# ---- serial_mag_cmp_flat ----
Figure 1. M1 wires (serial_mag_cmp_flat).
Bar = 20 um. Supply wires on this layer in grey.
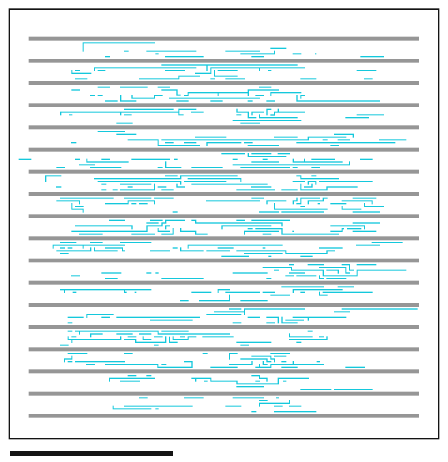

<file path="src/rtl/cmp_pkg.sv">
// Shared types for the bit-serial magnitude comparator: FSM states, the
// running decision, and the width helper for the bit index.
package cmp_pkg;

   typedef enum logic {
      IDLE,
      SCAN
   } state_e;

   typedef enum logic [1:0] {
      UNDEC = 2'b00,
      GT    = 2'b01,
      LT    = 2'b10
   } dec_e;

   // An index register narrower than one bit cannot be declared.
   function automatic int idx_width(input int width);
      return (width > 1) ? $clog2(width) : 1;
   endfunction

endpackage

</file>
<file path="src/rtl/serial_mag_cmp_if.sv">
// Request/response bundle of serial_mag_cmp: operands and start in, handshake
// and one-hot relation out.
interface serial_mag_cmp_if #(
   parameter int WIDTH = 8
);

   logic             start;
   logic [WIDTH-1:0] a;
   logic [WIDTH-1:0] b;
   logic             busy;
   logic             done;
   logic             gt;
   logic             eq;
   logic             lt;

   modport master (output start, a, b, input busy, done, gt, eq, lt);
   modport slave  (input start, a, b, output busy, done, gt, eq, lt);

endinterface

</file>
<file path="src/rtl/cmp_bit_cell.sv">
// One left-to-right comparison step: folds a single bit pair into the running
// decision. Purely combinational.
module cmp_bit_cell
   import cmp_pkg::*;
(
   input  dec_e dec_i,
   input  logic a_i,
   input  logic b_i,
   input  logic msb_signed_i,
   output dec_e dec_o
);

   always_comb begin
      dec_o = dec_i;
      // On the two's-complement sign bit a set bit means negative, so the sense flips.
      if ((dec_i == UNDEC) && (a_i != b_i)) begin
         dec_o = (a_i ^ msb_signed_i) ? GT : LT;
      end
   end

endmodule

</file>
<file path="src/rtl/serial_mag_cmp.sv">
// Bit-serial magnitude comparator, MSB first, one bit pair per clock.
// Build option SERIAL_MAG_CMP_EARLY_EXIT_EN ends the scan at the first differing bit.
module serial_mag_cmp
   import cmp_pkg::*;
#(
   parameter int WIDTH  = 8,
   parameter int SIGNED = 0
) (
   input logic             clk,
   input logic             rst_n,
   serial_mag_cmp_if.slave bus
);

   localparam int             IW      = idx_width(WIDTH);
   localparam logic [IW-1:0] IDX_MSB = IW'(WIDTH - 1);

   state_e           state_q, state_d;
   dec_e             dec_q, dec_d, dec_step;
   logic [WIDTH-1:0] a_q, a_d, b_q, b_d;
   logic [IW-1:0]    idx_q, idx_d;
   logic             done_q, done_d;
   logic             gt_q, gt_d, eq_q, eq_d, lt_q, lt_d;
   logic             msb_signed;
   logic             finish;

   assign msb_signed = (SIGNED != 0) && (idx_q == IDX_MSB);

   cmp_bit_cell u_cell (
      .dec_i        (dec_q),
      .a_i          (a_q[idx_q]),
      .b_i          (b_q[idx_q]),
      .msb_signed_i (msb_signed),
      .dec_o        (dec_step)
   );

`ifdef SERIAL_MAG_CMP_EARLY_EXIT_EN
   assign finish = (idx_q == '0) || (dec_step != UNDEC);
`else
   assign finish = (idx_q == '0);
`endif

   always_comb begin
      // NOTE: every variable gets its hold value first so no path can infer a latch.
      state_d = state_q;
      dec_d   = dec_q;
      a_d     = a_q;
      b_d     = b_q;
      idx_d   = idx_q;
      done_d  = 1'b0;
      gt_d    = gt_q;
      eq_d    = eq_q;
      lt_d    = lt_q;
      case (state_q)
         IDLE: begin
            if (bus.start) begin
               a_d     = bus.a;
               b_d     = bus.b;
               idx_d   = IDX_MSB;
               dec_d   = UNDEC;
               state_d = SCAN;
            end
         end
         SCAN: begin
            dec_d = dec_step;
            idx_d = idx_q - IW'(1);
            if (finish) begin
               state_d = IDLE;
               idx_d   = '0;
               done_d  = 1'b1;
               gt_d    = (dec_step == GT);
               eq_d    = (dec_step == UNDEC);
               lt_d    = (dec_step == LT);
            end
         end
         default: state_d = IDLE;
      endcase
   end

   // NOTE: state uses non-blocking assignments so every register samples pre-edge values.
   always_ff @(posedge clk) begin
      if (!rst_n) begin
         state_q <= IDLE;
         dec_q   <= UNDEC;
         a_q     <= '0;
         b_q     <= '0;
         idx_q   <= '0;
         done_q  <= 1'b0;
         gt_q    <= 1'b0;
         eq_q    <= 1'b0;
         lt_q    <= 1'b0;
      end else begin
         state_q <= state_d;
         dec_q   <= dec_d;
         a_q     <= a_d;
         b_q     <= b_d;
         idx_q   <= idx_d;
         done_q  <= done_d;
         gt_q    <= gt_d;
         eq_q    <= eq_d;
         lt_q    <= lt_d;
      end
   end

   assign bus.busy = (state_q == SCAN);
   assign bus.done = done_q;
   assign bus.gt   = gt_q;
   assign bus.eq   = eq_q;
   assign bus.lt   = lt_q;

endmodule
</file>
<file path="src/flat_wrapper.sv">
// flat-port wrapper written by rule: the top's interface ports become plain ports
module serial_mag_cmp_flat import cmp_pkg::*;
#(
   parameter int WIDTH  = 8,
   parameter int SIGNED = 0
)
  (clk, rst_n, bus_start, bus_a, bus_b, bus_busy, bus_done, bus_gt, bus_eq, bus_lt);
  serial_mag_cmp_if #(.WIDTH(WIDTH)) bus_i ();
  input logic clk;
  input logic rst_n;
  input wire logic [$bits(bus_i.start)-1:0] bus_start;
  input wire logic [$bits(bus_i.a)-1:0] bus_a;
  input wire logic [$bits(bus_i.b)-1:0] bus_b;
  output wire logic [$bits(bus_i.busy)-1:0] bus_busy;
  output wire logic [$bits(bus_i.done)-1:0] bus_done;
  output wire logic [$bits(bus_i.gt)-1:0] bus_gt;
  output wire logic [$bits(bus_i.eq)-1:0] bus_eq;
  output wire logic [$bits(bus_i.lt)-1:0] bus_lt;
  assign bus_i.start = bus_start;
  assign bus_i.a = bus_a;
  assign bus_i.b = bus_b;
  assign bus_busy = bus_i.busy;
  assign bus_done = bus_i.done;
  assign bus_gt = bus_i.gt;
  assign bus_eq = bus_i.eq;
  assign bus_lt = bus_i.lt;
  serial_mag_cmp #(.WIDTH(WIDTH), .SIGNED(SIGNED)) u_core (.clk(clk), .rst_n(rst_n), .bus(bus_i));
endmodule
</file>
<file path="config.mk">
export PLATFORM = sky130hd
export DESIGN_NAME = serial_mag_cmp_flat
export DESIGN_NICKNAME = d
export VERILOG_FILES = /design/src/rtl/cmp_pkg.sv /design/src/rtl/serial_mag_cmp_if.sv /design/src/rtl/cmp_bit_cell.sv /design/src/rtl/serial_mag_cmp.sv /design/src/flat_wrapper.sv
export SDC_FILE = /design/constraint.sdc
export NUM_CORES = 1
export LEC_CHECK = 0
export CORE_MARGIN = 2
export CORE_UTILIZATION = 49
export CTS_CLUSTER_DIAMETER = 50
export DETAILED_ROUTE_END_ITERATION = 10
export GPL_TIMING_DRIVEN = 0
export PLACE_DENSITY = 0.83
export SLEW_MARGIN = 10
export SYNTH_ARGS = -nofsm -noshare
export SYNTH_HDL_FRONTEND = slang
export SYNTH_HIERARCHICAL = 1
export SYNTH_SLANG_ARGS = --single-unit
export TNS_END_PERCENT = 100
</file>
<file path="constraint.sdc">
create_clock -name clk -period 2.5 [get_ports clk]
set_input_delay 0.5 -clock clk [delete_from_list [all_inputs] [get_ports clk]]
set_output_delay 0.5 -clock clk [all_outputs]
set_load 0.01 [all_outputs]
</file>
# ---- hazard_scoreboard ----
**config.mk**
```make
export PLATFORM = sky130hd
export DESIGN_NAME = hazard_scoreboard
export DESIGN_NICKNAME = d
export VERILOG_FILES = /design/src/rtl/hazard_scoreboard.sv
export SDC_FILE = /design/constraint.sdc
export NUM_CORES = 1
export LEC_CHECK = 0
export CORE_UTILIZATION = 55
export DETAILED_ROUTE_END_ITERATION = 7
export PLACE_DENSITY = 0.83
export SETUP_SLACK_MARGIN = 0.3
export SYNTH_ARGS = -nofsm -noshare
export SYNTH_HDL_FRONTEND = slang
export SYNTH_SLANG_ARGS = --single-unit
```
**constraint.sdc**
```tcl
create_clock -name clk -period 4.1 [get_ports clk]
set_input_delay 0.41 -clock clk [delete_from_list [all_inputs] [get_ports clk]]
set_output_delay 0.41 -clock clk [all_outputs]
set_load 0.1 [all_outputs]
```
**src/rtl/hazard_scoreboard.sv**
```systemverilog
// -----------------------------------------------------------------------------
// hazard_scoreboard
//
// Hazard and forwarding controller for the ARM pipeline. It keeps one
// scoreboard entry for each in-flight stage after ID (1 = EXE, 2 = MEM,
// 3 = WB, ...). Each entry records the destination of the instruction in that
// stage. From the entries it produces:
//   - the ID stall (hazard) and the IF/ID + ID/EXE flush;
//   - operand-forwarding selects for the instruction now in EXE;
//   - saturating counters of stall cycles and flush events.
//
// Parameters
//   STAGES : in-flight stages tracked after ID (2..6)
//   REG_W  : register-address width
//   FWD_EN : 1 = forwarding mode (only load-use stalls), 0 = stall-only mode
//   RF_WT  : 1 = register file writes before reads, so the last stage is
//            left out of the hazard check
//   CNT_W  : width of each performance counter
//
// Ports
//   clk          : clock, rising edge
//   rst          : asynchronous active-low reset
//   id_valid     : ID holds a real instruction
//   id_wb_en     : ID instruction writes a register
//   id_mem_r_en  : ID instruction is a load
//   id_dest      : ID destination register
//   id_src1      : Rn
//   id_src1_en   : Rn is read
//   id_src2      : Rm / Rd-for-store
//   id_two_src   : src2 is read
//   branch_taken : instruction in EXE redirects the PC
//   freeze_ext   : global hold (e.g. memory wait)
//   hazard       : stall IF, IF-reg and ID; bubble into EXE (combinational)
//   flush        : clear IF/ID and ID/EXE registers (combinational)
//   fwd_sel1     : forwarding source for EXE Rn (0 = register file)
//   fwd_sel2     : forwarding source for EXE Rm (0 = register file)
//   stall_cnt    : saturating count of hazard cycles
//   flush_cnt    : saturating count of flush cycles
// -----------------------------------------------------------------------------
module hazard_scoreboard #(
    parameter int STAGES = 3,
    parameter int REG_W  = 4,
    parameter int FWD_EN = 1,
    parameter int RF_WT  = 1,
    parameter int CNT_W  = 16
) (
    input  logic             clk,
    input  logic             rst,
    input  logic             id_valid,
    input  logic             id_wb_en,
    input  logic             id_mem_r_en,
    input  logic [REG_W-1:0] id_dest,
    input  logic [REG_W-1:0] id_src1,
    input  logic             id_src1_en,
    input  logic [REG_W-1:0] id_src2,
    input  logic             id_two_src,
    input  logic             branch_taken,
    input  logic             freeze_ext,
    output logic             hazard,
    output logic             flush,
    output logic [2:0]       fwd_sel1,
    output logic [2:0]       fwd_sel2,
    output logic [CNT_W-1:0] stall_cnt,
    output logic [CNT_W-1:0] flush_cnt
);

    // A source depends on an entry when the entry is a live register writer
    // whose destination equals that (enabled) source.
    function automatic logic live_match(
        input logic             v,
        input logic             wb,
        input logic [REG_W-1:0] dest,
        input logic [REG_W-1:0] src,
        input logic             src_en
    );
        return v & wb & src_en & (dest == src);
    endfunction

    localparam logic [CNT_W-1:0] CNT_MAX = {CNT_W{1'b1}};

    // Scoreboard entries, index 1 = EXE
    logic [STAGES:1]  r_v;
    logic [STAGES:1]  r_wb;
    logic [STAGES:1]  r_ld;
    logic [REG_W-1:0] r_dest [1:STAGES];

    // Source fields of the EXE instruction, needed to pick forwarding paths
    logic [REG_W-1:0] r_e1_src1;
    logic             r_e1_src1_en;
    logic [REG_W-1:0] r_e1_src2;
    logic             r_e1_two_src;

    logic [CNT_W-1:0] r_stall_cnt;
    logic [CNT_W-1:0] r_flush_cnt;

    // Per-entry dependency of the ID sources and of the EXE sources
    logic [STAGES:1]  w_id_hit1;
    logic [STAGES:1]  w_id_hit2;
    logic [STAGES:1]  w_ex_hit1;
    logic [STAGES:1]  w_ex_hit2;

    logic             w_raw;
    logic             w_load_use;
    logic             w_need_stall;
    logic             w_hazard;
    logic             w_flush;
    logic [2:0]       w_fwd1;
    logic [2:0]       w_fwd2;

    // Compare every entry against the ID sources and the EXE sources
    always_comb begin
        w_id_hit1 = '0;
        w_id_hit2 = '0;
        w_ex_hit1 = '0;
        w_ex_hit2 = '0;
        for (int k = 1; k <= STAGES; k++) begin
            w_id_hit1[k] = live_match(r_v[k], r_wb[k], r_dest[k], id_src1, id_src1_en);
            w_id_hit2[k] = live_match(r_v[k], r_wb[k], r_dest[k], id_src2, id_two_src);
            w_ex_hit1[k] = live_match(r_v[k], r_wb[k], r_dest[k], r_e1_src1, r_e1_src1_en);
            w_ex_hit2[k] = live_match(r_v[k], r_wb[k], r_dest[k], r_e1_src2, r_e1_two_src);
        end
    end

    // Stall and flush decisions; flush masks the stall, freeze masks both
    always_comb begin
        w_raw = 1'b0;
        for (int k = 1; k <= STAGES; k++) begin
            // With write-before-read the last stage delivers its value through
            // the register file in time, so it cannot block ID.
            w_raw = w_raw | ((w_id_hit1[k] | w_id_hit2[k]) & (k <= STAGES - RF_WT));
        end
        // A load in EXE has no data to forward until it reaches a later stage.
        w_load_use = r_ld[1] & (w_id_hit1[1] | w_id_hit2[1]);
        if (FWD_EN != 0) begin
            w_need_stall = w_load_use;
        end else begin
            w_need_stall = w_raw;
        end
        // Gating with rst keeps both outputs at 0 while reset is held.
        w_flush  = rst & branch_taken & ~freeze_ext;
        w_hazard = rst & id_valid & w_need_stall & ~branch_taken & ~freeze_ext;
    end

    // Forwarding selects for the EXE operands: youngest matching stage wins
    always_comb begin
        w_fwd1 = 3'd0;
        w_fwd2 = 3'd0;
        if (FWD_EN != 0) begin
            // Walk oldest to youngest so a younger match overrides an older one.
            // A load in stage 2 is skipped: its data only exists from stage 3.
            for (int k = STAGES; k >= 2; k--) begin
                w_fwd1 = (w_ex_hit1[k] && ((k >= 3) || !r_ld[k])) ? 3'(k) : w_fwd1;
                w_fwd2 = (w_ex_hit2[k] && ((k >= 3) || !r_ld[k])) ? 3'(k) : w_fwd2;
            end
        end else begin
            w_fwd1 = 3'd0;
            w_fwd2 = 3'd0;
        end
    end

    // Scoreboard shift: entries move one stage per unfrozen cycle
    always_ff @(posedge clk or negedge rst) begin
        if (!rst) begin
            r_v          <= '0;
            r_wb         <= '0;
            r_ld         <= '0;
            for (int k = 1; k <= STAGES; k++) begin
                r_dest[k] <= '0;
            end
            r_e1_src1    <= '0;
            r_e1_src1_en <= 1'b0;
            r_e1_src2    <= '0;
            r_e1_two_src <= 1'b0;
        end else if (!freeze_ext) begin
            r_v[STAGES:2]  <= r_v[STAGES-1:1];
            r_wb[STAGES:2] <= r_wb[STAGES-1:1];
            r_ld[STAGES:2] <= r_ld[STAGES-1:1];
            for (int k = 2; k <= STAGES; k++) begin
                r_dest[k] <= r_dest[k-1];
            end
            if (id_valid && !w_hazard && !w_flush) begin
                r_v[1]       <= 1'b1;
                r_wb[1]      <= id_wb_en;
                r_ld[1]      <= id_mem_r_en;
                r_dest[1]    <= id_dest;
                r_e1_src1    <= id_src1;
                r_e1_src1_en <= id_src1_en;
                r_e1_src2    <= id_src2;
                r_e1_two_src <= id_two_src;
            end else begin
                // Bubble: clear all fields so it can never match anything.
                r_v[1]       <= 1'b0;
                r_wb[1]      <= 1'b0;
                r_ld[1]      <= 1'b0;
                r_dest[1]    <= '0;
                r_e1_src1    <= '0;
                r_e1_src1_en <= 1'b0;
                r_e1_src2    <= '0;
                r_e1_two_src <= 1'b0;
            end
        end
    end

    // Saturating stall and flush counters
    always_ff @(posedge clk or negedge rst) begin
        if (!rst) begin
            r_stall_cnt <= '0;
            r_flush_cnt <= '0;
        end else begin
            if (w_hazard && (r_stall_cnt != CNT_MAX)) begin
                r_stall_cnt <= r_stall_cnt + {{(CNT_W-1){1'b0}}, 1'b1};
            end
            if (w_flush && (r_flush_cnt != CNT_MAX)) begin
                r_flush_cnt <= r_flush_cnt + {{(CNT_W-1){1'b0}}, 1'b1};
            end
        end
    end

    assign hazard    = w_hazard;
    assign flush     = w_flush;
    assign fwd_sel1  = w_fwd1;
    assign fwd_sel2  = w_fwd2;
    assign stall_cnt = r_stall_cnt;
    assign flush_cnt = r_flush_cnt;

endmodule

```

==> gallery <==
Signal wires on met3.
shot_01.png
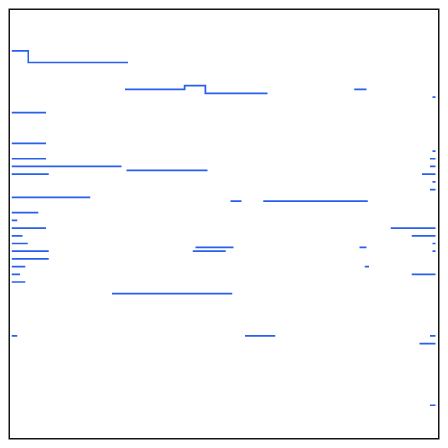
shot_02.png
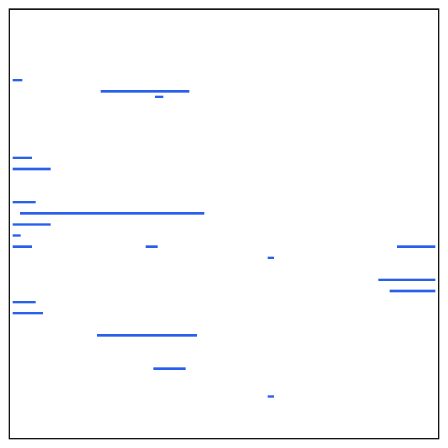
- hazard_scoreboard = shot_01.png
- serial_mag_cmp_flat = shot_02.png

Key to shot_02.png:
The longest straight run is 22.3 um. The wires run mostly horizontal. The layer carries 90.2 um of wire. 17 nets have wire on it. The layer holds 3.3% of the routed length.

Figure 2. Routing congestion map (hazard_scoreboard).
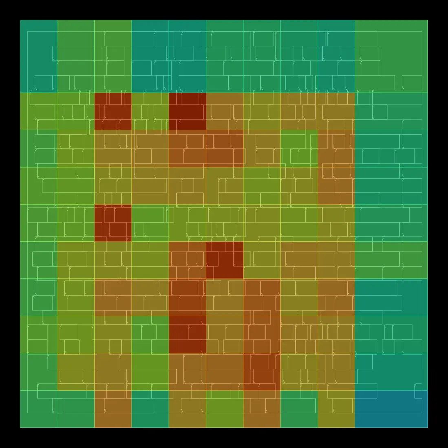
DR WL/cell: 15.1 um
grt peak-use layer: met2
met1 track demand over resource: 31.1%
fin util: 73.7%
Total GRT Usage: 23.1%

==> results.cfg, hazard_scoreboard <==
; implementation run metrics
[yosys]
synth_area_sq_um = 2980
ys_sh_aoi_pct = 6.94
synth.cellmix.simpleShare_pct = 18.1
yosys_warnings = 0
ys_sh_mux_pct = 5.67
ys_top_cells_by_count = dfrtp_1, xnor2_1, nand2_1
top_area_cell = dfrtp_1
ys.flops = 62
xor_area_share_pct = 14.7
top_logic_kind = simple AND/OR/NAND/NOR gates

[final_layout]
multiInputCombCellCount = 185
area_growth_pct = 28.0
ff_count = 62
largest_cell_class = sequential cells

[floorplan]
chip_area_sq_um = 5710

[drt]
num_vias = 2178
drt_iter0_drc = 141

[run]
stage_log_warnings = 26

[power]
clkPwrFrac_pct = 30.7
swShare_pct = 35.5
top_power_group = sequential cells

[sta]
fmax_mhz = 318
relSlewSlack_pct = 26.4

[worst_setup_path]
reg2reg_to = r_e1_src2[3]$_DFFE_PN0N_
path_max_fanout = 3
worstSetupStartpoint = r_e1_src2[3]$_DFFE_PN0N_
cp.depth = 4

[grt]
use_met2_pct = 36.1
grt_pass1_vias = 2058

[clock_network]
cts_tree = yes

[run_status]
status = completed
Figure 3. Wire density map (serial_mag_cmp_flat).
10 x 10 tiles, from dark blue (low) to red (high), scaled to the fullest tile. Values are wire area over tile area, all layers added.
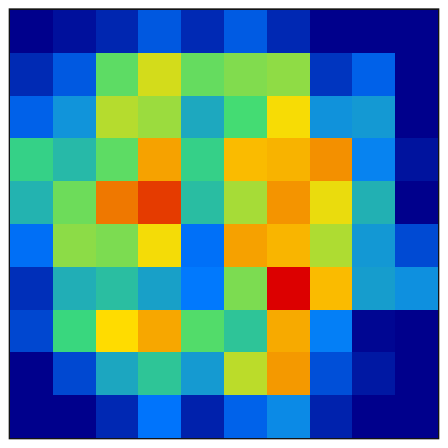
The densest ninth of the die: centre. The mean over all tiles is 0.16. The fullest tile reaches 0.41. 15% of the tiles are nearly empty. 35% of the tiles are over half the peak.

About Figure 1:
The wires run mostly horizontal. The longest straight run is 17.9 um. 168 nets have wire on it. The layer carries 1,120 um of wire.

==> results.cfg, serial_mag_cmp_flat <==
; implementation run metrics
[run_status]
status = completed

[yosys]
top_area_cell = dfxtp_1
edf_count = 0
synth_cells = 129
avgSynthCellArea_sq_um = 8.92

[grt]
grt_util_met1_pct = 25.3
use_met2_pct = 37.3
top_usage_layer = met2
grt_pass1_vias = 973

[worst_setup_path]
worstPathRequired_ns = 2.75
worstSetupStartpointType = flip-flop
crit_family = simple AND/OR/NAND/NOR gates

[final_layout]
buffer_area_share_pct = 21.6
reg.largest.list = u_core/a_q: 8 flops, u_core/b_q: 8 flops, u_core/idx_q: 3 flops
n_all_inverters = 2

[power]
powerClk_uw = 211
clkPwrFrac_pct = 24.6
seqPwrFrac_pct = 53.8
pwr-share-comb_pct = 21.6

[sta]
fin_ws_ns = 0.0115

[clock_network]
ctsRootBufferMaster = clkbuf_4
numCtsBuffers = 3

[drt]
drt_iter0_drc = 23

[floorplan]
chip_area_sq_um = 2750

[run]
stage_log_warnings = 26
maxCapViolCount = 0

# ---- car_motion_ctrl ----
Figure 4. The metal 2 layer (car_motion_ctrl).
Cells faint in the background.
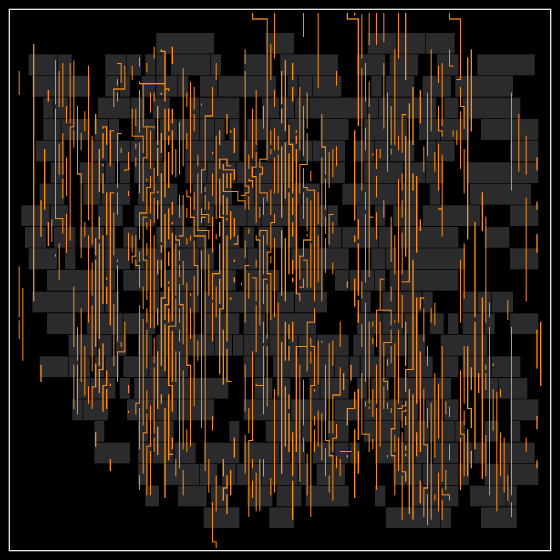

--- config.mk ---
export PLATFORM = sky130hd
export DESIGN_NAME = car_motion_ctrl
export DESIGN_NICKNAME = d
export VERILOG_FILES = /design/src/rtl/car_motion_ctrl.sv
export SDC_FILE = /design/constraint.sdc
export NUM_CORES = 1
export LEC_CHECK = 0
export CORE_UTILIZATION = 57
export CTS_CLUSTER_SIZE = 14
export DETAILED_ROUTE_END_ITERATION = 8
export PLACE_DENSITY = 0.81
export SLEW_MARGIN = 20
export SYNTH_ARGS = -nofsm -noshare
export SYNTH_HDL_FRONTEND = slang
export SYNTH_SLANG_ARGS = --single-unit
--- constraint.sdc ---
create_clock -name clk -period 11.29 [get_ports clk]
set_input_delay 2.258 -clock clk [delete_from_list [all_inputs] [get_ports clk]]
set_output_delay 2.258 -clock clk [all_outputs]
set_load 0.05 [all_outputs]
--- src/rtl/car_motion_ctrl.sv ---
// car_motion_ctrl
// Horizontal motion controller for the player car. Keeps a registered
// position, a speed magnitude and a heading. On every move tick the speed
// ramps toward the requested direction, coasts down when nothing (or the
// opposite way) is requested, and the position is clamped to the track
// bounds with a one-cycle bump pulse when a clamp happens.

module car_motion_ctrl #(
  parameter int X_WIDTH = 9,
  parameter int X_MIN   = 6,
  parameter int X_MAX   = 290,
  parameter int X_RESET = 150,
  parameter int V_WIDTH = 4,
  parameter int V_MAX   = 8,
  parameter int ACCEL   = 1,
  parameter int DECEL   = 1
) (
  input  logic               clk,
  input  logic               reset,
  input  logic               can_move,
  input  logic               left_req,
  input  logic               right_req,
  input  logic [V_WIDTH-1:0] speed_cap,
  output logic [X_WIDTH-1:0] car_x,
  output logic [V_WIDTH-1:0] velocity,
  output logic [1:0]         heading,
  output logic [1:0]         direction,
  output logic               at_left_edge,
  output logic               at_right_edge,
  output logic               bumped
);

  // Shared encoding for heading and direction.
  typedef enum logic [1:0] {
    DIR_NONE  = 2'b00,
    DIR_LEFT  = 2'b01,
    DIR_RIGHT = 2'b10
  } dir_e;

  localparam int PW = X_WIDTH + 2;

  localparam logic [V_WIDTH-1:0]   VMaxW   = V_WIDTH'(V_MAX);
  localparam logic [V_WIDTH-1:0]   AccelW  = V_WIDTH'(ACCEL);
  localparam logic [V_WIDTH-1:0]   DecelW  = V_WIDTH'(DECEL);
  localparam logic [X_WIDTH-1:0]   XMinW   = X_WIDTH'(X_MIN);
  localparam logic [X_WIDTH-1:0]   XMaxW   = X_WIDTH'(X_MAX);
  localparam logic [X_WIDTH-1:0]   XResetW = X_WIDTH'(X_RESET);
  localparam logic signed [PW-1:0] XMinS   = PW'(X_MIN);
  localparam logic signed [PW-1:0] XMaxS   = PW'(X_MAX);

  logic [X_WIDTH-1:0] carX_q, carX_d;
  logic [V_WIDTH-1:0] velocity_q, velocity_d;
  dir_e               heading_q, heading_d;
  dir_e               direction_q, direction_d;
  logic               bumped_q, bumped_d;

  logic [V_WIDTH-1:0]   capV;
  logic [V_WIDTH-1:0]   vIn;
  logic [V_WIDTH:0]     vUp;
  logic [V_WIDTH-1:0]   vDown;
  logic [V_WIDTH-1:0]   vStart;
  logic [V_WIDTH-1:0]   vRule;
  dir_e                 headRule;
  logic signed [PW-1:0] basePos;
  logic signed [PW-1:0] step;
  logic signed [PW-1:0] nextPos;

  // State register: reset first, otherwise take the next-state values.
  always_ff @(posedge clk) begin
    if (reset) begin
      carX_q      <= XResetW;
      velocity_q  <= '0;
      heading_q   <= DIR_NONE;
      direction_q <= DIR_NONE;
      bumped_q    <= 1'b0;
    end else begin
      carX_q      <= carX_d;
      velocity_q  <= velocity_d;
      heading_q   <= heading_d;
      direction_q <= direction_d;
      bumped_q    <= bumped_d;
    end
  end

  // Next state: request decode every cycle, velocity/position only on a move tick.
  always_comb begin
    direction_d = DIR_NONE;
    if (left_req && !right_req) begin
      direction_d = DIR_LEFT;
    end else if (right_req && !left_req) begin
      direction_d = DIR_RIGHT;
    end

    capV   = (speed_cap > VMaxW) ? VMaxW : speed_cap;
    vIn    = (velocity_q > capV) ? capV : velocity_q;
    vUp    = {1'b0, vIn} + {1'b0, AccelW};
    vDown  = (vIn >= DecelW) ? (vIn - DecelW) : '0;
    vStart = (AccelW > capV) ? capV : AccelW;

    vRule    = vDown;
    headRule = heading_q;
    if (heading_q == DIR_NONE && direction_q != DIR_NONE) begin
      headRule = direction_q;
      vRule    = vStart;
    end else if (heading_q != DIR_NONE && direction_q == heading_q) begin
      vRule = (vUp > {1'b0, capV}) ? capV : vUp[V_WIDTH-1:0];
    end
    if (vRule == '0) begin
      headRule = DIR_NONE;
    end

    basePos = $signed({2'b00, carX_q});
    step    = $signed({{(PW-V_WIDTH){1'b0}}, vRule});
    nextPos = basePos;
    if (headRule == DIR_LEFT) begin
      nextPos = basePos - step;
    end else if (headRule == DIR_RIGHT) begin
      nextPos = basePos + step;
    end

    carX_d     = carX_q;
    velocity_d = velocity_q;
    heading_d  = heading_q;
    bumped_d   = 1'b0;
    if (can_move) begin
      if (nextPos < XMinS) begin
        carX_d     = XMinW;
        velocity_d = '0;
        heading_d  = DIR_NONE;
        bumped_d   = 1'b1;
      end else if (nextPos > XMaxS) begin
        carX_d     = XMaxW;
        velocity_d = '0;
        heading_d  = DIR_NONE;
        bumped_d   = 1'b1;
      end else begin
        carX_d     = nextPos[X_WIDTH-1:0];
        velocity_d = vRule;
        heading_d  = headRule;
      end
    end
  end

  // Outputs: registered state plus edge flags decoded from the position.
  always_comb begin
    car_x         = carX_q;
    velocity      = velocity_q;
    heading       = heading_q;
    direction     = direction_q;
    bumped        = bumped_q;
    at_left_edge  = (carX_q == XMinW);
    at_right_edge = (carX_q == XMaxW);
  end

endmodule

# ---- vga_rect_master ----
<file path="config.mk">
export PLATFORM = sky130hd
export DESIGN_NAME = vga_rect_master
export DESIGN_NICKNAME = d
export VERILOG_FILES = /design/src/rtl/vga_pkg.sv /design/src/rtl/vga_rect_master.sv
export SDC_FILE = /design/constraint.sdc
export NUM_CORES = 1
export LEC_CHECK = 0
export CAP_MARGIN = 0
export CORE_ASPECT_RATIO = 1.4
export CORE_MARGIN = 2
export CORE_UTILIZATION = 35
export DETAILED_ROUTE_END_ITERATION = 8
export SYNTH_ARGS = -nofsm -noshare
export SYNTH_HDL_FRONTEND = slang
export SYNTH_SLANG_ARGS = --single-unit
export TNS_END_PERCENT = 100
</file>
<file path="constraint.sdc">
create_clock -name clk -period 3.75 [get_ports clk]
set_input_delay 0.75 -clock clk [delete_from_list [all_inputs] [get_ports clk]]
set_output_delay 0.75 -clock clk [all_outputs]
set_load 0.005 [all_outputs]
</file>
<file path="src/rtl/vga_pkg.sv">
// -----------------------------------------------------------------------------
// vga_pkg
// Shared definitions for the rectangle-fill VGA master:
//   - fill FSM state encoding
//   - CSR word addresses of the slave register map
//   - screen limits (160 x 120) and the last legal x / y coordinate
//   - pack_pixel(): builds the word the pixel-plot slave expects
// -----------------------------------------------------------------------------
package vga_pkg;

  typedef enum logic [1:0] {
    ST_IDLE  = 2'd0,
    ST_SETUP = 2'd1,
    ST_WRITE = 2'd2,
    ST_DONE  = 2'd3
  } state_t;

  localparam logic [3:0] CSR_CTRL     = 4'd0;
  localparam logic [3:0] CSR_CORNER_A = 4'd1;
  localparam logic [3:0] CSR_CORNER_B = 4'd2;
  localparam logic [3:0] CSR_COLOUR   = 4'd3;
  localparam logic [3:0] CSR_PIXCOUNT = 4'd4;

  localparam int SCREEN_W = 160;
  localparam int SCREEN_H = 120;

  localparam logic [7:0] X_LAST = 8'(SCREEN_W - 1);
  localparam logic [6:0] Y_LAST = 7'(SCREEN_H - 1);

  // One screen coordinate as held in the corner registers.
  typedef struct packed {
    logic [7:0] x;
    logic [6:0] y;
  } point_t;

  // Pixel word layout: {13'b0, colour[2:0], x[7:0], 1'b0, y[6:0]}.
  function automatic logic [31:0] pack_pixel(input logic [2:0] colour,
                                             input logic [7:0] x,
                                             input logic [6:0] y);
    return {13'b0, colour, x, 1'b0, y};
  endfunction

endpackage : vga_pkg

</file>
<file path="src/rtl/vga_rect_master.sv">
// -----------------------------------------------------------------------------
// vga_rect_master
// Fills an axis-aligned rectangle on a 160x120 screen by issuing one Avalon-MM
// write per pixel to a pixel-plot slave at VGA_BASE. Software programs two
// corners and a colour through the CSR slave port, then writes start.
//
// Ports
//   clk, reset        : rising-edge clock, synchronous active-high reset
//   address/read/readdata/write/writedata
//                     : Avalon-MM CSR slave, zero wait states, registered read
//                       0 CTRL/STATUS (wr bit0 start; rd bit0 busy, bit1 done)
//                       1 corner A, 2 corner B ([15:8] x, [6:0] y)
//                       3 COLOUR ([2:0]), 4 PIXCOUNT (read-only)
//   m_address/m_write/m_writedata/m_waitrequest
//                     : Avalon-MM master write port to the pixel-plot slave
// -----------------------------------------------------------------------------
module vga_rect_master
  import vga_pkg::*;
#(
  parameter logic [31:0] VGA_BASE = 32'h0000_0000
) (
  input  logic        clk,
  input  logic        reset,
  // CSR slave
  input  logic [3:0]  address,
  input  logic        read,
  output logic [31:0] readdata,
  input  logic        write,
  input  logic [31:0] writedata,
  // pixel master
  output logic [31:0] m_address,
  output logic        m_write,
  output logic [31:0] m_writedata,
  input  logic        m_waitrequest
);

  state_t state, state_next;

  // Software-visible registers
  point_t     corner_a, corner_b;
  logic [2:0] colour_reg;
  logic [14:0] pixcount;
  logic        done;

  // Fill-private copies, frozen in SETUP so CSR writes cannot disturb a fill
  logic [2:0] fill_colour;
  logic [7:0] x_min, x_max, x_cnt;
  logic [6:0] y_max, y_cnt;

  // Ordered and clipped view of the current corner registers
  logic [7:0] ord_x_min, ord_x_max, clip_x_max;
  logic [6:0] ord_y_min, ord_y_max, clip_y_max;
  logic       fill_empty;

  logic        busy;
  logic        start_req;
  logic        last_pixel;
  logic [31:0] rd_mux;

  // Only [15:8], [6:0] and [2:0] of writedata carry register fields.
  logic unused_wdata_bits;
  assign unused_wdata_bits = ^{writedata[31:16], writedata[7]};

  assign busy       = (state != ST_IDLE);
  assign start_req  = write && (address == CSR_CTRL) && writedata[0];
  assign last_pixel = (x_cnt == x_max) && (y_cnt == y_max);

  // ---------------------------------------------------------------------------
  // Corner ordering and clipping. Only the max edge is clipped; a min edge off
  // screen means nothing is visible, which SETUP turns into an empty fill.
  // ---------------------------------------------------------------------------
  always_comb begin
    ord_x_min  = (corner_a.x < corner_b.x) ? corner_a.x : corner_b.x;
    ord_x_max  = (corner_a.x < corner_b.x) ? corner_b.x : corner_a.x;
    ord_y_min  = (corner_a.y < corner_b.y) ? corner_a.y : corner_b.y;
    ord_y_max  = (corner_a.y < corner_b.y) ? corner_b.y : corner_a.y;
    clip_x_max = (ord_x_max > X_LAST) ? X_LAST : ord_x_max;
    clip_y_max = (ord_y_max > Y_LAST) ? Y_LAST : ord_y_max;
    fill_empty = (ord_x_min > X_LAST) || (ord_y_min > Y_LAST);
  end

  // ---------------------------------------------------------------------------
  // FSM state register
  // ---------------------------------------------------------------------------
  // NOTE: clocked state uses non-blocking (<=) so every flop samples the
  // pre-edge values of the others; blocking here would create order races.
  always_ff @(posedge clk) begin
    if (reset) begin
      state <= ST_IDLE;
    end else begin
      state <= state_next;
    end
  end

  // ---------------------------------------------------------------------------
  // FSM next state and master outputs. The master port is decoded straight
  // from the state and frozen fill registers, so reset in any cycle drops
  // m_write on the very next cycle and the word cannot change while stalled.
  // ---------------------------------------------------------------------------
  // NOTE: every output of a combinational block gets a default first; a path
  // that leaves one unassigned would infer a latch.
  always_comb begin
    state_next  = state;
    m_write     = 1'b0;
    m_address   = '0;
    m_writedata = '0;

    unique case (state)
      ST_IDLE: begin
        if (start_req) state_next = ST_SETUP;
      end
      ST_SETUP: begin
        state_next = fill_empty ? ST_DONE : ST_WRITE;
      end
      ST_WRITE: begin
        m_write     = 1'b1;
        m_address   = VGA_BASE;
        m_writedata = pack_pixel(fill_colour, x_cnt, y_cnt);
        if (!m_waitrequest && last_pixel) state_next = ST_DONE;
      end
      ST_DONE: begin
        state_next = ST_IDLE;
      end
      default: state_next = ST_IDLE;
    endcase
  end

  // ---------------------------------------------------------------------------
  // CSR read mux
  // ---------------------------------------------------------------------------
  always_comb begin
    rd_mux = '0;
    case (address)
      CSR_CTRL:     rd_mux = {30'b0, done, busy};
      CSR_CORNER_A: rd_mux = {16'b0, corner_a.x, 1'b0, corner_a.y};
      CSR_CORNER_B: rd_mux = {16'b0, corner_b.x, 1'b0, corner_b.y};
      CSR_COLOUR:   rd_mux = {29'b0, colour_reg};
      CSR_PIXCOUNT: rd_mux = {17'b0, pixcount};
      default:      rd_mux = '0;
    endcase
  end

  // ---------------------------------------------------------------------------
  // CSR registers, fill datapath and registered read data
  // ---------------------------------------------------------------------------
  // NOTE: reset clears every register here, including the fill-private ones,
  // so nothing from an aborted fill survives into the next one.
  always_ff @(posedge clk) begin
    if (reset) begin
      corner_a    <= '0;
      corner_b    <= '0;
      colour_reg  <= '0;
      pixcount    <= '0;
      done        <= 1'b0;
      fill_colour <= '0;
      x_min       <= '0;
      x_max       <= '0;
      x_cnt       <= '0;
      y_max       <= '0;
      y_cnt       <= '0;
      readdata    <= '0;
    end else begin
      // Corner and colour writes are accepted at any time; an active fill
      // works from its own copies taken in SETUP.
      if (write) begin
        case (address)
          CSR_CORNER_A: corner_a   <= '{x: writedata[15:8], y: writedata[6:0]};
          CSR_CORNER_B: corner_b   <= '{x: writedata[15:8], y: writedata[6:0]};
          CSR_COLOUR:   colour_reg <= writedata[2:0];
          default:      ;
        endcase
      end

      case (state)
        ST_SETUP: begin
          fill_colour <= colour_reg;
          x_min       <= ord_x_min;
          x_max       <= clip_x_max;
          y_max       <= clip_y_max;
          x_cnt       <= ord_x_min;
          y_cnt       <= ord_y_min;
          pixcount    <= '0;
          done        <= 1'b0;
        end
        ST_WRITE: begin
          if (!m_waitrequest) begin
            pixcount <= pixcount + 15'd1;
            // Raster order, x fastest. On the final pixel the counters hold;
            // the FSM leaves WRITE on the same edge.
            if (x_cnt != x_max) begin
              x_cnt <= x_cnt + 8'd1;
            end else if (y_cnt != y_max) begin
              x_cnt <= x_min;
              y_cnt <= y_cnt + 7'd1;
            end
          end
        end
        ST_DONE: begin
          done <= 1'b1;
        end
        default: ;
      endcase

      if (read) readdata <= rd_mux;
    end
  end

endmodule : vga_rect_master
</file>
# ---- multiplier_sequencer_flat ----
===== src/rtl/multiplier_sequencer_if.sv =====
// Control interface between the multiplication sequencer and its surroundings:
// the button-side request/cancel, datapath status in, datapath strobes out.
interface multiplier_sequencer_if;
    logic start;
    logic abort;
    logic signA;
    logic signB;
    logic multiplierLsb;
    logic zeroFlag;
    logic loadOperands;
    logic addEnable;
    logic shiftEnable;
    logic negateResult;
    logic busy;
    logic done;

    // The sequencer owns the iteration, so it is the master of the strobes.
    modport master (
        input  start, abort, signA, signB, multiplierLsb, zeroFlag,
        output loadOperands, addEnable, shiftEnable, negateResult, busy, done
    );

    modport slave (
        output start, abort, signA, signB, multiplierLsb, zeroFlag,
        input  loadOperands, addEnable, shiftEnable, negateResult, busy, done
    );
endinterface


===== src/rtl/multiplier_sequencer.sv =====
// Moore sequencer for a shift-add signed multiplier: load, test/add/shift per
// multiplier bit with early exit on a zero remainder, sign fix-up, then done.
module multiplier_sequencer #(
    parameter int WIDTH = 8
) (
    input  logic                   clk,
    input  logic                   rst_n,
    multiplier_sequencer_if.master bus
);
    localparam int CW = $clog2(WIDTH + 1);
    localparam logic [CW-1:0] LIMIT = CW'(WIDTH);

    typedef enum logic [2:0] {
        IDLE, LOAD, TEST, ADD, SHIFT, FIX, DONE
    } state_t;

    state_t          state;
    logic [CW-1:0]   count;
    logic            negSign;

    // Every output is registered together with the state it belongs to, so
    // each branch sets the strobes of the state being entered.
    always_ff @(posedge clk) begin
        if (!rst_n) begin
            // NOTE: reset is sampled on the clock edge, so it lives inside the
            // clocked branch rather than in the sensitivity list.
            state            <= IDLE;
            count            <= '0;
            negSign          <= 1'b0;
            bus.loadOperands <= 1'b0;
            bus.addEnable    <= 1'b0;
            bus.shiftEnable  <= 1'b0;
            bus.negateResult <= 1'b0;
            bus.busy         <= 1'b0;
            bus.done         <= 1'b0;
        end else begin
            // NOTE: non-blocking throughout, so these defaults are simply
            // overridden by the later assignments of the taken branch.
            bus.loadOperands <= 1'b0;
            bus.addEnable    <= 1'b0;
            bus.shiftEnable  <= 1'b0;
            bus.negateResult <= 1'b0;
            bus.busy         <= 1'b0;
            bus.done         <= 1'b0;

            if (bus.abort) begin
                state <= IDLE;
            end else begin
                unique case (state)
                    IDLE, DONE: begin
                        if (bus.start) begin
                            state            <= LOAD;
                            negSign          <= bus.signA ^ bus.signB;
                            bus.loadOperands <= 1'b1;
                            bus.busy         <= 1'b1;
                        end else begin
                            bus.done <= (state == DONE);
                        end
                    end
                    LOAD: begin
                        state    <= TEST;
                        count    <= '0;
                        bus.busy <= 1'b1;
                    end
                    TEST: begin
                        bus.busy <= 1'b1;
                        // The count limit also guarantees count never passes WIDTH.
                        if (bus.zeroFlag || count == LIMIT) begin
                            state            <= FIX;
                            bus.negateResult <= negSign;
                        end else if (bus.multiplierLsb) begin
                            state         <= ADD;
                            bus.addEnable <= 1'b1;
                        end else begin
                            state           <= SHIFT;
                            bus.shiftEnable <= 1'b1;
                        end
                    end
                    ADD: begin
                        state           <= SHIFT;
                        bus.shiftEnable <= 1'b1;
                        bus.busy        <= 1'b1;
                    end
                    SHIFT: begin
                        state    <= TEST;
                        count    <= count + CW'(1);
                        bus.busy <= 1'b1;
                    end
                    FIX: begin
                        state    <= DONE;
                        bus.done <= 1'b1;
                    end
                    default: state <= IDLE;
                endcase
            end
        end
    end
endmodule

===== src/flat_wrapper.sv =====
// flat-port wrapper written by rule: the top's interface ports become plain ports
module multiplier_sequencer_flat 
#(
    parameter int WIDTH = 8
)
  (clk, rst_n, bus_start, bus_abort, bus_signA, bus_signB, bus_multiplierLsb, bus_zeroFlag, bus_loadOperands, bus_addEnable, bus_shiftEnable, bus_negateResult, bus_busy, bus_done);
  multiplier_sequencer_if bus_i ();
  input  logic clk;
  input  logic rst_n;
  input wire logic [$bits(bus_i.start)-1:0] bus_start;
  input wire logic [$bits(bus_i.abort)-1:0] bus_abort;
  input wire logic [$bits(bus_i.signA)-1:0] bus_signA;
  input wire logic [$bits(bus_i.signB)-1:0] bus_signB;
  input wire logic [$bits(bus_i.multiplierLsb)-1:0] bus_multiplierLsb;
  input wire logic [$bits(bus_i.zeroFlag)-1:0] bus_zeroFlag;
  output wire logic [$bits(bus_i.loadOperands)-1:0] bus_loadOperands;
  output wire logic [$bits(bus_i.addEnable)-1:0] bus_addEnable;
  output wire logic [$bits(bus_i.shiftEnable)-1:0] bus_shiftEnable;
  output wire logic [$bits(bus_i.negateResult)-1:0] bus_negateResult;
  output wire logic [$bits(bus_i.busy)-1:0] bus_busy;
  output wire logic [$bits(bus_i.done)-1:0] bus_done;
  assign bus_i.start = bus_start;
  assign bus_i.abort = bus_abort;
  assign bus_i.signA = bus_signA;
  assign bus_i.signB = bus_signB;
  assign bus_i.multiplierLsb = bus_multiplierLsb;
  assign bus_i.zeroFlag = bus_zeroFlag;
  assign bus_loadOperands = bus_i.loadOperands;
  assign bus_addEnable = bus_i.addEnable;
  assign bus_shiftEnable = bus_i.shiftEnable;
  assign bus_negateResult = bus_i.negateResult;
  assign bus_busy = bus_i.busy;
  assign bus_done = bus_i.done;
  multiplier_sequencer #(.WIDTH(WIDTH)) u_core (.clk(clk), .rst_n(rst_n), .bus(bus_i));
endmodule

===== config.mk =====
export PLATFORM = sky130hd
export DESIGN_NAME = multiplier_sequencer_flat
export DESIGN_NICKNAME = d
export VERILOG_FILES = /design/src/rtl/multiplier_sequencer_if.sv /design/src/rtl/multiplier_sequencer.sv /design/src/flat_wrapper.sv
export SDC_FILE = /design/constraint.sdc
export NUM_CORES = 1
export LEC_CHECK = 0
export CORE_AREA = 3 3 40 42
export CTS_CLUSTER_SIZE = 16
export DETAILED_ROUTE_END_ITERATION = 10
export DIE_AREA = 0 0 43 45
export PLACE_DENSITY = 0.78
export SLEW_MARGIN = 30
export SYNTH_ARGS = -nofsm -noshare
export SYNTH_HDL_FRONTEND = slang
export SYNTH_SLANG_ARGS = --single-unit
export TNS_END_PERCENT = 20

===== constraint.sdc =====
create_clock -name clk -period 2.7 [get_ports clk]
set_clock_uncertainty 0.2 [all_clocks]
set_input_delay 0.405 -clock clk [delete_from_list [all_inputs] [get_ports clk]]
set_output_delay 0.405 -clock clk [all_outputs]
set_load 0.01 [all_outputs]

Figure 5. M1 wires (multiplier_sequencer_flat).
Bar = 10 um. Supply wires on this layer in grey.
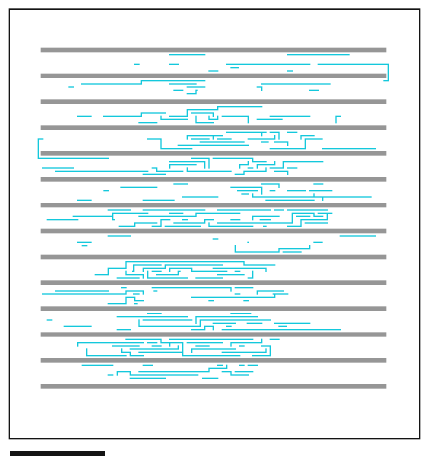
The wires run mostly horizontal. The layer carries 674 um of wire.

==> results.cfg, multiplier_sequencer_flat <==
; implementation run metrics
[worst_setup_path]
critical_path.slowest_cell = or4_1
endpoint_kind = flip-flop
cp.depth = 4
worstSetupStartpoint = bus_abort

[final_layout]
multiInputCombCellCount = 56
largest_reg_flops = 4

[yosys]
edf_count = 0
asyncSetResetFlopFracSynth_pct = 0
synthesis.nets = 90

[placed_design]
place.gp.congestion = 0.798

[sta]
hold_viol = 0

[clock_network]
cts_hold_buf = 0
clock_latency_ns = 0.27
ctsResizeCount = 0

[floorplan]
chip_area_sq_um = 1940

[run_status]
status = completed

[run]
stage_log_warnings = 27
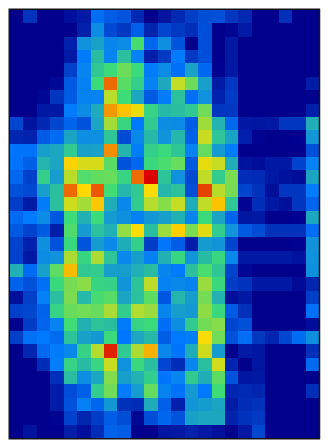
Figure 6: vga_rect_master, wire density map.
23 x 32 tiles, from dark blue (low) to red (high), scaled to the fullest tile. Values are wire area over tile area, all layers added.
The emptiest ninth of the die: upper right. The densest ninth of the die: centre. 22% of the tiles are nearly empty. The mean over all tiles is 0.13. 13% of the tiles are over half the peak. The fullest tile reaches 0.53.

==> results.cfg, vga_rect_master <==
; implementation run metrics
[placed_design]
portBuffers = 58
dp_cells = 1033

[drt]
routed_wirelength_um = 15200
drt-met1-wl_um = 6740
drt_iter0_drc = 343
num_vias = 5138

[sta]
tightest_slew_ns = 1.18
rsz0062_at_grt = no
fmax_mhz = 365
fin_crit_ns = 2.74
finalClockSkew_ns = 0.00673

[yosys]
avgSynthCellArea_sq_um = 7.96
yosys.cell_count.top_type = dfxtp_1
ys_sh_adder_pct = 4.08
synth_cell_types = 55
ys_sh_mux_pct = 4.82
ys_sh_aoi_pct = 18.6

[run]
stage_log_warnings = 46

[worst_hold_path]
whs_endpoint = readdata[7]$_SDFFE_PP0P_
holdCritStartpoint = readdata[7]$_SDFFE_PP0P_

[grt]
grt_max_degree = 91

[final_layout]
seq_area_share_pct = 31.0
nNetsFinal = 869
clock_tree_area_fraction_pct = 4.36
top_register = readdata

[floorplan]
die.size.y_um = 161
chip_area_sq_um = 18600
core_sq_um = 17300
io_pins = 138

[worst_setup_path]
r2r_slack_ns = 1.25
critical_path.slowest_cell = clkdlybuf4s50_1
path_max_fanout = 16
endpoint_kind = output pin
r2r_cells = 9

[run_status]
status = completed

[clock_network]
ctsResizeCount = 0
cts_sinks = 108
Figure 7. Signal wires on met3 (car_motion_ctrl).
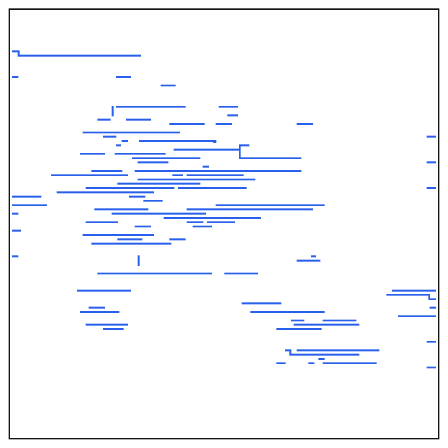
The longest straight run is 26.2 um. The layer holds 8.2% of the routed length.

## Picture notes: Figure 4
The wires run mostly vertical. 312 nets have wire on it.

==> results.cfg, car_motion_ctrl <==
; implementation run metrics
[run_status]
status = completed

[worst_setup_path]
r2r_slack_ns = 3.92
reg2reg_to = car_x[0]$_SDFFE_PP0P_
cp_data_arrival_time_ns = 9.96
cp.depth = 33
worstPathRequired_ns = 11.46

[final_layout]
clock_tree_area_fraction_pct = 1.97
largest_reg_flops = 9
buffer_area_share_pct = 10.0
n_all_inverters = 25
final-instance-count-excl-fill = 394
buffers_excl_clock = 28
clockBufferCount = 4
finish.utilization_pct = 68.4
diodes = 0

[clock_network]
post_cts_buffers = 0
ctsRootBufferMaster = clkbuf_8

[sta]
setup_violations = 0
relSlewSlack_pct = 43.3
fin_crit_ns = 9.79
fin_ws_ns = 1.50
worst_hold_slack_ns = 0.607

[yosys]
ys_sh_mux_pct = 2.56
ys_sh_adder_pct = 11.7
yosys_warnings = 0
netlist.area_leader.share_pct = 14.5

[drt]
dr_wl_met3_um = 558
num_vias = 2600
first_pass_iters = 5
routed_wirelength_um = 6810
drt-met1-wl_um = 3060

[worst_hold_path]
whs_endpoint = velocity[0]$_SDFFE_PP0P_
hp-class = reg -> reg

[placed_design]
portBuffers = 28
dp.final_hpwl_um = 5270

[grt]
grt_util_met1_pct = 43.6
grt_pass1_wl_um = 11100

[floorplan]
core_sq_um = 4090

[run]
stage_log_warnings = 33

# ---- mux2_arbiter ----
Figure 8. Wire density map (mux2_arbiter).
11 x 11 tiles, from dark blue (low) to red (high), scaled to the fullest tile. Values are wire area over tile area, all layers added.
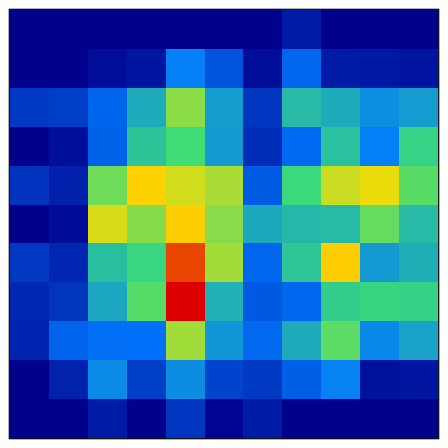

$ cat src/rtl/mux2_arbiter.sv
// -----------------------------------------------------------------------------
// mux2_arbiter
//
// Round-robin sequencer for a shared 2:1 mux channel. It grants one of two
// requesters at a time, drives the mux select and registers the selected
// requester's data onto the shared output y. If a grant is contended, it is
// preempted after MAX_HOLD consecutive cycles. An uncontended grant has no
// time limit.
//
// Parameters
//   W         data width of d0, d1 and y
//   MAX_HOLD  max consecutive grant cycles while the other side waits (>= 1)
//
// Ports
//   clk      in   rising-edge clock, only clock domain
//   rst      in   synchronous active-high reset
//   req0     in   requester 0 request, held high while access is needed
//   req1     in   requester 1 request
//   d0       in   requester 0 data [W]
//   d1       in   requester 1 data [W]
//   gnt0     out  grant to requester 0 (decoded from the state register)
//   gnt1     out  grant to requester 1 (decoded from the state register)
//   sel      out  mux select, 0 = d0, 1 = d1
//   y        out  registered shared output [W]
//   y_valid  out  y was loaded with granted data on the last edge
//   busy     out  gnt0 | gnt1
// -----------------------------------------------------------------------------
module mux2_arbiter #(
  parameter int W        = 8,
  parameter int MAX_HOLD = 4
) (
  input  logic         clk,
  input  logic         rst,
  input  logic         req0,
  input  logic         req1,
  input  logic [W-1:0] d0,
  input  logic [W-1:0] d1,
  output logic         gnt0,
  output logic         gnt1,
  output logic         sel,
  output logic [W-1:0] y,
  output logic         y_valid,
  output logic         busy
);

  // The hold counter only has to reach MAX_HOLD, because it saturates there.
  localparam int CW = $clog2(MAX_HOLD + 1);

  typedef enum logic [1:0] {
    IDLE = 2'd0,
    G0   = 2'd1,
    G1   = 2'd2
  } state_t;

  state_t         r_state;
  state_t         w_state_next;
  logic           r_last;        // requester that held the most recent grant
  logic           w_last_next;
  logic [CW-1:0]  r_hold_cnt;    // grant cycles so far in the current tenure
  logic [CW-1:0]  w_hold_cnt_next;
  logic           r_sel;
  logic           w_sel_next;
  logic [W-1:0]   r_y;
  logic           r_y_valid;

  logic           w_hold_max;
  logic           w_cap0;
  logic           w_cap1;

  assign w_hold_max = (r_hold_cnt == CW'(MAX_HOLD));

  // Data is captured only while the owner still requests. A requester that
  // drops req during its grant does not have that cycle's data taken.
  assign w_cap0 = (r_state == G0) && req0;
  assign w_cap1 = (r_state == G1) && req1;

  // ---------------------------------------------------------------------------
  // Next-state logic
  // ---------------------------------------------------------------------------
  always_comb begin
    w_state_next    = r_state;
    w_last_next     = r_last;
    w_hold_cnt_next = r_hold_cnt;
    w_sel_next      = r_sel;

    case (r_state)
      IDLE: begin
        // On a tie, the requester that did not go last wins. After reset,
        // last=1, so requester 0 wins the first tie.
        if (req0 && req1) begin
          w_state_next = r_last ? G0 : G1;
        end else if (req0) begin
          w_state_next = G0;
        end else if (req1) begin
          w_state_next = G1;
        end
      end

      G0: begin
        if (!req0) begin
          // The owner releases the channel. Hand it straight to the waiter,
          // with no idle bubble, or fall back to IDLE.
          w_last_next  = 1'b0;
          w_state_next = req1 ? G1 : IDLE;
        end else if (req1 && w_hold_max) begin
          // Contended and the tenure is used up: preempt.
          w_last_next  = 1'b0;
          w_state_next = G1;
        end
      end

      G1: begin
        if (!req1) begin
          w_last_next  = 1'b1;
          w_state_next = req0 ? G0 : IDLE;
        end else if (req0 && w_hold_max) begin
          w_last_next  = 1'b1;
          w_state_next = G0;
        end
      end

      default: begin
        w_state_next = IDLE;
      end
    endcase

    // Tenure counter. It restarts at 1 on every new grant, clears in IDLE and
    // saturates so that a late-arriving contender is served promptly.
    if (w_state_next == IDLE) begin
      w_hold_cnt_next = '0;
    end else if (w_state_next != r_state) begin
      w_hold_cnt_next = CW'(1);
    end else if (!w_hold_max) begin
      w_hold_cnt_next = r_hold_cnt + CW'(1);
    end

    // The select follows the grant on entry and keeps its last value in IDLE.
    if ((w_state_next == G0) && (r_state != G0)) begin
      w_sel_next = 1'b0;
    end else if ((w_state_next == G1) && (r_state != G1)) begin
      w_sel_next = 1'b1;
    end
  end

  // ---------------------------------------------------------------------------
  // State and datapath registers
  // ---------------------------------------------------------------------------
  always_ff @(posedge clk) begin
    if (rst) begin
      r_state    <= IDLE;
      r_last     <= 1'b1;
      r_hold_cnt <= '0;
      r_sel      <= 1'b0;
      r_y        <= '0;
      r_y_valid  <= 1'b0;
    end else begin
      r_state    <= w_state_next;
      r_last     <= w_last_next;
      r_hold_cnt <= w_hold_cnt_next;
      r_sel      <= w_sel_next;
      if (w_cap0) begin
        r_y       <= d0;
        r_y_valid <= 1'b1;
      end else if (w_cap1) begin
        r_y       <= d1;
        r_y_valid <= 1'b1;
      end else begin
        r_y_valid <= 1'b0;
      end
    end
  end

  assign gnt0    = (r_state == G0);
  assign gnt1    = (r_state == G1);
  assign busy    = gnt0 | gnt1;
  assign sel     = r_sel;
  assign y       = r_y;
  assign y_valid = r_y_valid;

endmodule

$ cat config.mk
export PLATFORM = sky130hd
export DESIGN_NAME = mux2_arbiter
export DESIGN_NICKNAME = d
export VERILOG_FILES = /design/src/rtl/mux2_arbiter.sv
export SDC_FILE = /design/constraint.sdc
export NUM_CORES = 1
export LEC_CHECK = 0
export ABC_AREA = 1
export CORE_MARGIN = 4
export CORE_UTILIZATION = 39
export DETAILED_ROUTE_END_ITERATION = 12
export GPL_TIMING_DRIVEN = 0
export PLACE_DENSITY = 0.74
export SYNTH_ARGS = -nofsm -noshare
export SYNTH_HDL_FRONTEND = slang
export SYNTH_SLANG_ARGS = --single-unit
$ cat constraint.sdc
create_clock -name clk -period 1.6 [get_ports clk]
set_input_delay 0.32 -clock clk [delete_from_list [all_inputs] [get_ports clk]]
set_output_delay 0.32 -clock clk [all_outputs]
set_load 0.05 [all_outputs]
# ---- shift_exec_stage ----
===== src/rtl/shift_exec_stage.sv =====
// Two-stage MIPS shift execute unit (SLL/SRL/SRA and variable forms) with valid/ready flow control.
// Optional rotate support (ROTR/ROTRV) is built when SHIFT_ROTATE_EN is defined.
module shift_exec_stage #(
    parameter int TAG_W = 5
) (
    input  logic             clk,
    input  logic             rst,
    input  logic             flush,
    input  logic             in_valid,
    output logic             in_ready,
    input  logic [2:0]       in_op,
    input  logic             in_rot,
    input  logic [31:0]      in_rt,
    input  logic [31:0]      in_rs,
    input  logic [4:0]       in_shamt,
    input  logic [TAG_W-1:0] in_tag,
    output logic             out_valid,
    input  logic             out_ready,
    output logic [31:0]      out_result,
    output logic [TAG_W-1:0] out_tag,
    output logic             out_illegal
);

    // Stage A: captured micro-op with the shift amount already resolved
    logic             a_valid_reg;
    logic [1:0]       a_op_reg;
    logic [31:0]      a_rt_reg;
    logic [4:0]       a_amt_reg;
    logic [TAG_W-1:0] a_tag_reg;

    // Stage B: computed result presented to the consumer
    logic             b_valid_reg;
    logic [31:0]      b_result_reg;
    logic [TAG_W-1:0] b_tag_reg;
    logic             b_illegal_reg;

    logic             a_advance;
    logic             capture;
    logic [4:0]       in_amt;
    logic [31:0]      shift_result;
    logic             shift_illegal;

    // op[2] selects the variable form, which takes its amount from rs
    assign in_amt    = in_op[2] ? in_rs[4:0] : in_shamt;
    assign a_advance = !b_valid_reg || out_ready;
    assign in_ready  = !a_valid_reg || a_advance;
    assign capture   = in_valid && in_ready && !flush;

`ifdef SHIFT_ROTATE_EN
    logic        a_rot_reg;
    logic [63:0] rot_wide;
    logic        unused_rs_hi;

    assign unused_rs_hi = ^in_rs[31:5];
    assign rot_wide     = {a_rt_reg, a_rt_reg} >> a_amt_reg;

    always_ff @(posedge clk) begin
        if (rst) begin
            a_rot_reg <= 1'b0;
        end else if (capture) begin
            a_rot_reg <= in_rot;
        end
    end
`else
    logic unused_inputs;

    assign unused_inputs = ^{in_rs[31:5], in_rot};
`endif

    always_ff @(posedge clk) begin
        if (rst) begin
            a_valid_reg <= 1'b0;
            a_op_reg    <= '0;
            a_rt_reg    <= '0;
            a_amt_reg   <= '0;
            a_tag_reg   <= '0;
        end else begin
            if (flush) begin
                a_valid_reg <= 1'b0;
            end else if (in_ready) begin
                a_valid_reg <= in_valid;
            end
            if (capture) begin
                a_op_reg  <= in_op[1:0];
                a_rt_reg  <= in_rt;
                a_amt_reg <= in_amt;
                a_tag_reg <= in_tag;
            end
        end
    end

    // Illegal encodings pass rt through untouched so the writeback slot is still consumed
    always_comb begin
        shift_illegal = (a_op_reg == 2'b01);
`ifdef SHIFT_ROTATE_EN
        if (a_rot_reg && (a_op_reg != 2'b10)) begin
            shift_illegal = 1'b1;
        end
`endif
        shift_result = a_rt_reg;
        if (!shift_illegal) begin
            case (a_op_reg)
                2'b00:   shift_result = a_rt_reg << a_amt_reg;
                2'b10: begin
                    shift_result = a_rt_reg >> a_amt_reg;
`ifdef SHIFT_ROTATE_EN
                    if (a_rot_reg) begin
                        shift_result = rot_wide[31:0];
                    end
`endif
                end
                2'b11:   shift_result = $unsigned($signed(a_rt_reg) >>> a_amt_reg);
                default: shift_result = a_rt_reg;
            endcase
        end
    end

    always_ff @(posedge clk) begin
        if (rst) begin
            b_valid_reg   <= 1'b0;
            b_result_reg  <= '0;
            b_tag_reg     <= '0;
            b_illegal_reg <= 1'b0;
        end else begin
            if (flush) begin
                b_valid_reg <= 1'b0;
            end else if (a_advance) begin
                b_valid_reg <= a_valid_reg;
            end
            // Loading only on advance keeps the outputs frozen while stalled
            if (a_advance && a_valid_reg && !flush) begin
                b_result_reg  <= shift_result;
                b_tag_reg     <= a_tag_reg;
                b_illegal_reg <= shift_illegal;
            end
        end
    end

    assign out_valid   = b_valid_reg;
    assign out_result  = b_result_reg;
    assign out_tag     = b_tag_reg;
    assign out_illegal = b_illegal_reg;

endmodule

===== config.mk =====
export PLATFORM = sky130hd
export DESIGN_NAME = shift_exec_stage
export DESIGN_NICKNAME = d
export VERILOG_FILES = /design/src/rtl/shift_exec_stage.sv
export SDC_FILE = /design/constraint.sdc
export NUM_CORES = 1
export LEC_CHECK = 0
export CAP_MARGIN = 20
export CORE_MARGIN = 5
export CORE_UTILIZATION = 25
export DETAILED_ROUTE_END_ITERATION = 10
export HOLD_SLACK_MARGIN = 0.15
export PLACE_DENSITY = 0.43
export SLEW_MARGIN = 25
export SYNTH_ARGS = -nofsm -noshare
export SYNTH_HDL_FRONTEND = slang
export SYNTH_SLANG_ARGS = --single-unit

===== constraint.sdc =====
create_clock -name clk -period 2.4 [get_ports clk]
set_input_delay 0.6 -clock clk [delete_from_list [all_inputs] [get_ports clk]]
set_output_delay 0.6 -clock clk [all_outputs]
set_load 0.02 [all_outputs]

# ---- hazard_ctrl_flat ----
$ cat src/rtl/hazard_ctrl_pkg.sv
// rv32i_types: shared FSM state type and NOP encoding for the hazard controller.
package rv32i_types;
    typedef enum logic {RUN, REDIRECT_WAIT} hazard_state_t;
    localparam logic [31:0] NOP_INSN = 32'h0000_0013;
endpackage

$ cat src/rtl/hazard_ctrl_if.sv
// hazard_ctrl_if: pipeline hazard status in, stage enables/flushes/redirect/counters out.
interface hazard_ctrl_if #(parameter int XLEN = 32, parameter int CNT_W = 32);
    logic imem_read, imem_resp, dmem_read, dmem_write, dmem_resp;
    logic stall_ex_mem, stall_mem_wb;
    logic [4:0] if_id_rs1, if_id_rs2, id_ex_rd;
    logic if_id_uses_rs1, if_id_uses_rs2, id_ex_mem_read;
    logic ex_br_taken;
    logic [XLEN-1:0] ex_br_target;
    logic load_pc, load_if_id, load_id_ex, load_ex_mem, load_mem_wb;
    logic flush_if_id, flush_id_ex, pc_redirect, redirect_pending;
    logic [XLEN-1:0] redirect_pc;
    logic [CNT_W-1:0] stall_cnt, flush_cnt;
    modport master (
        output imem_read, imem_resp, dmem_read, dmem_write, dmem_resp, stall_ex_mem, stall_mem_wb,
               if_id_rs1, if_id_rs2, id_ex_rd, if_id_uses_rs1, if_id_uses_rs2, id_ex_mem_read,
               ex_br_taken, ex_br_target,
        input  load_pc, load_if_id, load_id_ex, load_ex_mem, load_mem_wb, flush_if_id, flush_id_ex,
               pc_redirect, redirect_pending, redirect_pc, stall_cnt, flush_cnt
    );
    modport slave (
        input  imem_read, imem_resp, dmem_read, dmem_write, dmem_resp, stall_ex_mem, stall_mem_wb,
               if_id_rs1, if_id_rs2, id_ex_rd, if_id_uses_rs1, if_id_uses_rs2, id_ex_mem_read,
               ex_br_taken, ex_br_target,
        output load_pc, load_if_id, load_id_ex, load_ex_mem, load_mem_wb, flush_if_id, flush_id_ex,
               pc_redirect, redirect_pending, redirect_pc, stall_cnt, flush_cnt
    );
endinterface

$ cat src/rtl/hazard_ctrl_sat_counter.sv
// sat_counter: synchronous-reset up counter that sticks at all-ones.
module sat_counter #(parameter int WIDTH = 32) (
    input  logic             clk,
    input  logic             rst,
    input  logic             inc,
    output logic [WIDTH-1:0] cnt
);
    logic [WIDTH-1:0] cnt_q, cnt_d;
    always_comb cnt_d = (inc && cnt_q != '1) ? cnt_q + WIDTH'(1) : cnt_q;
    always_ff @(posedge clk) begin
        if (rst) cnt_q <= '0;
        else     cnt_q <= cnt_d;
    end
    assign cnt = cnt_q;
endmodule

$ cat src/rtl/hazard_ctrl.sv
// hazard_ctrl: pipeline stall/flush/redirect control with a pending-redirect FSM and perf counters.
module hazard_ctrl
    import rv32i_types::*;
#(
    parameter int XLEN  = 32,
    parameter int CNT_W = 32
) (
    input logic         clk,
    input logic         rst,
    hazard_ctrl_if.slave hif
);
    hazard_state_t   state_q, state_d;
    logic [XLEN-1:0] target_q, target_d, rpc;
    logic [4:0]      ld;
    logic            flush_if, flush_id, redir, stall_inc, flush_inc;
    logic            dmem_wait, imem_wait, back_freeze, load_use;

    assign dmem_wait   = (hif.dmem_read | hif.dmem_write) & ~hif.dmem_resp;
    assign imem_wait   = hif.imem_read & ~hif.imem_resp;
    assign back_freeze = dmem_wait | ~hif.stall_ex_mem | ~hif.stall_mem_wb;
    assign load_use    = hif.id_ex_mem_read && hif.id_ex_rd != 5'd0 &&
                         ((hif.if_id_uses_rs1 && hif.if_id_rs1 == hif.id_ex_rd) ||
                          (hif.if_id_uses_rs2 && hif.if_id_rs2 == hif.id_ex_rd));

    // ld bit order: pc, if_id, id_ex, ex_mem, mem_wb
    always_comb begin
        state_d   = state_q;
        target_d  = target_q;
        ld        = '0;
        flush_if  = 1'b0;
        flush_id  = 1'b0;
        redir     = 1'b0;
        rpc       = '0;
        stall_inc = 1'b0;
        flush_inc = 1'b0;
        if (!rst) begin
            if (state_q == RUN) begin
                if (back_freeze) begin
                    stall_inc = 1'b1;
                end else if (hif.ex_br_taken) begin
                    ld        = imem_wait ? 5'b01111 : 5'b11111;
                    flush_if  = 1'b1;
                    flush_id  = 1'b1;
                    flush_inc = 1'b1;
                    redir     = ~imem_wait;
                    rpc       = imem_wait ? '0 : hif.ex_br_target;
                    target_d  = imem_wait ? hif.ex_br_target : target_q;
                    state_d   = imem_wait ? REDIRECT_WAIT : RUN;
                end else if (load_use) begin
                    ld        = 5'b00111;
                    flush_id  = 1'b1;
                    stall_inc = 1'b1;
                end else if (imem_wait) begin
                    ld        = 5'b01111;
                    flush_if  = 1'b1;
                    stall_inc = 1'b1;
                end else begin
                    ld = 5'b11111;
                end
            end else begin
                // only bubbles sit in ID here, so the front end ignores the back-end freeze
                ld        = {~imem_wait, 1'b1, {3{~back_freeze}}};
                flush_if  = 1'b1;
                redir     = ~imem_wait;
                rpc       = imem_wait ? '0 : target_q;
                stall_inc = imem_wait | back_freeze;
                state_d   = imem_wait ? REDIRECT_WAIT : RUN;
            end
        end
    end

    always_ff @(posedge clk) begin
        if (rst) begin
            state_q  <= RUN;
            target_q <= '0;
        end else begin
            state_q  <= state_d;
            target_q <= target_d;
        end
    end

    assign {hif.load_pc, hif.load_if_id, hif.load_id_ex, hif.load_ex_mem, hif.load_mem_wb} = ld;
    assign hif.flush_if_id      = flush_if;
    assign hif.flush_id_ex      = flush_id;
    assign hif.pc_redirect      = redir;
    assign hif.redirect_pc      = rpc;
    assign hif.redirect_pending = ~rst & (state_q == REDIRECT_WAIT);

    sat_counter #(.WIDTH(CNT_W)) u_stall_cnt (.clk(clk), .rst(rst), .inc(stall_inc), .cnt(hif.stall_cnt));
    sat_counter #(.WIDTH(CNT_W)) u_flush_cnt (.clk(clk), .rst(rst), .inc(flush_inc), .cnt(hif.flush_cnt));
endmodule

$ cat src/flat_wrapper.sv
// flat-port wrapper written by rule: the top's interface ports become plain ports
module hazard_ctrl_flat import rv32i_types::*;
#(
    parameter int XLEN  = 32,
    parameter int CNT_W = 32
)
  (clk, rst, hif_imem_read, hif_imem_resp, hif_dmem_read, hif_dmem_write, hif_dmem_resp, hif_stall_ex_mem, hif_stall_mem_wb, hif_if_id_rs1, hif_if_id_rs2, hif_id_ex_rd, hif_if_id_uses_rs1, hif_if_id_uses_rs2, hif_id_ex_mem_read, hif_ex_br_taken, hif_ex_br_target, hif_load_pc, hif_load_if_id, hif_load_id_ex, hif_load_ex_mem, hif_load_mem_wb, hif_flush_if_id, hif_flush_id_ex, hif_pc_redirect, hif_redirect_pending, hif_redirect_pc, hif_stall_cnt, hif_flush_cnt);
  hazard_ctrl_if #(.XLEN(XLEN), .CNT_W(CNT_W)) hif_i ();
  input logic clk;
  input logic rst;
  input wire logic [$bits(hif_i.imem_read)-1:0] hif_imem_read;
  input wire logic [$bits(hif_i.imem_resp)-1:0] hif_imem_resp;
  input wire logic [$bits(hif_i.dmem_read)-1:0] hif_dmem_read;
  input wire logic [$bits(hif_i.dmem_write)-1:0] hif_dmem_write;
  input wire logic [$bits(hif_i.dmem_resp)-1:0] hif_dmem_resp;
  input wire logic [$bits(hif_i.stall_ex_mem)-1:0] hif_stall_ex_mem;
  input wire logic [$bits(hif_i.stall_mem_wb)-1:0] hif_stall_mem_wb;
  input wire logic [$bits(hif_i.if_id_rs1)-1:0] hif_if_id_rs1;
  input wire logic [$bits(hif_i.if_id_rs2)-1:0] hif_if_id_rs2;
  input wire logic [$bits(hif_i.id_ex_rd)-1:0] hif_id_ex_rd;
  input wire logic [$bits(hif_i.if_id_uses_rs1)-1:0] hif_if_id_uses_rs1;
  input wire logic [$bits(hif_i.if_id_uses_rs2)-1:0] hif_if_id_uses_rs2;
  input wire logic [$bits(hif_i.id_ex_mem_read)-1:0] hif_id_ex_mem_read;
  input wire logic [$bits(hif_i.ex_br_taken)-1:0] hif_ex_br_taken;
  input wire logic [$bits(hif_i.ex_br_target)-1:0] hif_ex_br_target;
  output wire logic [$bits(hif_i.load_pc)-1:0] hif_load_pc;
  output wire logic [$bits(hif_i.load_if_id)-1:0] hif_load_if_id;
  output wire logic [$bits(hif_i.load_id_ex)-1:0] hif_load_id_ex;
  output wire logic [$bits(hif_i.load_ex_mem)-1:0] hif_load_ex_mem;
  output wire logic [$bits(hif_i.load_mem_wb)-1:0] hif_load_mem_wb;
  output wire logic [$bits(hif_i.flush_if_id)-1:0] hif_flush_if_id;
  output wire logic [$bits(hif_i.flush_id_ex)-1:0] hif_flush_id_ex;
  output wire logic [$bits(hif_i.pc_redirect)-1:0] hif_pc_redirect;
  output wire logic [$bits(hif_i.redirect_pending)-1:0] hif_redirect_pending;
  output wire logic [$bits(hif_i.redirect_pc)-1:0] hif_redirect_pc;
  output wire logic [$bits(hif_i.stall_cnt)-1:0] hif_stall_cnt;
  output wire logic [$bits(hif_i.flush_cnt)-1:0] hif_flush_cnt;
  assign hif_i.imem_read = hif_imem_read;
  assign hif_i.imem_resp = hif_imem_resp;
  assign hif_i.dmem_read = hif_dmem_read;
  assign hif_i.dmem_write = hif_dmem_write;
  assign hif_i.dmem_resp = hif_dmem_resp;
  assign hif_i.stall_ex_mem = hif_stall_ex_mem;
  assign hif_i.stall_mem_wb = hif_stall_mem_wb;
  assign hif_i.if_id_rs1 = hif_if_id_rs1;
  assign hif_i.if_id_rs2 = hif_if_id_rs2;
  assign hif_i.id_ex_rd = hif_id_ex_rd;
  assign hif_i.if_id_uses_rs1 = hif_if_id_uses_rs1;
  assign hif_i.if_id_uses_rs2 = hif_if_id_uses_rs2;
  assign hif_i.id_ex_mem_read = hif_id_ex_mem_read;
  assign hif_i.ex_br_taken = hif_ex_br_taken;
  assign hif_i.ex_br_target = hif_ex_br_target;
  assign hif_load_pc = hif_i.load_pc;
  assign hif_load_if_id = hif_i.load_if_id;
  assign hif_load_id_ex = hif_i.load_id_ex;
  assign hif_load_ex_mem = hif_i.load_ex_mem;
  assign hif_load_mem_wb = hif_i.load_mem_wb;
  assign hif_flush_if_id = hif_i.flush_if_id;
  assign hif_flush_id_ex = hif_i.flush_id_ex;
  assign hif_pc_redirect = hif_i.pc_redirect;
  assign hif_redirect_pending = hif_i.redirect_pending;
  assign hif_redirect_pc = hif_i.redirect_pc;
  assign hif_stall_cnt = hif_i.stall_cnt;
  assign hif_flush_cnt = hif_i.flush_cnt;
  hazard_ctrl #(.XLEN(XLEN), .CNT_W(CNT_W)) u_core (.clk(clk), .rst(rst), .hif(hif_i));
endmodule
$ cat config.mk
export PLATFORM = sky130hd
export DESIGN_NAME = hazard_ctrl_flat
export DESIGN_NICKNAME = d
export VERILOG_FILES = /design/src/rtl/hazard_ctrl_pkg.sv /design/src/rtl/hazard_ctrl_if.sv /design/src/rtl/hazard_ctrl_sat_counter.sv /design/src/rtl/hazard_ctrl.sv /design/src/flat_wrapper.sv
export SDC_FILE = /design/constraint.sdc
export NUM_CORES = 1
export LEC_CHECK = 0
export CAP_MARGIN = 40
export CORE_MARGIN = 3
export CORE_UTILIZATION = 47
export CTS_BUF_LIST = sky130_fd_sc_hd__clkbuf_4
export DETAILED_ROUTE_END_ITERATION = 10
export HOLD_SLACK_MARGIN = 0.02
export PLACE_DENSITY = 0.9
export SLEW_MARGIN = 5
export SYNTH_ARGS = -nofsm -noshare
export SYNTH_HDL_FRONTEND = slang
export SYNTH_SLANG_ARGS = --single-unit
$ cat constraint.sdc
create_clock -name clk -period 2.2 [get_ports clk]
set_input_delay 0.22 -clock clk [delete_from_list [all_inputs] [get_ports clk]]
set_output_delay 0.22 -clock clk [all_outputs]
set_load 0.03 [all_outputs]
# ---- sl_channel_ctrl_flat ----
===== src/rtl/sl_channel_ctrl_if.sv =====
// Handshake/status bundle between the SL channel direction controller and
// the transmitter, receiver and channel pads it coordinates.
interface sl_channel_ctrl_if;
  logic       tx_req;
  logic       tx_done;
  logic       rx_enable;
  logic       loopback_en;
  logic       sl_zeroes_in;
  logic       sl_ones_in;
  logic       trans_active;
  logic       rec_active;
  logic       tx_grant;
  logic       tx_fail;
  logic [2:0] state_o;

  // Requesting side: transmitter, receiver, test control and line readback.
  modport master (
    output tx_req, tx_done, rx_enable, loopback_en, sl_zeroes_in, sl_ones_in,
    input  trans_active, rec_active, tx_grant, tx_fail, state_o
  );

  // Controller side.
  modport slave (
    input  tx_req, tx_done, rx_enable, loopback_en, sl_zeroes_in, sl_ones_in,
    output trans_active, rec_active, tx_grant, tx_fail, state_o
  );
endinterface


===== src/rtl/sl_channel_ctrl.sv =====
// Direction controller for the half-duplex two-wire SL channel.
// Decides who owns the zeroes/ones pair: local transmitter, receiver or the
// internal loopback path. The line is only driven after a run of idle samples,
// and a guard gap with both drivers released follows every driving period.
module sl_channel_ctrl #(
  parameter int IDLE_CYCLES    = 8,
  parameter int GUARD_CYCLES   = 4,
  parameter int TIMEOUT_CYCLES = 1024
) (
  input  logic               clk,
  input  logic               rst_n,
  sl_channel_ctrl_if.slave   ch
);

  localparam int IW = $clog2(IDLE_CYCLES + 1);
  localparam int GW = $clog2(GUARD_CYCLES + 1);
  localparam int TW = $clog2(TIMEOUT_CYCLES + 1);

  localparam logic [IW-1:0] IDLE_MAX  = IW'(IDLE_CYCLES);
  localparam logic [GW-1:0] GUARD_MAX = GW'(GUARD_CYCLES);
  localparam logic [TW-1:0] TMO_MAX   = TW'(TIMEOUT_CYCLES);

  typedef enum logic [2:0] {
    ST_OFF       = 3'd0,
    ST_LISTEN    = 3'd1,
    ST_WAIT_IDLE = 3'd2,
    ST_TX        = 3'd3,
    ST_TURN      = 3'd4,
    ST_LOOP      = 3'd5
  } state_e;

  // Synchronizer flops; idle line (both wires high) is the reset value so a
  // reset never fabricates a busy line.
  logic zeroes_meta_q, zeroes_sync_q;
  logic ones_meta_q, ones_sync_q;
  logic line_idle_s;

  state_e        state_q, state_d;
  logic [IW-1:0] idle_cnt_q, idle_cnt_d, idle_step_s;
  logic [GW-1:0] guard_cnt_q, guard_cnt_d, guard_step_s;
  logic [TW-1:0] tmo_cnt_q, tmo_cnt_d, tmo_step_s;

  logic trans_active_q, trans_active_d;
  logic rec_active_q, rec_active_d;
  logic tx_grant_q, tx_grant_d;
  logic tx_fail_q, tx_fail_d;

  // Shared arbitration: loopback beats transmit beats receive.
  function automatic state_e dispatch(input logic lb, input logic tx, input logic rx);
    if (lb) begin
      return ST_LOOP;
    end else if (tx) begin
      return ST_WAIT_IDLE;
    end else if (rx) begin
      return ST_LISTEN;
    end else begin
      return ST_OFF;
    end
  endfunction

  // Two-flop synchronizer for the raw channel readback wires.
  always_ff @(posedge clk or negedge rst_n) begin
    if (!rst_n) begin
      zeroes_meta_q <= 1'b1;
      zeroes_sync_q <= 1'b1;
      ones_meta_q   <= 1'b1;
      ones_sync_q   <= 1'b1;
    end else begin
      zeroes_meta_q <= ch.sl_zeroes_in;
      zeroes_sync_q <= zeroes_meta_q;
      ones_meta_q   <= ch.sl_ones_in;
      ones_sync_q   <= ones_meta_q;
    end
  end

  assign line_idle_s = zeroes_sync_q & ones_sync_q;

  // Next-state, counter and output decode; outputs follow the next state so
  // they switch on the same edge as the state register.
  always_comb begin
    state_d   = state_q;
    tx_fail_d = 1'b0;

    // Saturating increments; the idle run restarts on any busy sample.
    if (idle_cnt_q == IDLE_MAX) begin
      idle_step_s = idle_cnt_q;
    end else begin
      idle_step_s = idle_cnt_q + IW'(1);
    end
    if (!line_idle_s) begin
      idle_step_s = {IW{1'b0}};
    end else begin
      idle_step_s = idle_step_s;
    end
    if (guard_cnt_q == GUARD_MAX) begin
      guard_step_s = guard_cnt_q;
    end else begin
      guard_step_s = guard_cnt_q + GW'(1);
    end
    if (tmo_cnt_q == TMO_MAX) begin
      tmo_step_s = tmo_cnt_q;
    end else begin
      tmo_step_s = tmo_cnt_q + TW'(1);
    end

    case (state_q)
      ST_OFF, ST_LISTEN: begin
        state_d = dispatch(ch.loopback_en, ch.tx_req, ch.rx_enable);
      end
      ST_WAIT_IDLE: begin
        if (ch.loopback_en) begin
          state_d = ST_LOOP;
        end else if (!ch.tx_req) begin
          state_d = dispatch(1'b0, 1'b0, ch.rx_enable);
        end else if (idle_step_s == IDLE_MAX) begin
          // Idle completion wins over a simultaneous timeout.
          state_d = ST_TX;
        end else if (tmo_step_s == TMO_MAX) begin
          // Give up; the still-held tx_req is ignored for this one decision.
          tx_fail_d = 1'b1;
          state_d   = dispatch(1'b0, 1'b0, ch.rx_enable);
        end else begin
          state_d = ST_WAIT_IDLE;
        end
      end
      ST_TX: begin
        if (ch.tx_done || !ch.tx_req) begin
          state_d = ST_TURN;
        end else begin
          state_d = ST_TX;
        end
      end
      ST_LOOP: begin
        if (!ch.loopback_en) begin
          state_d = ST_TURN;
        end else begin
          state_d = ST_LOOP;
        end
      end
      ST_TURN: begin
        if (guard_step_s == GUARD_MAX) begin
          state_d = dispatch(ch.loopback_en, ch.tx_req, ch.rx_enable);
        end else begin
          state_d = ST_TURN;
        end
      end
      default: begin
        state_d = ST_OFF;
      end
    endcase

    // Counters only run while the state is held; any entry starts them at 0.
    if ((state_q == ST_WAIT_IDLE) && (state_d == ST_WAIT_IDLE)) begin
      idle_cnt_d = idle_step_s;
      tmo_cnt_d  = tmo_step_s;
    end else begin
      idle_cnt_d = {IW{1'b0}};
      tmo_cnt_d  = {TW{1'b0}};
    end
    if ((state_q == ST_TURN) && (state_d == ST_TURN)) begin
      guard_cnt_d = guard_step_s;
    end else begin
      guard_cnt_d = {GW{1'b0}};
    end

    case (state_d)
      ST_OFF: begin
        trans_active_d = 1'b0; rec_active_d = 1'b0;         tx_grant_d = 1'b0;
      end
      ST_LISTEN: begin
        trans_active_d = 1'b0; rec_active_d = 1'b1;         tx_grant_d = 1'b0;
      end
      ST_WAIT_IDLE: begin
        trans_active_d = 1'b0; rec_active_d = ch.rx_enable; tx_grant_d = 1'b0;
      end
      ST_TX: begin
        trans_active_d = 1'b1; rec_active_d = 1'b0;         tx_grant_d = 1'b1;
      end
      ST_TURN: begin
        trans_active_d = 1'b0; rec_active_d = 1'b0;         tx_grant_d = 1'b0;
      end
      ST_LOOP: begin
        trans_active_d = 1'b1; rec_active_d = 1'b1;         tx_grant_d = 1'b1;
      end
      default: begin
        trans_active_d = 1'b0; rec_active_d = 1'b0;         tx_grant_d = 1'b0;
      end
    endcase
  end

  // State, counters and registered outputs; reset releases the line at once.
  always_ff @(posedge clk or negedge rst_n) begin
    if (!rst_n) begin
      state_q        <= ST_OFF;
      idle_cnt_q     <= {IW{1'b0}};
      guard_cnt_q    <= {GW{1'b0}};
      tmo_cnt_q      <= {TW{1'b0}};
      trans_active_q <= 1'b0;
      rec_active_q   <= 1'b0;
      tx_grant_q     <= 1'b0;
      tx_fail_q      <= 1'b0;
    end else begin
      state_q        <= state_d;
      idle_cnt_q     <= idle_cnt_d;
      guard_cnt_q    <= guard_cnt_d;
      tmo_cnt_q      <= tmo_cnt_d;
      trans_active_q <= trans_active_d;
      rec_active_q   <= rec_active_d;
      tx_grant_q     <= tx_grant_d;
      tx_fail_q      <= tx_fail_d;
    end
  end

  assign ch.trans_active = trans_active_q;
  assign ch.rec_active   = rec_active_q;
  assign ch.tx_grant     = tx_grant_q;
  assign ch.tx_fail      = tx_fail_q;
  assign ch.state_o      = state_q;

endmodule


===== src/flat_wrapper.sv =====
// flat-port wrapper written by rule: the top's interface ports become plain ports
module sl_channel_ctrl_flat 
#(
  parameter int IDLE_CYCLES    = 8,
  parameter int GUARD_CYCLES   = 4,
  parameter int TIMEOUT_CYCLES = 1024
)
  (clk, rst_n, ch_tx_req, ch_tx_done, ch_rx_enable, ch_loopback_en, ch_sl_zeroes_in, ch_sl_ones_in, ch_trans_active, ch_rec_active, ch_tx_grant, ch_tx_fail, ch_state_o);
  sl_channel_ctrl_if ch_i ();
  input  logic clk;
  input  logic rst_n;
  input wire logic [$bits(ch_i.tx_req)-1:0] ch_tx_req;
  input wire logic [$bits(ch_i.tx_done)-1:0] ch_tx_done;
  input wire logic [$bits(ch_i.rx_enable)-1:0] ch_rx_enable;
  input wire logic [$bits(ch_i.loopback_en)-1:0] ch_loopback_en;
  input wire logic [$bits(ch_i.sl_zeroes_in)-1:0] ch_sl_zeroes_in;
  input wire logic [$bits(ch_i.sl_ones_in)-1:0] ch_sl_ones_in;
  output wire logic [$bits(ch_i.trans_active)-1:0] ch_trans_active;
  output wire logic [$bits(ch_i.rec_active)-1:0] ch_rec_active;
  output wire logic [$bits(ch_i.tx_grant)-1:0] ch_tx_grant;
  output wire logic [$bits(ch_i.tx_fail)-1:0] ch_tx_fail;
  output wire logic [$bits(ch_i.state_o)-1:0] ch_state_o;
  assign ch_i.tx_req = ch_tx_req;
  assign ch_i.tx_done = ch_tx_done;
  assign ch_i.rx_enable = ch_rx_enable;
  assign ch_i.loopback_en = ch_loopback_en;
  assign ch_i.sl_zeroes_in = ch_sl_zeroes_in;
  assign ch_i.sl_ones_in = ch_sl_ones_in;
  assign ch_trans_active = ch_i.trans_active;
  assign ch_rec_active = ch_i.rec_active;
  assign ch_tx_grant = ch_i.tx_grant;
  assign ch_tx_fail = ch_i.tx_fail;
  assign ch_state_o = ch_i.state_o;
  sl_channel_ctrl #(.IDLE_CYCLES(IDLE_CYCLES), .GUARD_CYCLES(GUARD_CYCLES), .TIMEOUT_CYCLES(TIMEOUT_CYCLES)) u_core (.clk(clk), .rst_n(rst_n), .ch(ch_i));
endmodule

===== config.mk =====
export PLATFORM = sky130hd
export DESIGN_NAME = sl_channel_ctrl_flat
export DESIGN_NICKNAME = d
export VERILOG_FILES = /design/src/rtl/sl_channel_ctrl_if.sv /design/src/rtl/sl_channel_ctrl.sv /design/src/flat_wrapper.sv
export SDC_FILE = /design/constraint.sdc
export NUM_CORES = 1
export LEC_CHECK = 0
export CAP_MARGIN = 20
export CELL_PAD_IN_SITES_DETAIL_PLACEMENT = 1
export CELL_PAD_IN_SITES_GLOBAL_PLACEMENT = 1
export CORE_MARGIN = 8
export CORE_UTILIZATION = 48
export CTS_CLUSTER_SIZE = 25
export DETAILED_ROUTE_END_ITERATION = 12
export PLACE_DENSITY = 0.87
export SETUP_SLACK_MARGIN = 0.2
export SLEW_MARGIN = 10
export SYNTH_ARGS = -nofsm -noshare
export SYNTH_HDL_FRONTEND = slang
export SYNTH_SLANG_ARGS = --single-unit

===== constraint.sdc =====
create_clock -name clk -period 5.4 [get_ports clk]
set_clock_uncertainty 0.15 [all_clocks]
set_input_delay 1.08 -clock clk [delete_from_list [all_inputs] [get_ports clk]]
set_output_delay 1.08 -clock clk [all_outputs]
set_load 0.005 [all_outputs]

Figure 9. Routing congestion map (sl_channel_ctrl_flat).
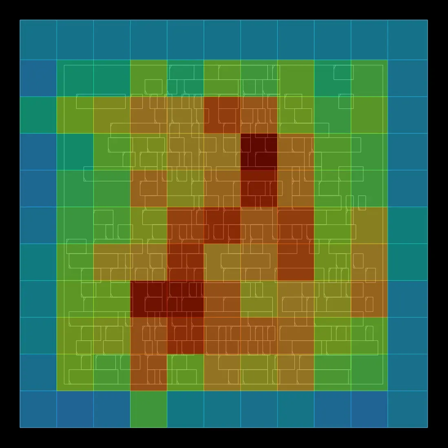
met1 track demand over resource: 17.3%
Total GRT Usage: 15.7%
grt peak-use layer: met2

Figure 10. The metal 2 layer (sl_channel_ctrl_flat).
Cells faint in the background.
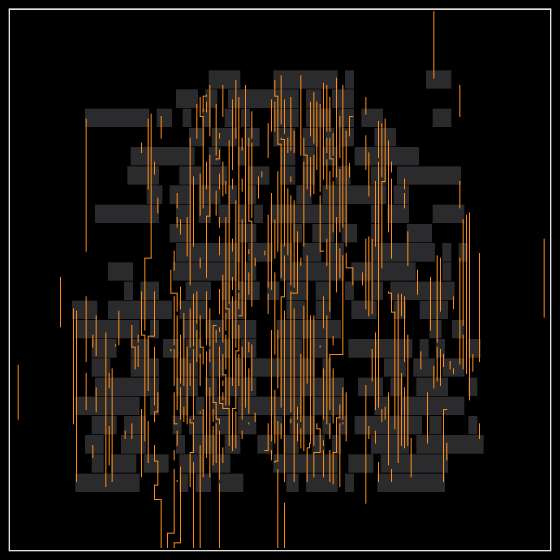
The layer carries 2,360 um of wire. The wires run mostly vertical.

==> results.cfg, sl_channel_ctrl_flat <==
; implementation run metrics
[yosys]
asyncSetResetFlopFracSynth_pct = 100
yosys.cell_count.top_type = dfrtp_1
synth.cellmix.simpleShare_pct = 24.4
ys.flops = 28

[final_layout]
logic_area_sq_um = 937
diodes = 0
nNetsFinal = 206
buffer_area_share_pct = 7.56

[worst_hold_path]
hp-class = reg -> reg

[sta]
fin_ws_ns = 2.11
rsz0062_at_grt = no
setup-tns-final_ns = 0

[power]
power_switching_uw = 188
seqPwrFrac_pct = 45.1

[clock_network]
cts_tree = yes
ctsRootBufferMaster = clkbuf_4

[worst_setup_path]
worstPathRequired_ns = 5.52
crit_family = AND-OR/OR-AND gates
r2r_slack_ns = 2.17
worstPathCellList = clkdlybuf4s50_1, inv_1, a31oi_1, a211oi_1, a2111oi_0, a31oi_1, a21boi_2, o21a_1

[run_status]
status = completed

[grt]
use_met3_pct = 3.42
Figure 11. Signal wires on met3 (shift_exec_stage).
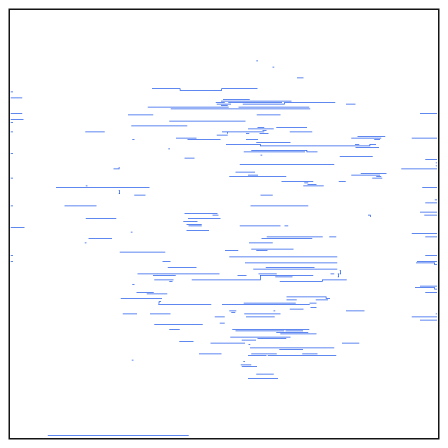
The wires run mostly horizontal. 145 nets have wire on it.

==> results.cfg, shift_exec_stage <==
; implementation run metrics
[final_layout]
fillers = 3386
drive_above_1_share_pct = 31.0
final-instance-count-excl-fill = 1668
regArea_sq_um = 1700
n_all_inverters = 11
buffers_excl_clock = 345

[grt]
grt_util_met1_pct = 32.9
overflow = 0
grt_pass1_vias = 8931

[floorplan]
fp_util_pct = 25.3
die_x_um = 189
core_sq_um = 31600

[power]
power_switching_uw = 1710
seq_power_uw = 1520
comb-power_uw = 1830

[yosys]
top_area_cell = dfxtp_1
ys_sh_aoi_pct = 23.4
synth_area_sq_um = 7990
synthesis.nets = 1115
synth_cells = 1032
xor_area_share_pct = 0
ys_chip_area_sq_um = 7990
avgSynthCellArea_sq_um = 7.74
ys_sh_mux_pct = 26.8
synth.cellmix.simpleShare_pct = 20.8
netlist.area_leader.share_pct = 21.1

[placed_design]
dpl_cell_area_sq_um = 10800
dp.final_hpwl_um = 32700
portBuffers = 94

[worst_setup_path]
crit_family = AND-OR/OR-AND gates
r2r_slack_ns = 0.01
worstSetupStartpointType = flip-flop
worstSetupStartpoint = a_amt_reg[1]$_SDFFE_PP0P_
cp.depth = 9

[run_status]
status = completed

[sta]
hold_viol = 0
tightest_slew_ns = 0.901
relSlewSlack_pct = 39.5
finalCritPeriodShare_pct = 99.5
rsz0062_at_grt = yes

[drt]
antenna_left = 0

[worst_hold_path]
hp-class = reg -> reg
whs_endpoint = out_tag[1]$_SDFFE_PP0P_

[clock_network]
cts_sinks = 84
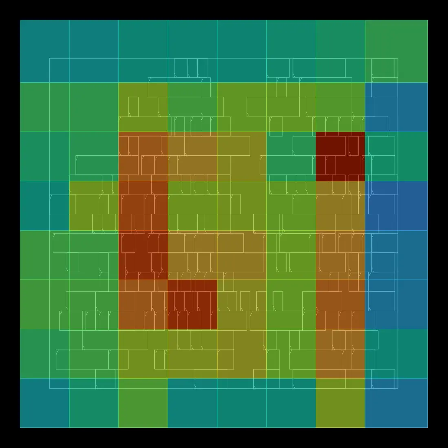
Figure 12: mux2_arbiter, routing congestion map.
met1 track demand over resource: 15.7%
met3 Use GR: 3.17%
grt peak-use layer: met2
fin util: 62.6%
DR WL/cell: 11.6 um

Figure 13. The metal 2 layer (mux2_arbiter).
Cells faint in the background.
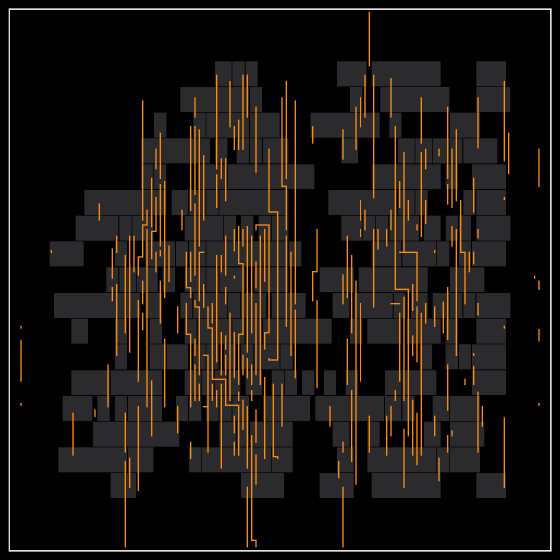
The longest straight run is 21.4 um. 158 nets have wire on it. The wires run mostly vertical. The layer holds 46% of the routed length.

Notes on Figure 8 above:
The mean over all tiles is 0.12. 19% of the tiles are nearly empty. The emptiest ninth of the die: upper left. The fullest tile reaches 0.45. 17% of the tiles are over half the peak.

==> results.cfg, mux2_arbiter <==
; implementation run metrics
[power]
seq_power_uw = 509
p_int_uw = 900
swShare_pct = 43.0

[sta]
fmax_mhz = 630
tightest_slew_ns = 0.500
fin_ws_ns = 0.0129
finalCritPeriodShare_pct = 99.2

[clock_network]
clk_pin_slew_ns = 0.10
ctsRootBufferMaster = clkbuf_4

[final_layout]
largest_reg_flops = 8
nNetsFinal = 205
drive_above_1_share_pct = 19.1
logic_area_sq_um = 589
fillers = 217

[worst_setup_path]
path_max_fanout = 6
worstPathRequired_ns = 1.28

[run_status]
status = completed

[drt]
drc = 0
wl_met2_um = 1100

[yosys]
yosys_warnings = 0
seq_area_frac_synth_pct = 34.1
ys.flop_type = dfxtp_1
netlist.area_leader.share_pct = 34.1
synth.cellmix.simpleShare_pct = 36.0

[grt]
grt_max_degree = 11

[floorplan]
die_x_um = 57.1
die.size.y_um = 57.1
rows = 17
Figure 14. M1 wires (hazard_ctrl_flat).
Bar = 20 um. Supply wires on this layer in grey.
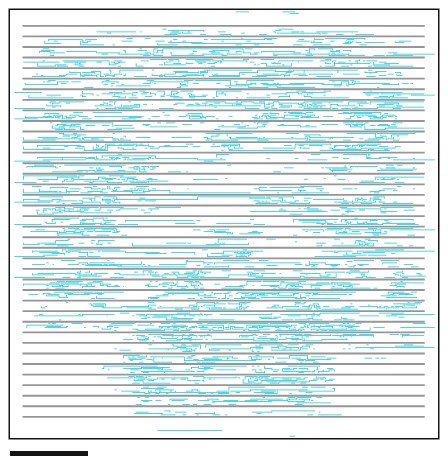
The layer holds 40% of the routed length. 774 nets have wire on it. The layer carries 6,170 um of wire. The longest straight run is 30.4 um. The wires run mostly horizontal.

==> results.cfg, hazard_ctrl_flat <==
; implementation run metrics
[run_status]
status = completed

[worst_setup_path]
crit_end = hif_redirect_pc[23]
reg2reg_to = u_core.u_stall_cnt.cnt[19]$_SDFFE_PP0P_
r2r_cells = 7
crit_top_cell = and2_4
worstSetupStartpointType = input port

[worst_hold_path]
hp-class = in -> reg
whs_endpoint = u_core.u_stall_cnt.cnt[22]$_SDFFE_PP0P_

[yosys]
synthesis.nets = 710
top_area_cell = dfxtp_1
ys.flop_type = dfxtp_1
synth_cells = 648
ys.flops = 97
synth_area_sq_um = 5100
area_leaders = dfxtp_1, nand2_1, mux2i_1
seq_area_frac_synth_pct = 38.1

[final_layout]
n_all_inverters = 12
largest_cell_class = logic gates

[drt]
vias_per_cell = 5.56
top_layer = met4
first_pass_iters = 5
wire_per_inst_um = 16.0

[power]
leakage_uw = 0.00255
top_power_group = sequential cells

[sta]
setup-tns-final_ns = 0
finalCritPeriodShare_pct = 100

[clock_network]
clk_pin_slew_ns = 0.15
numCtsBuffers = 9
post_cts_buffers = 4

[floorplan]
fp_util_pct = 48.9

[grt]
top_usage_layer = met2


==> notes/layouts.md <==
Pictures saved along the way, in no particular order.

Metal 4.
Supply wires on this layer in grey.
Plate I
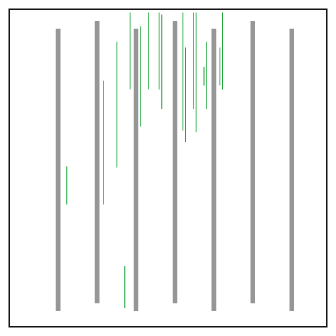
Plate II
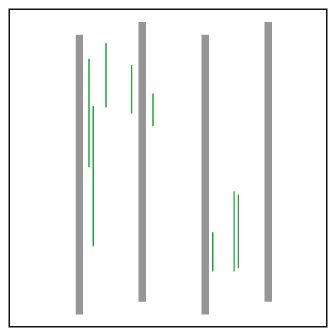
Plate III
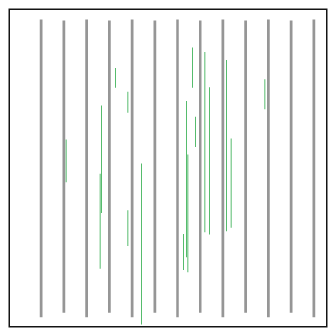
car_motion_ctrl -> Plate II
hazard_ctrl_flat -> Plate I
shift_exec_stage -> Plate III


## Gallery

Wire density map.
image #1
15 x 15 tiles, from dark blue (low) to red (high), scaled to the fullest tile. Values are wire area over tile area, all layers added.
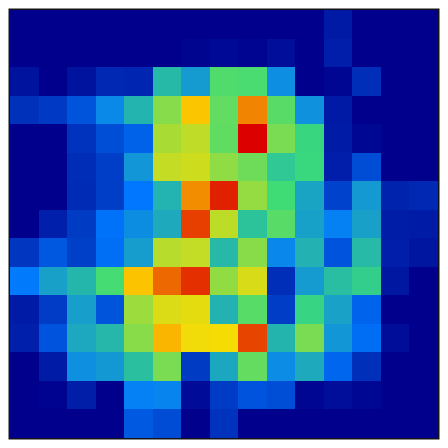
image #2
9 x 9 tiles, from dark blue (low) to red (high), scaled to the fullest tile. Values are wire area over tile area, all layers added.
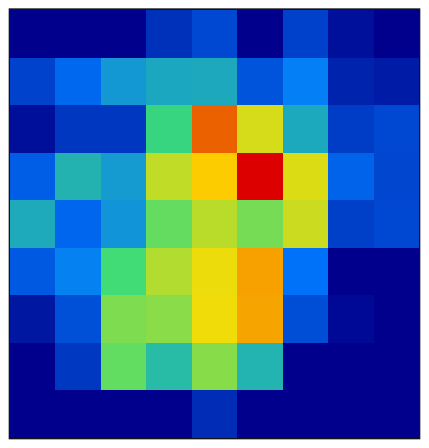
image #3
15 x 15 tiles, from dark blue (low) to red (high), scaled to the fullest tile. Values are wire area over tile area, all layers added.
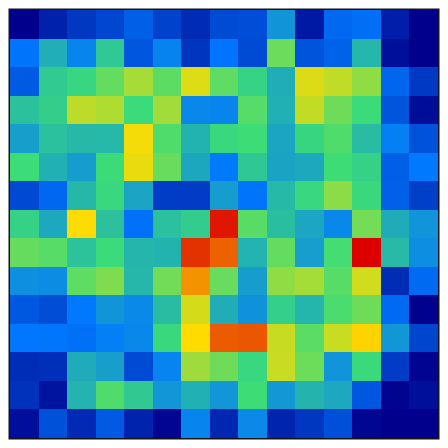
Image #2 is multiplier_sequencer_flat.
Image #1 is sl_channel_ctrl_flat.
Image #3 is hazard_scoreboard.

Key to image #2:
25% of the tiles are over half the peak. The densest ninth of the die: centre. 26% of the tiles are nearly empty.

Power is estimated from default activity; no workload was simulated.
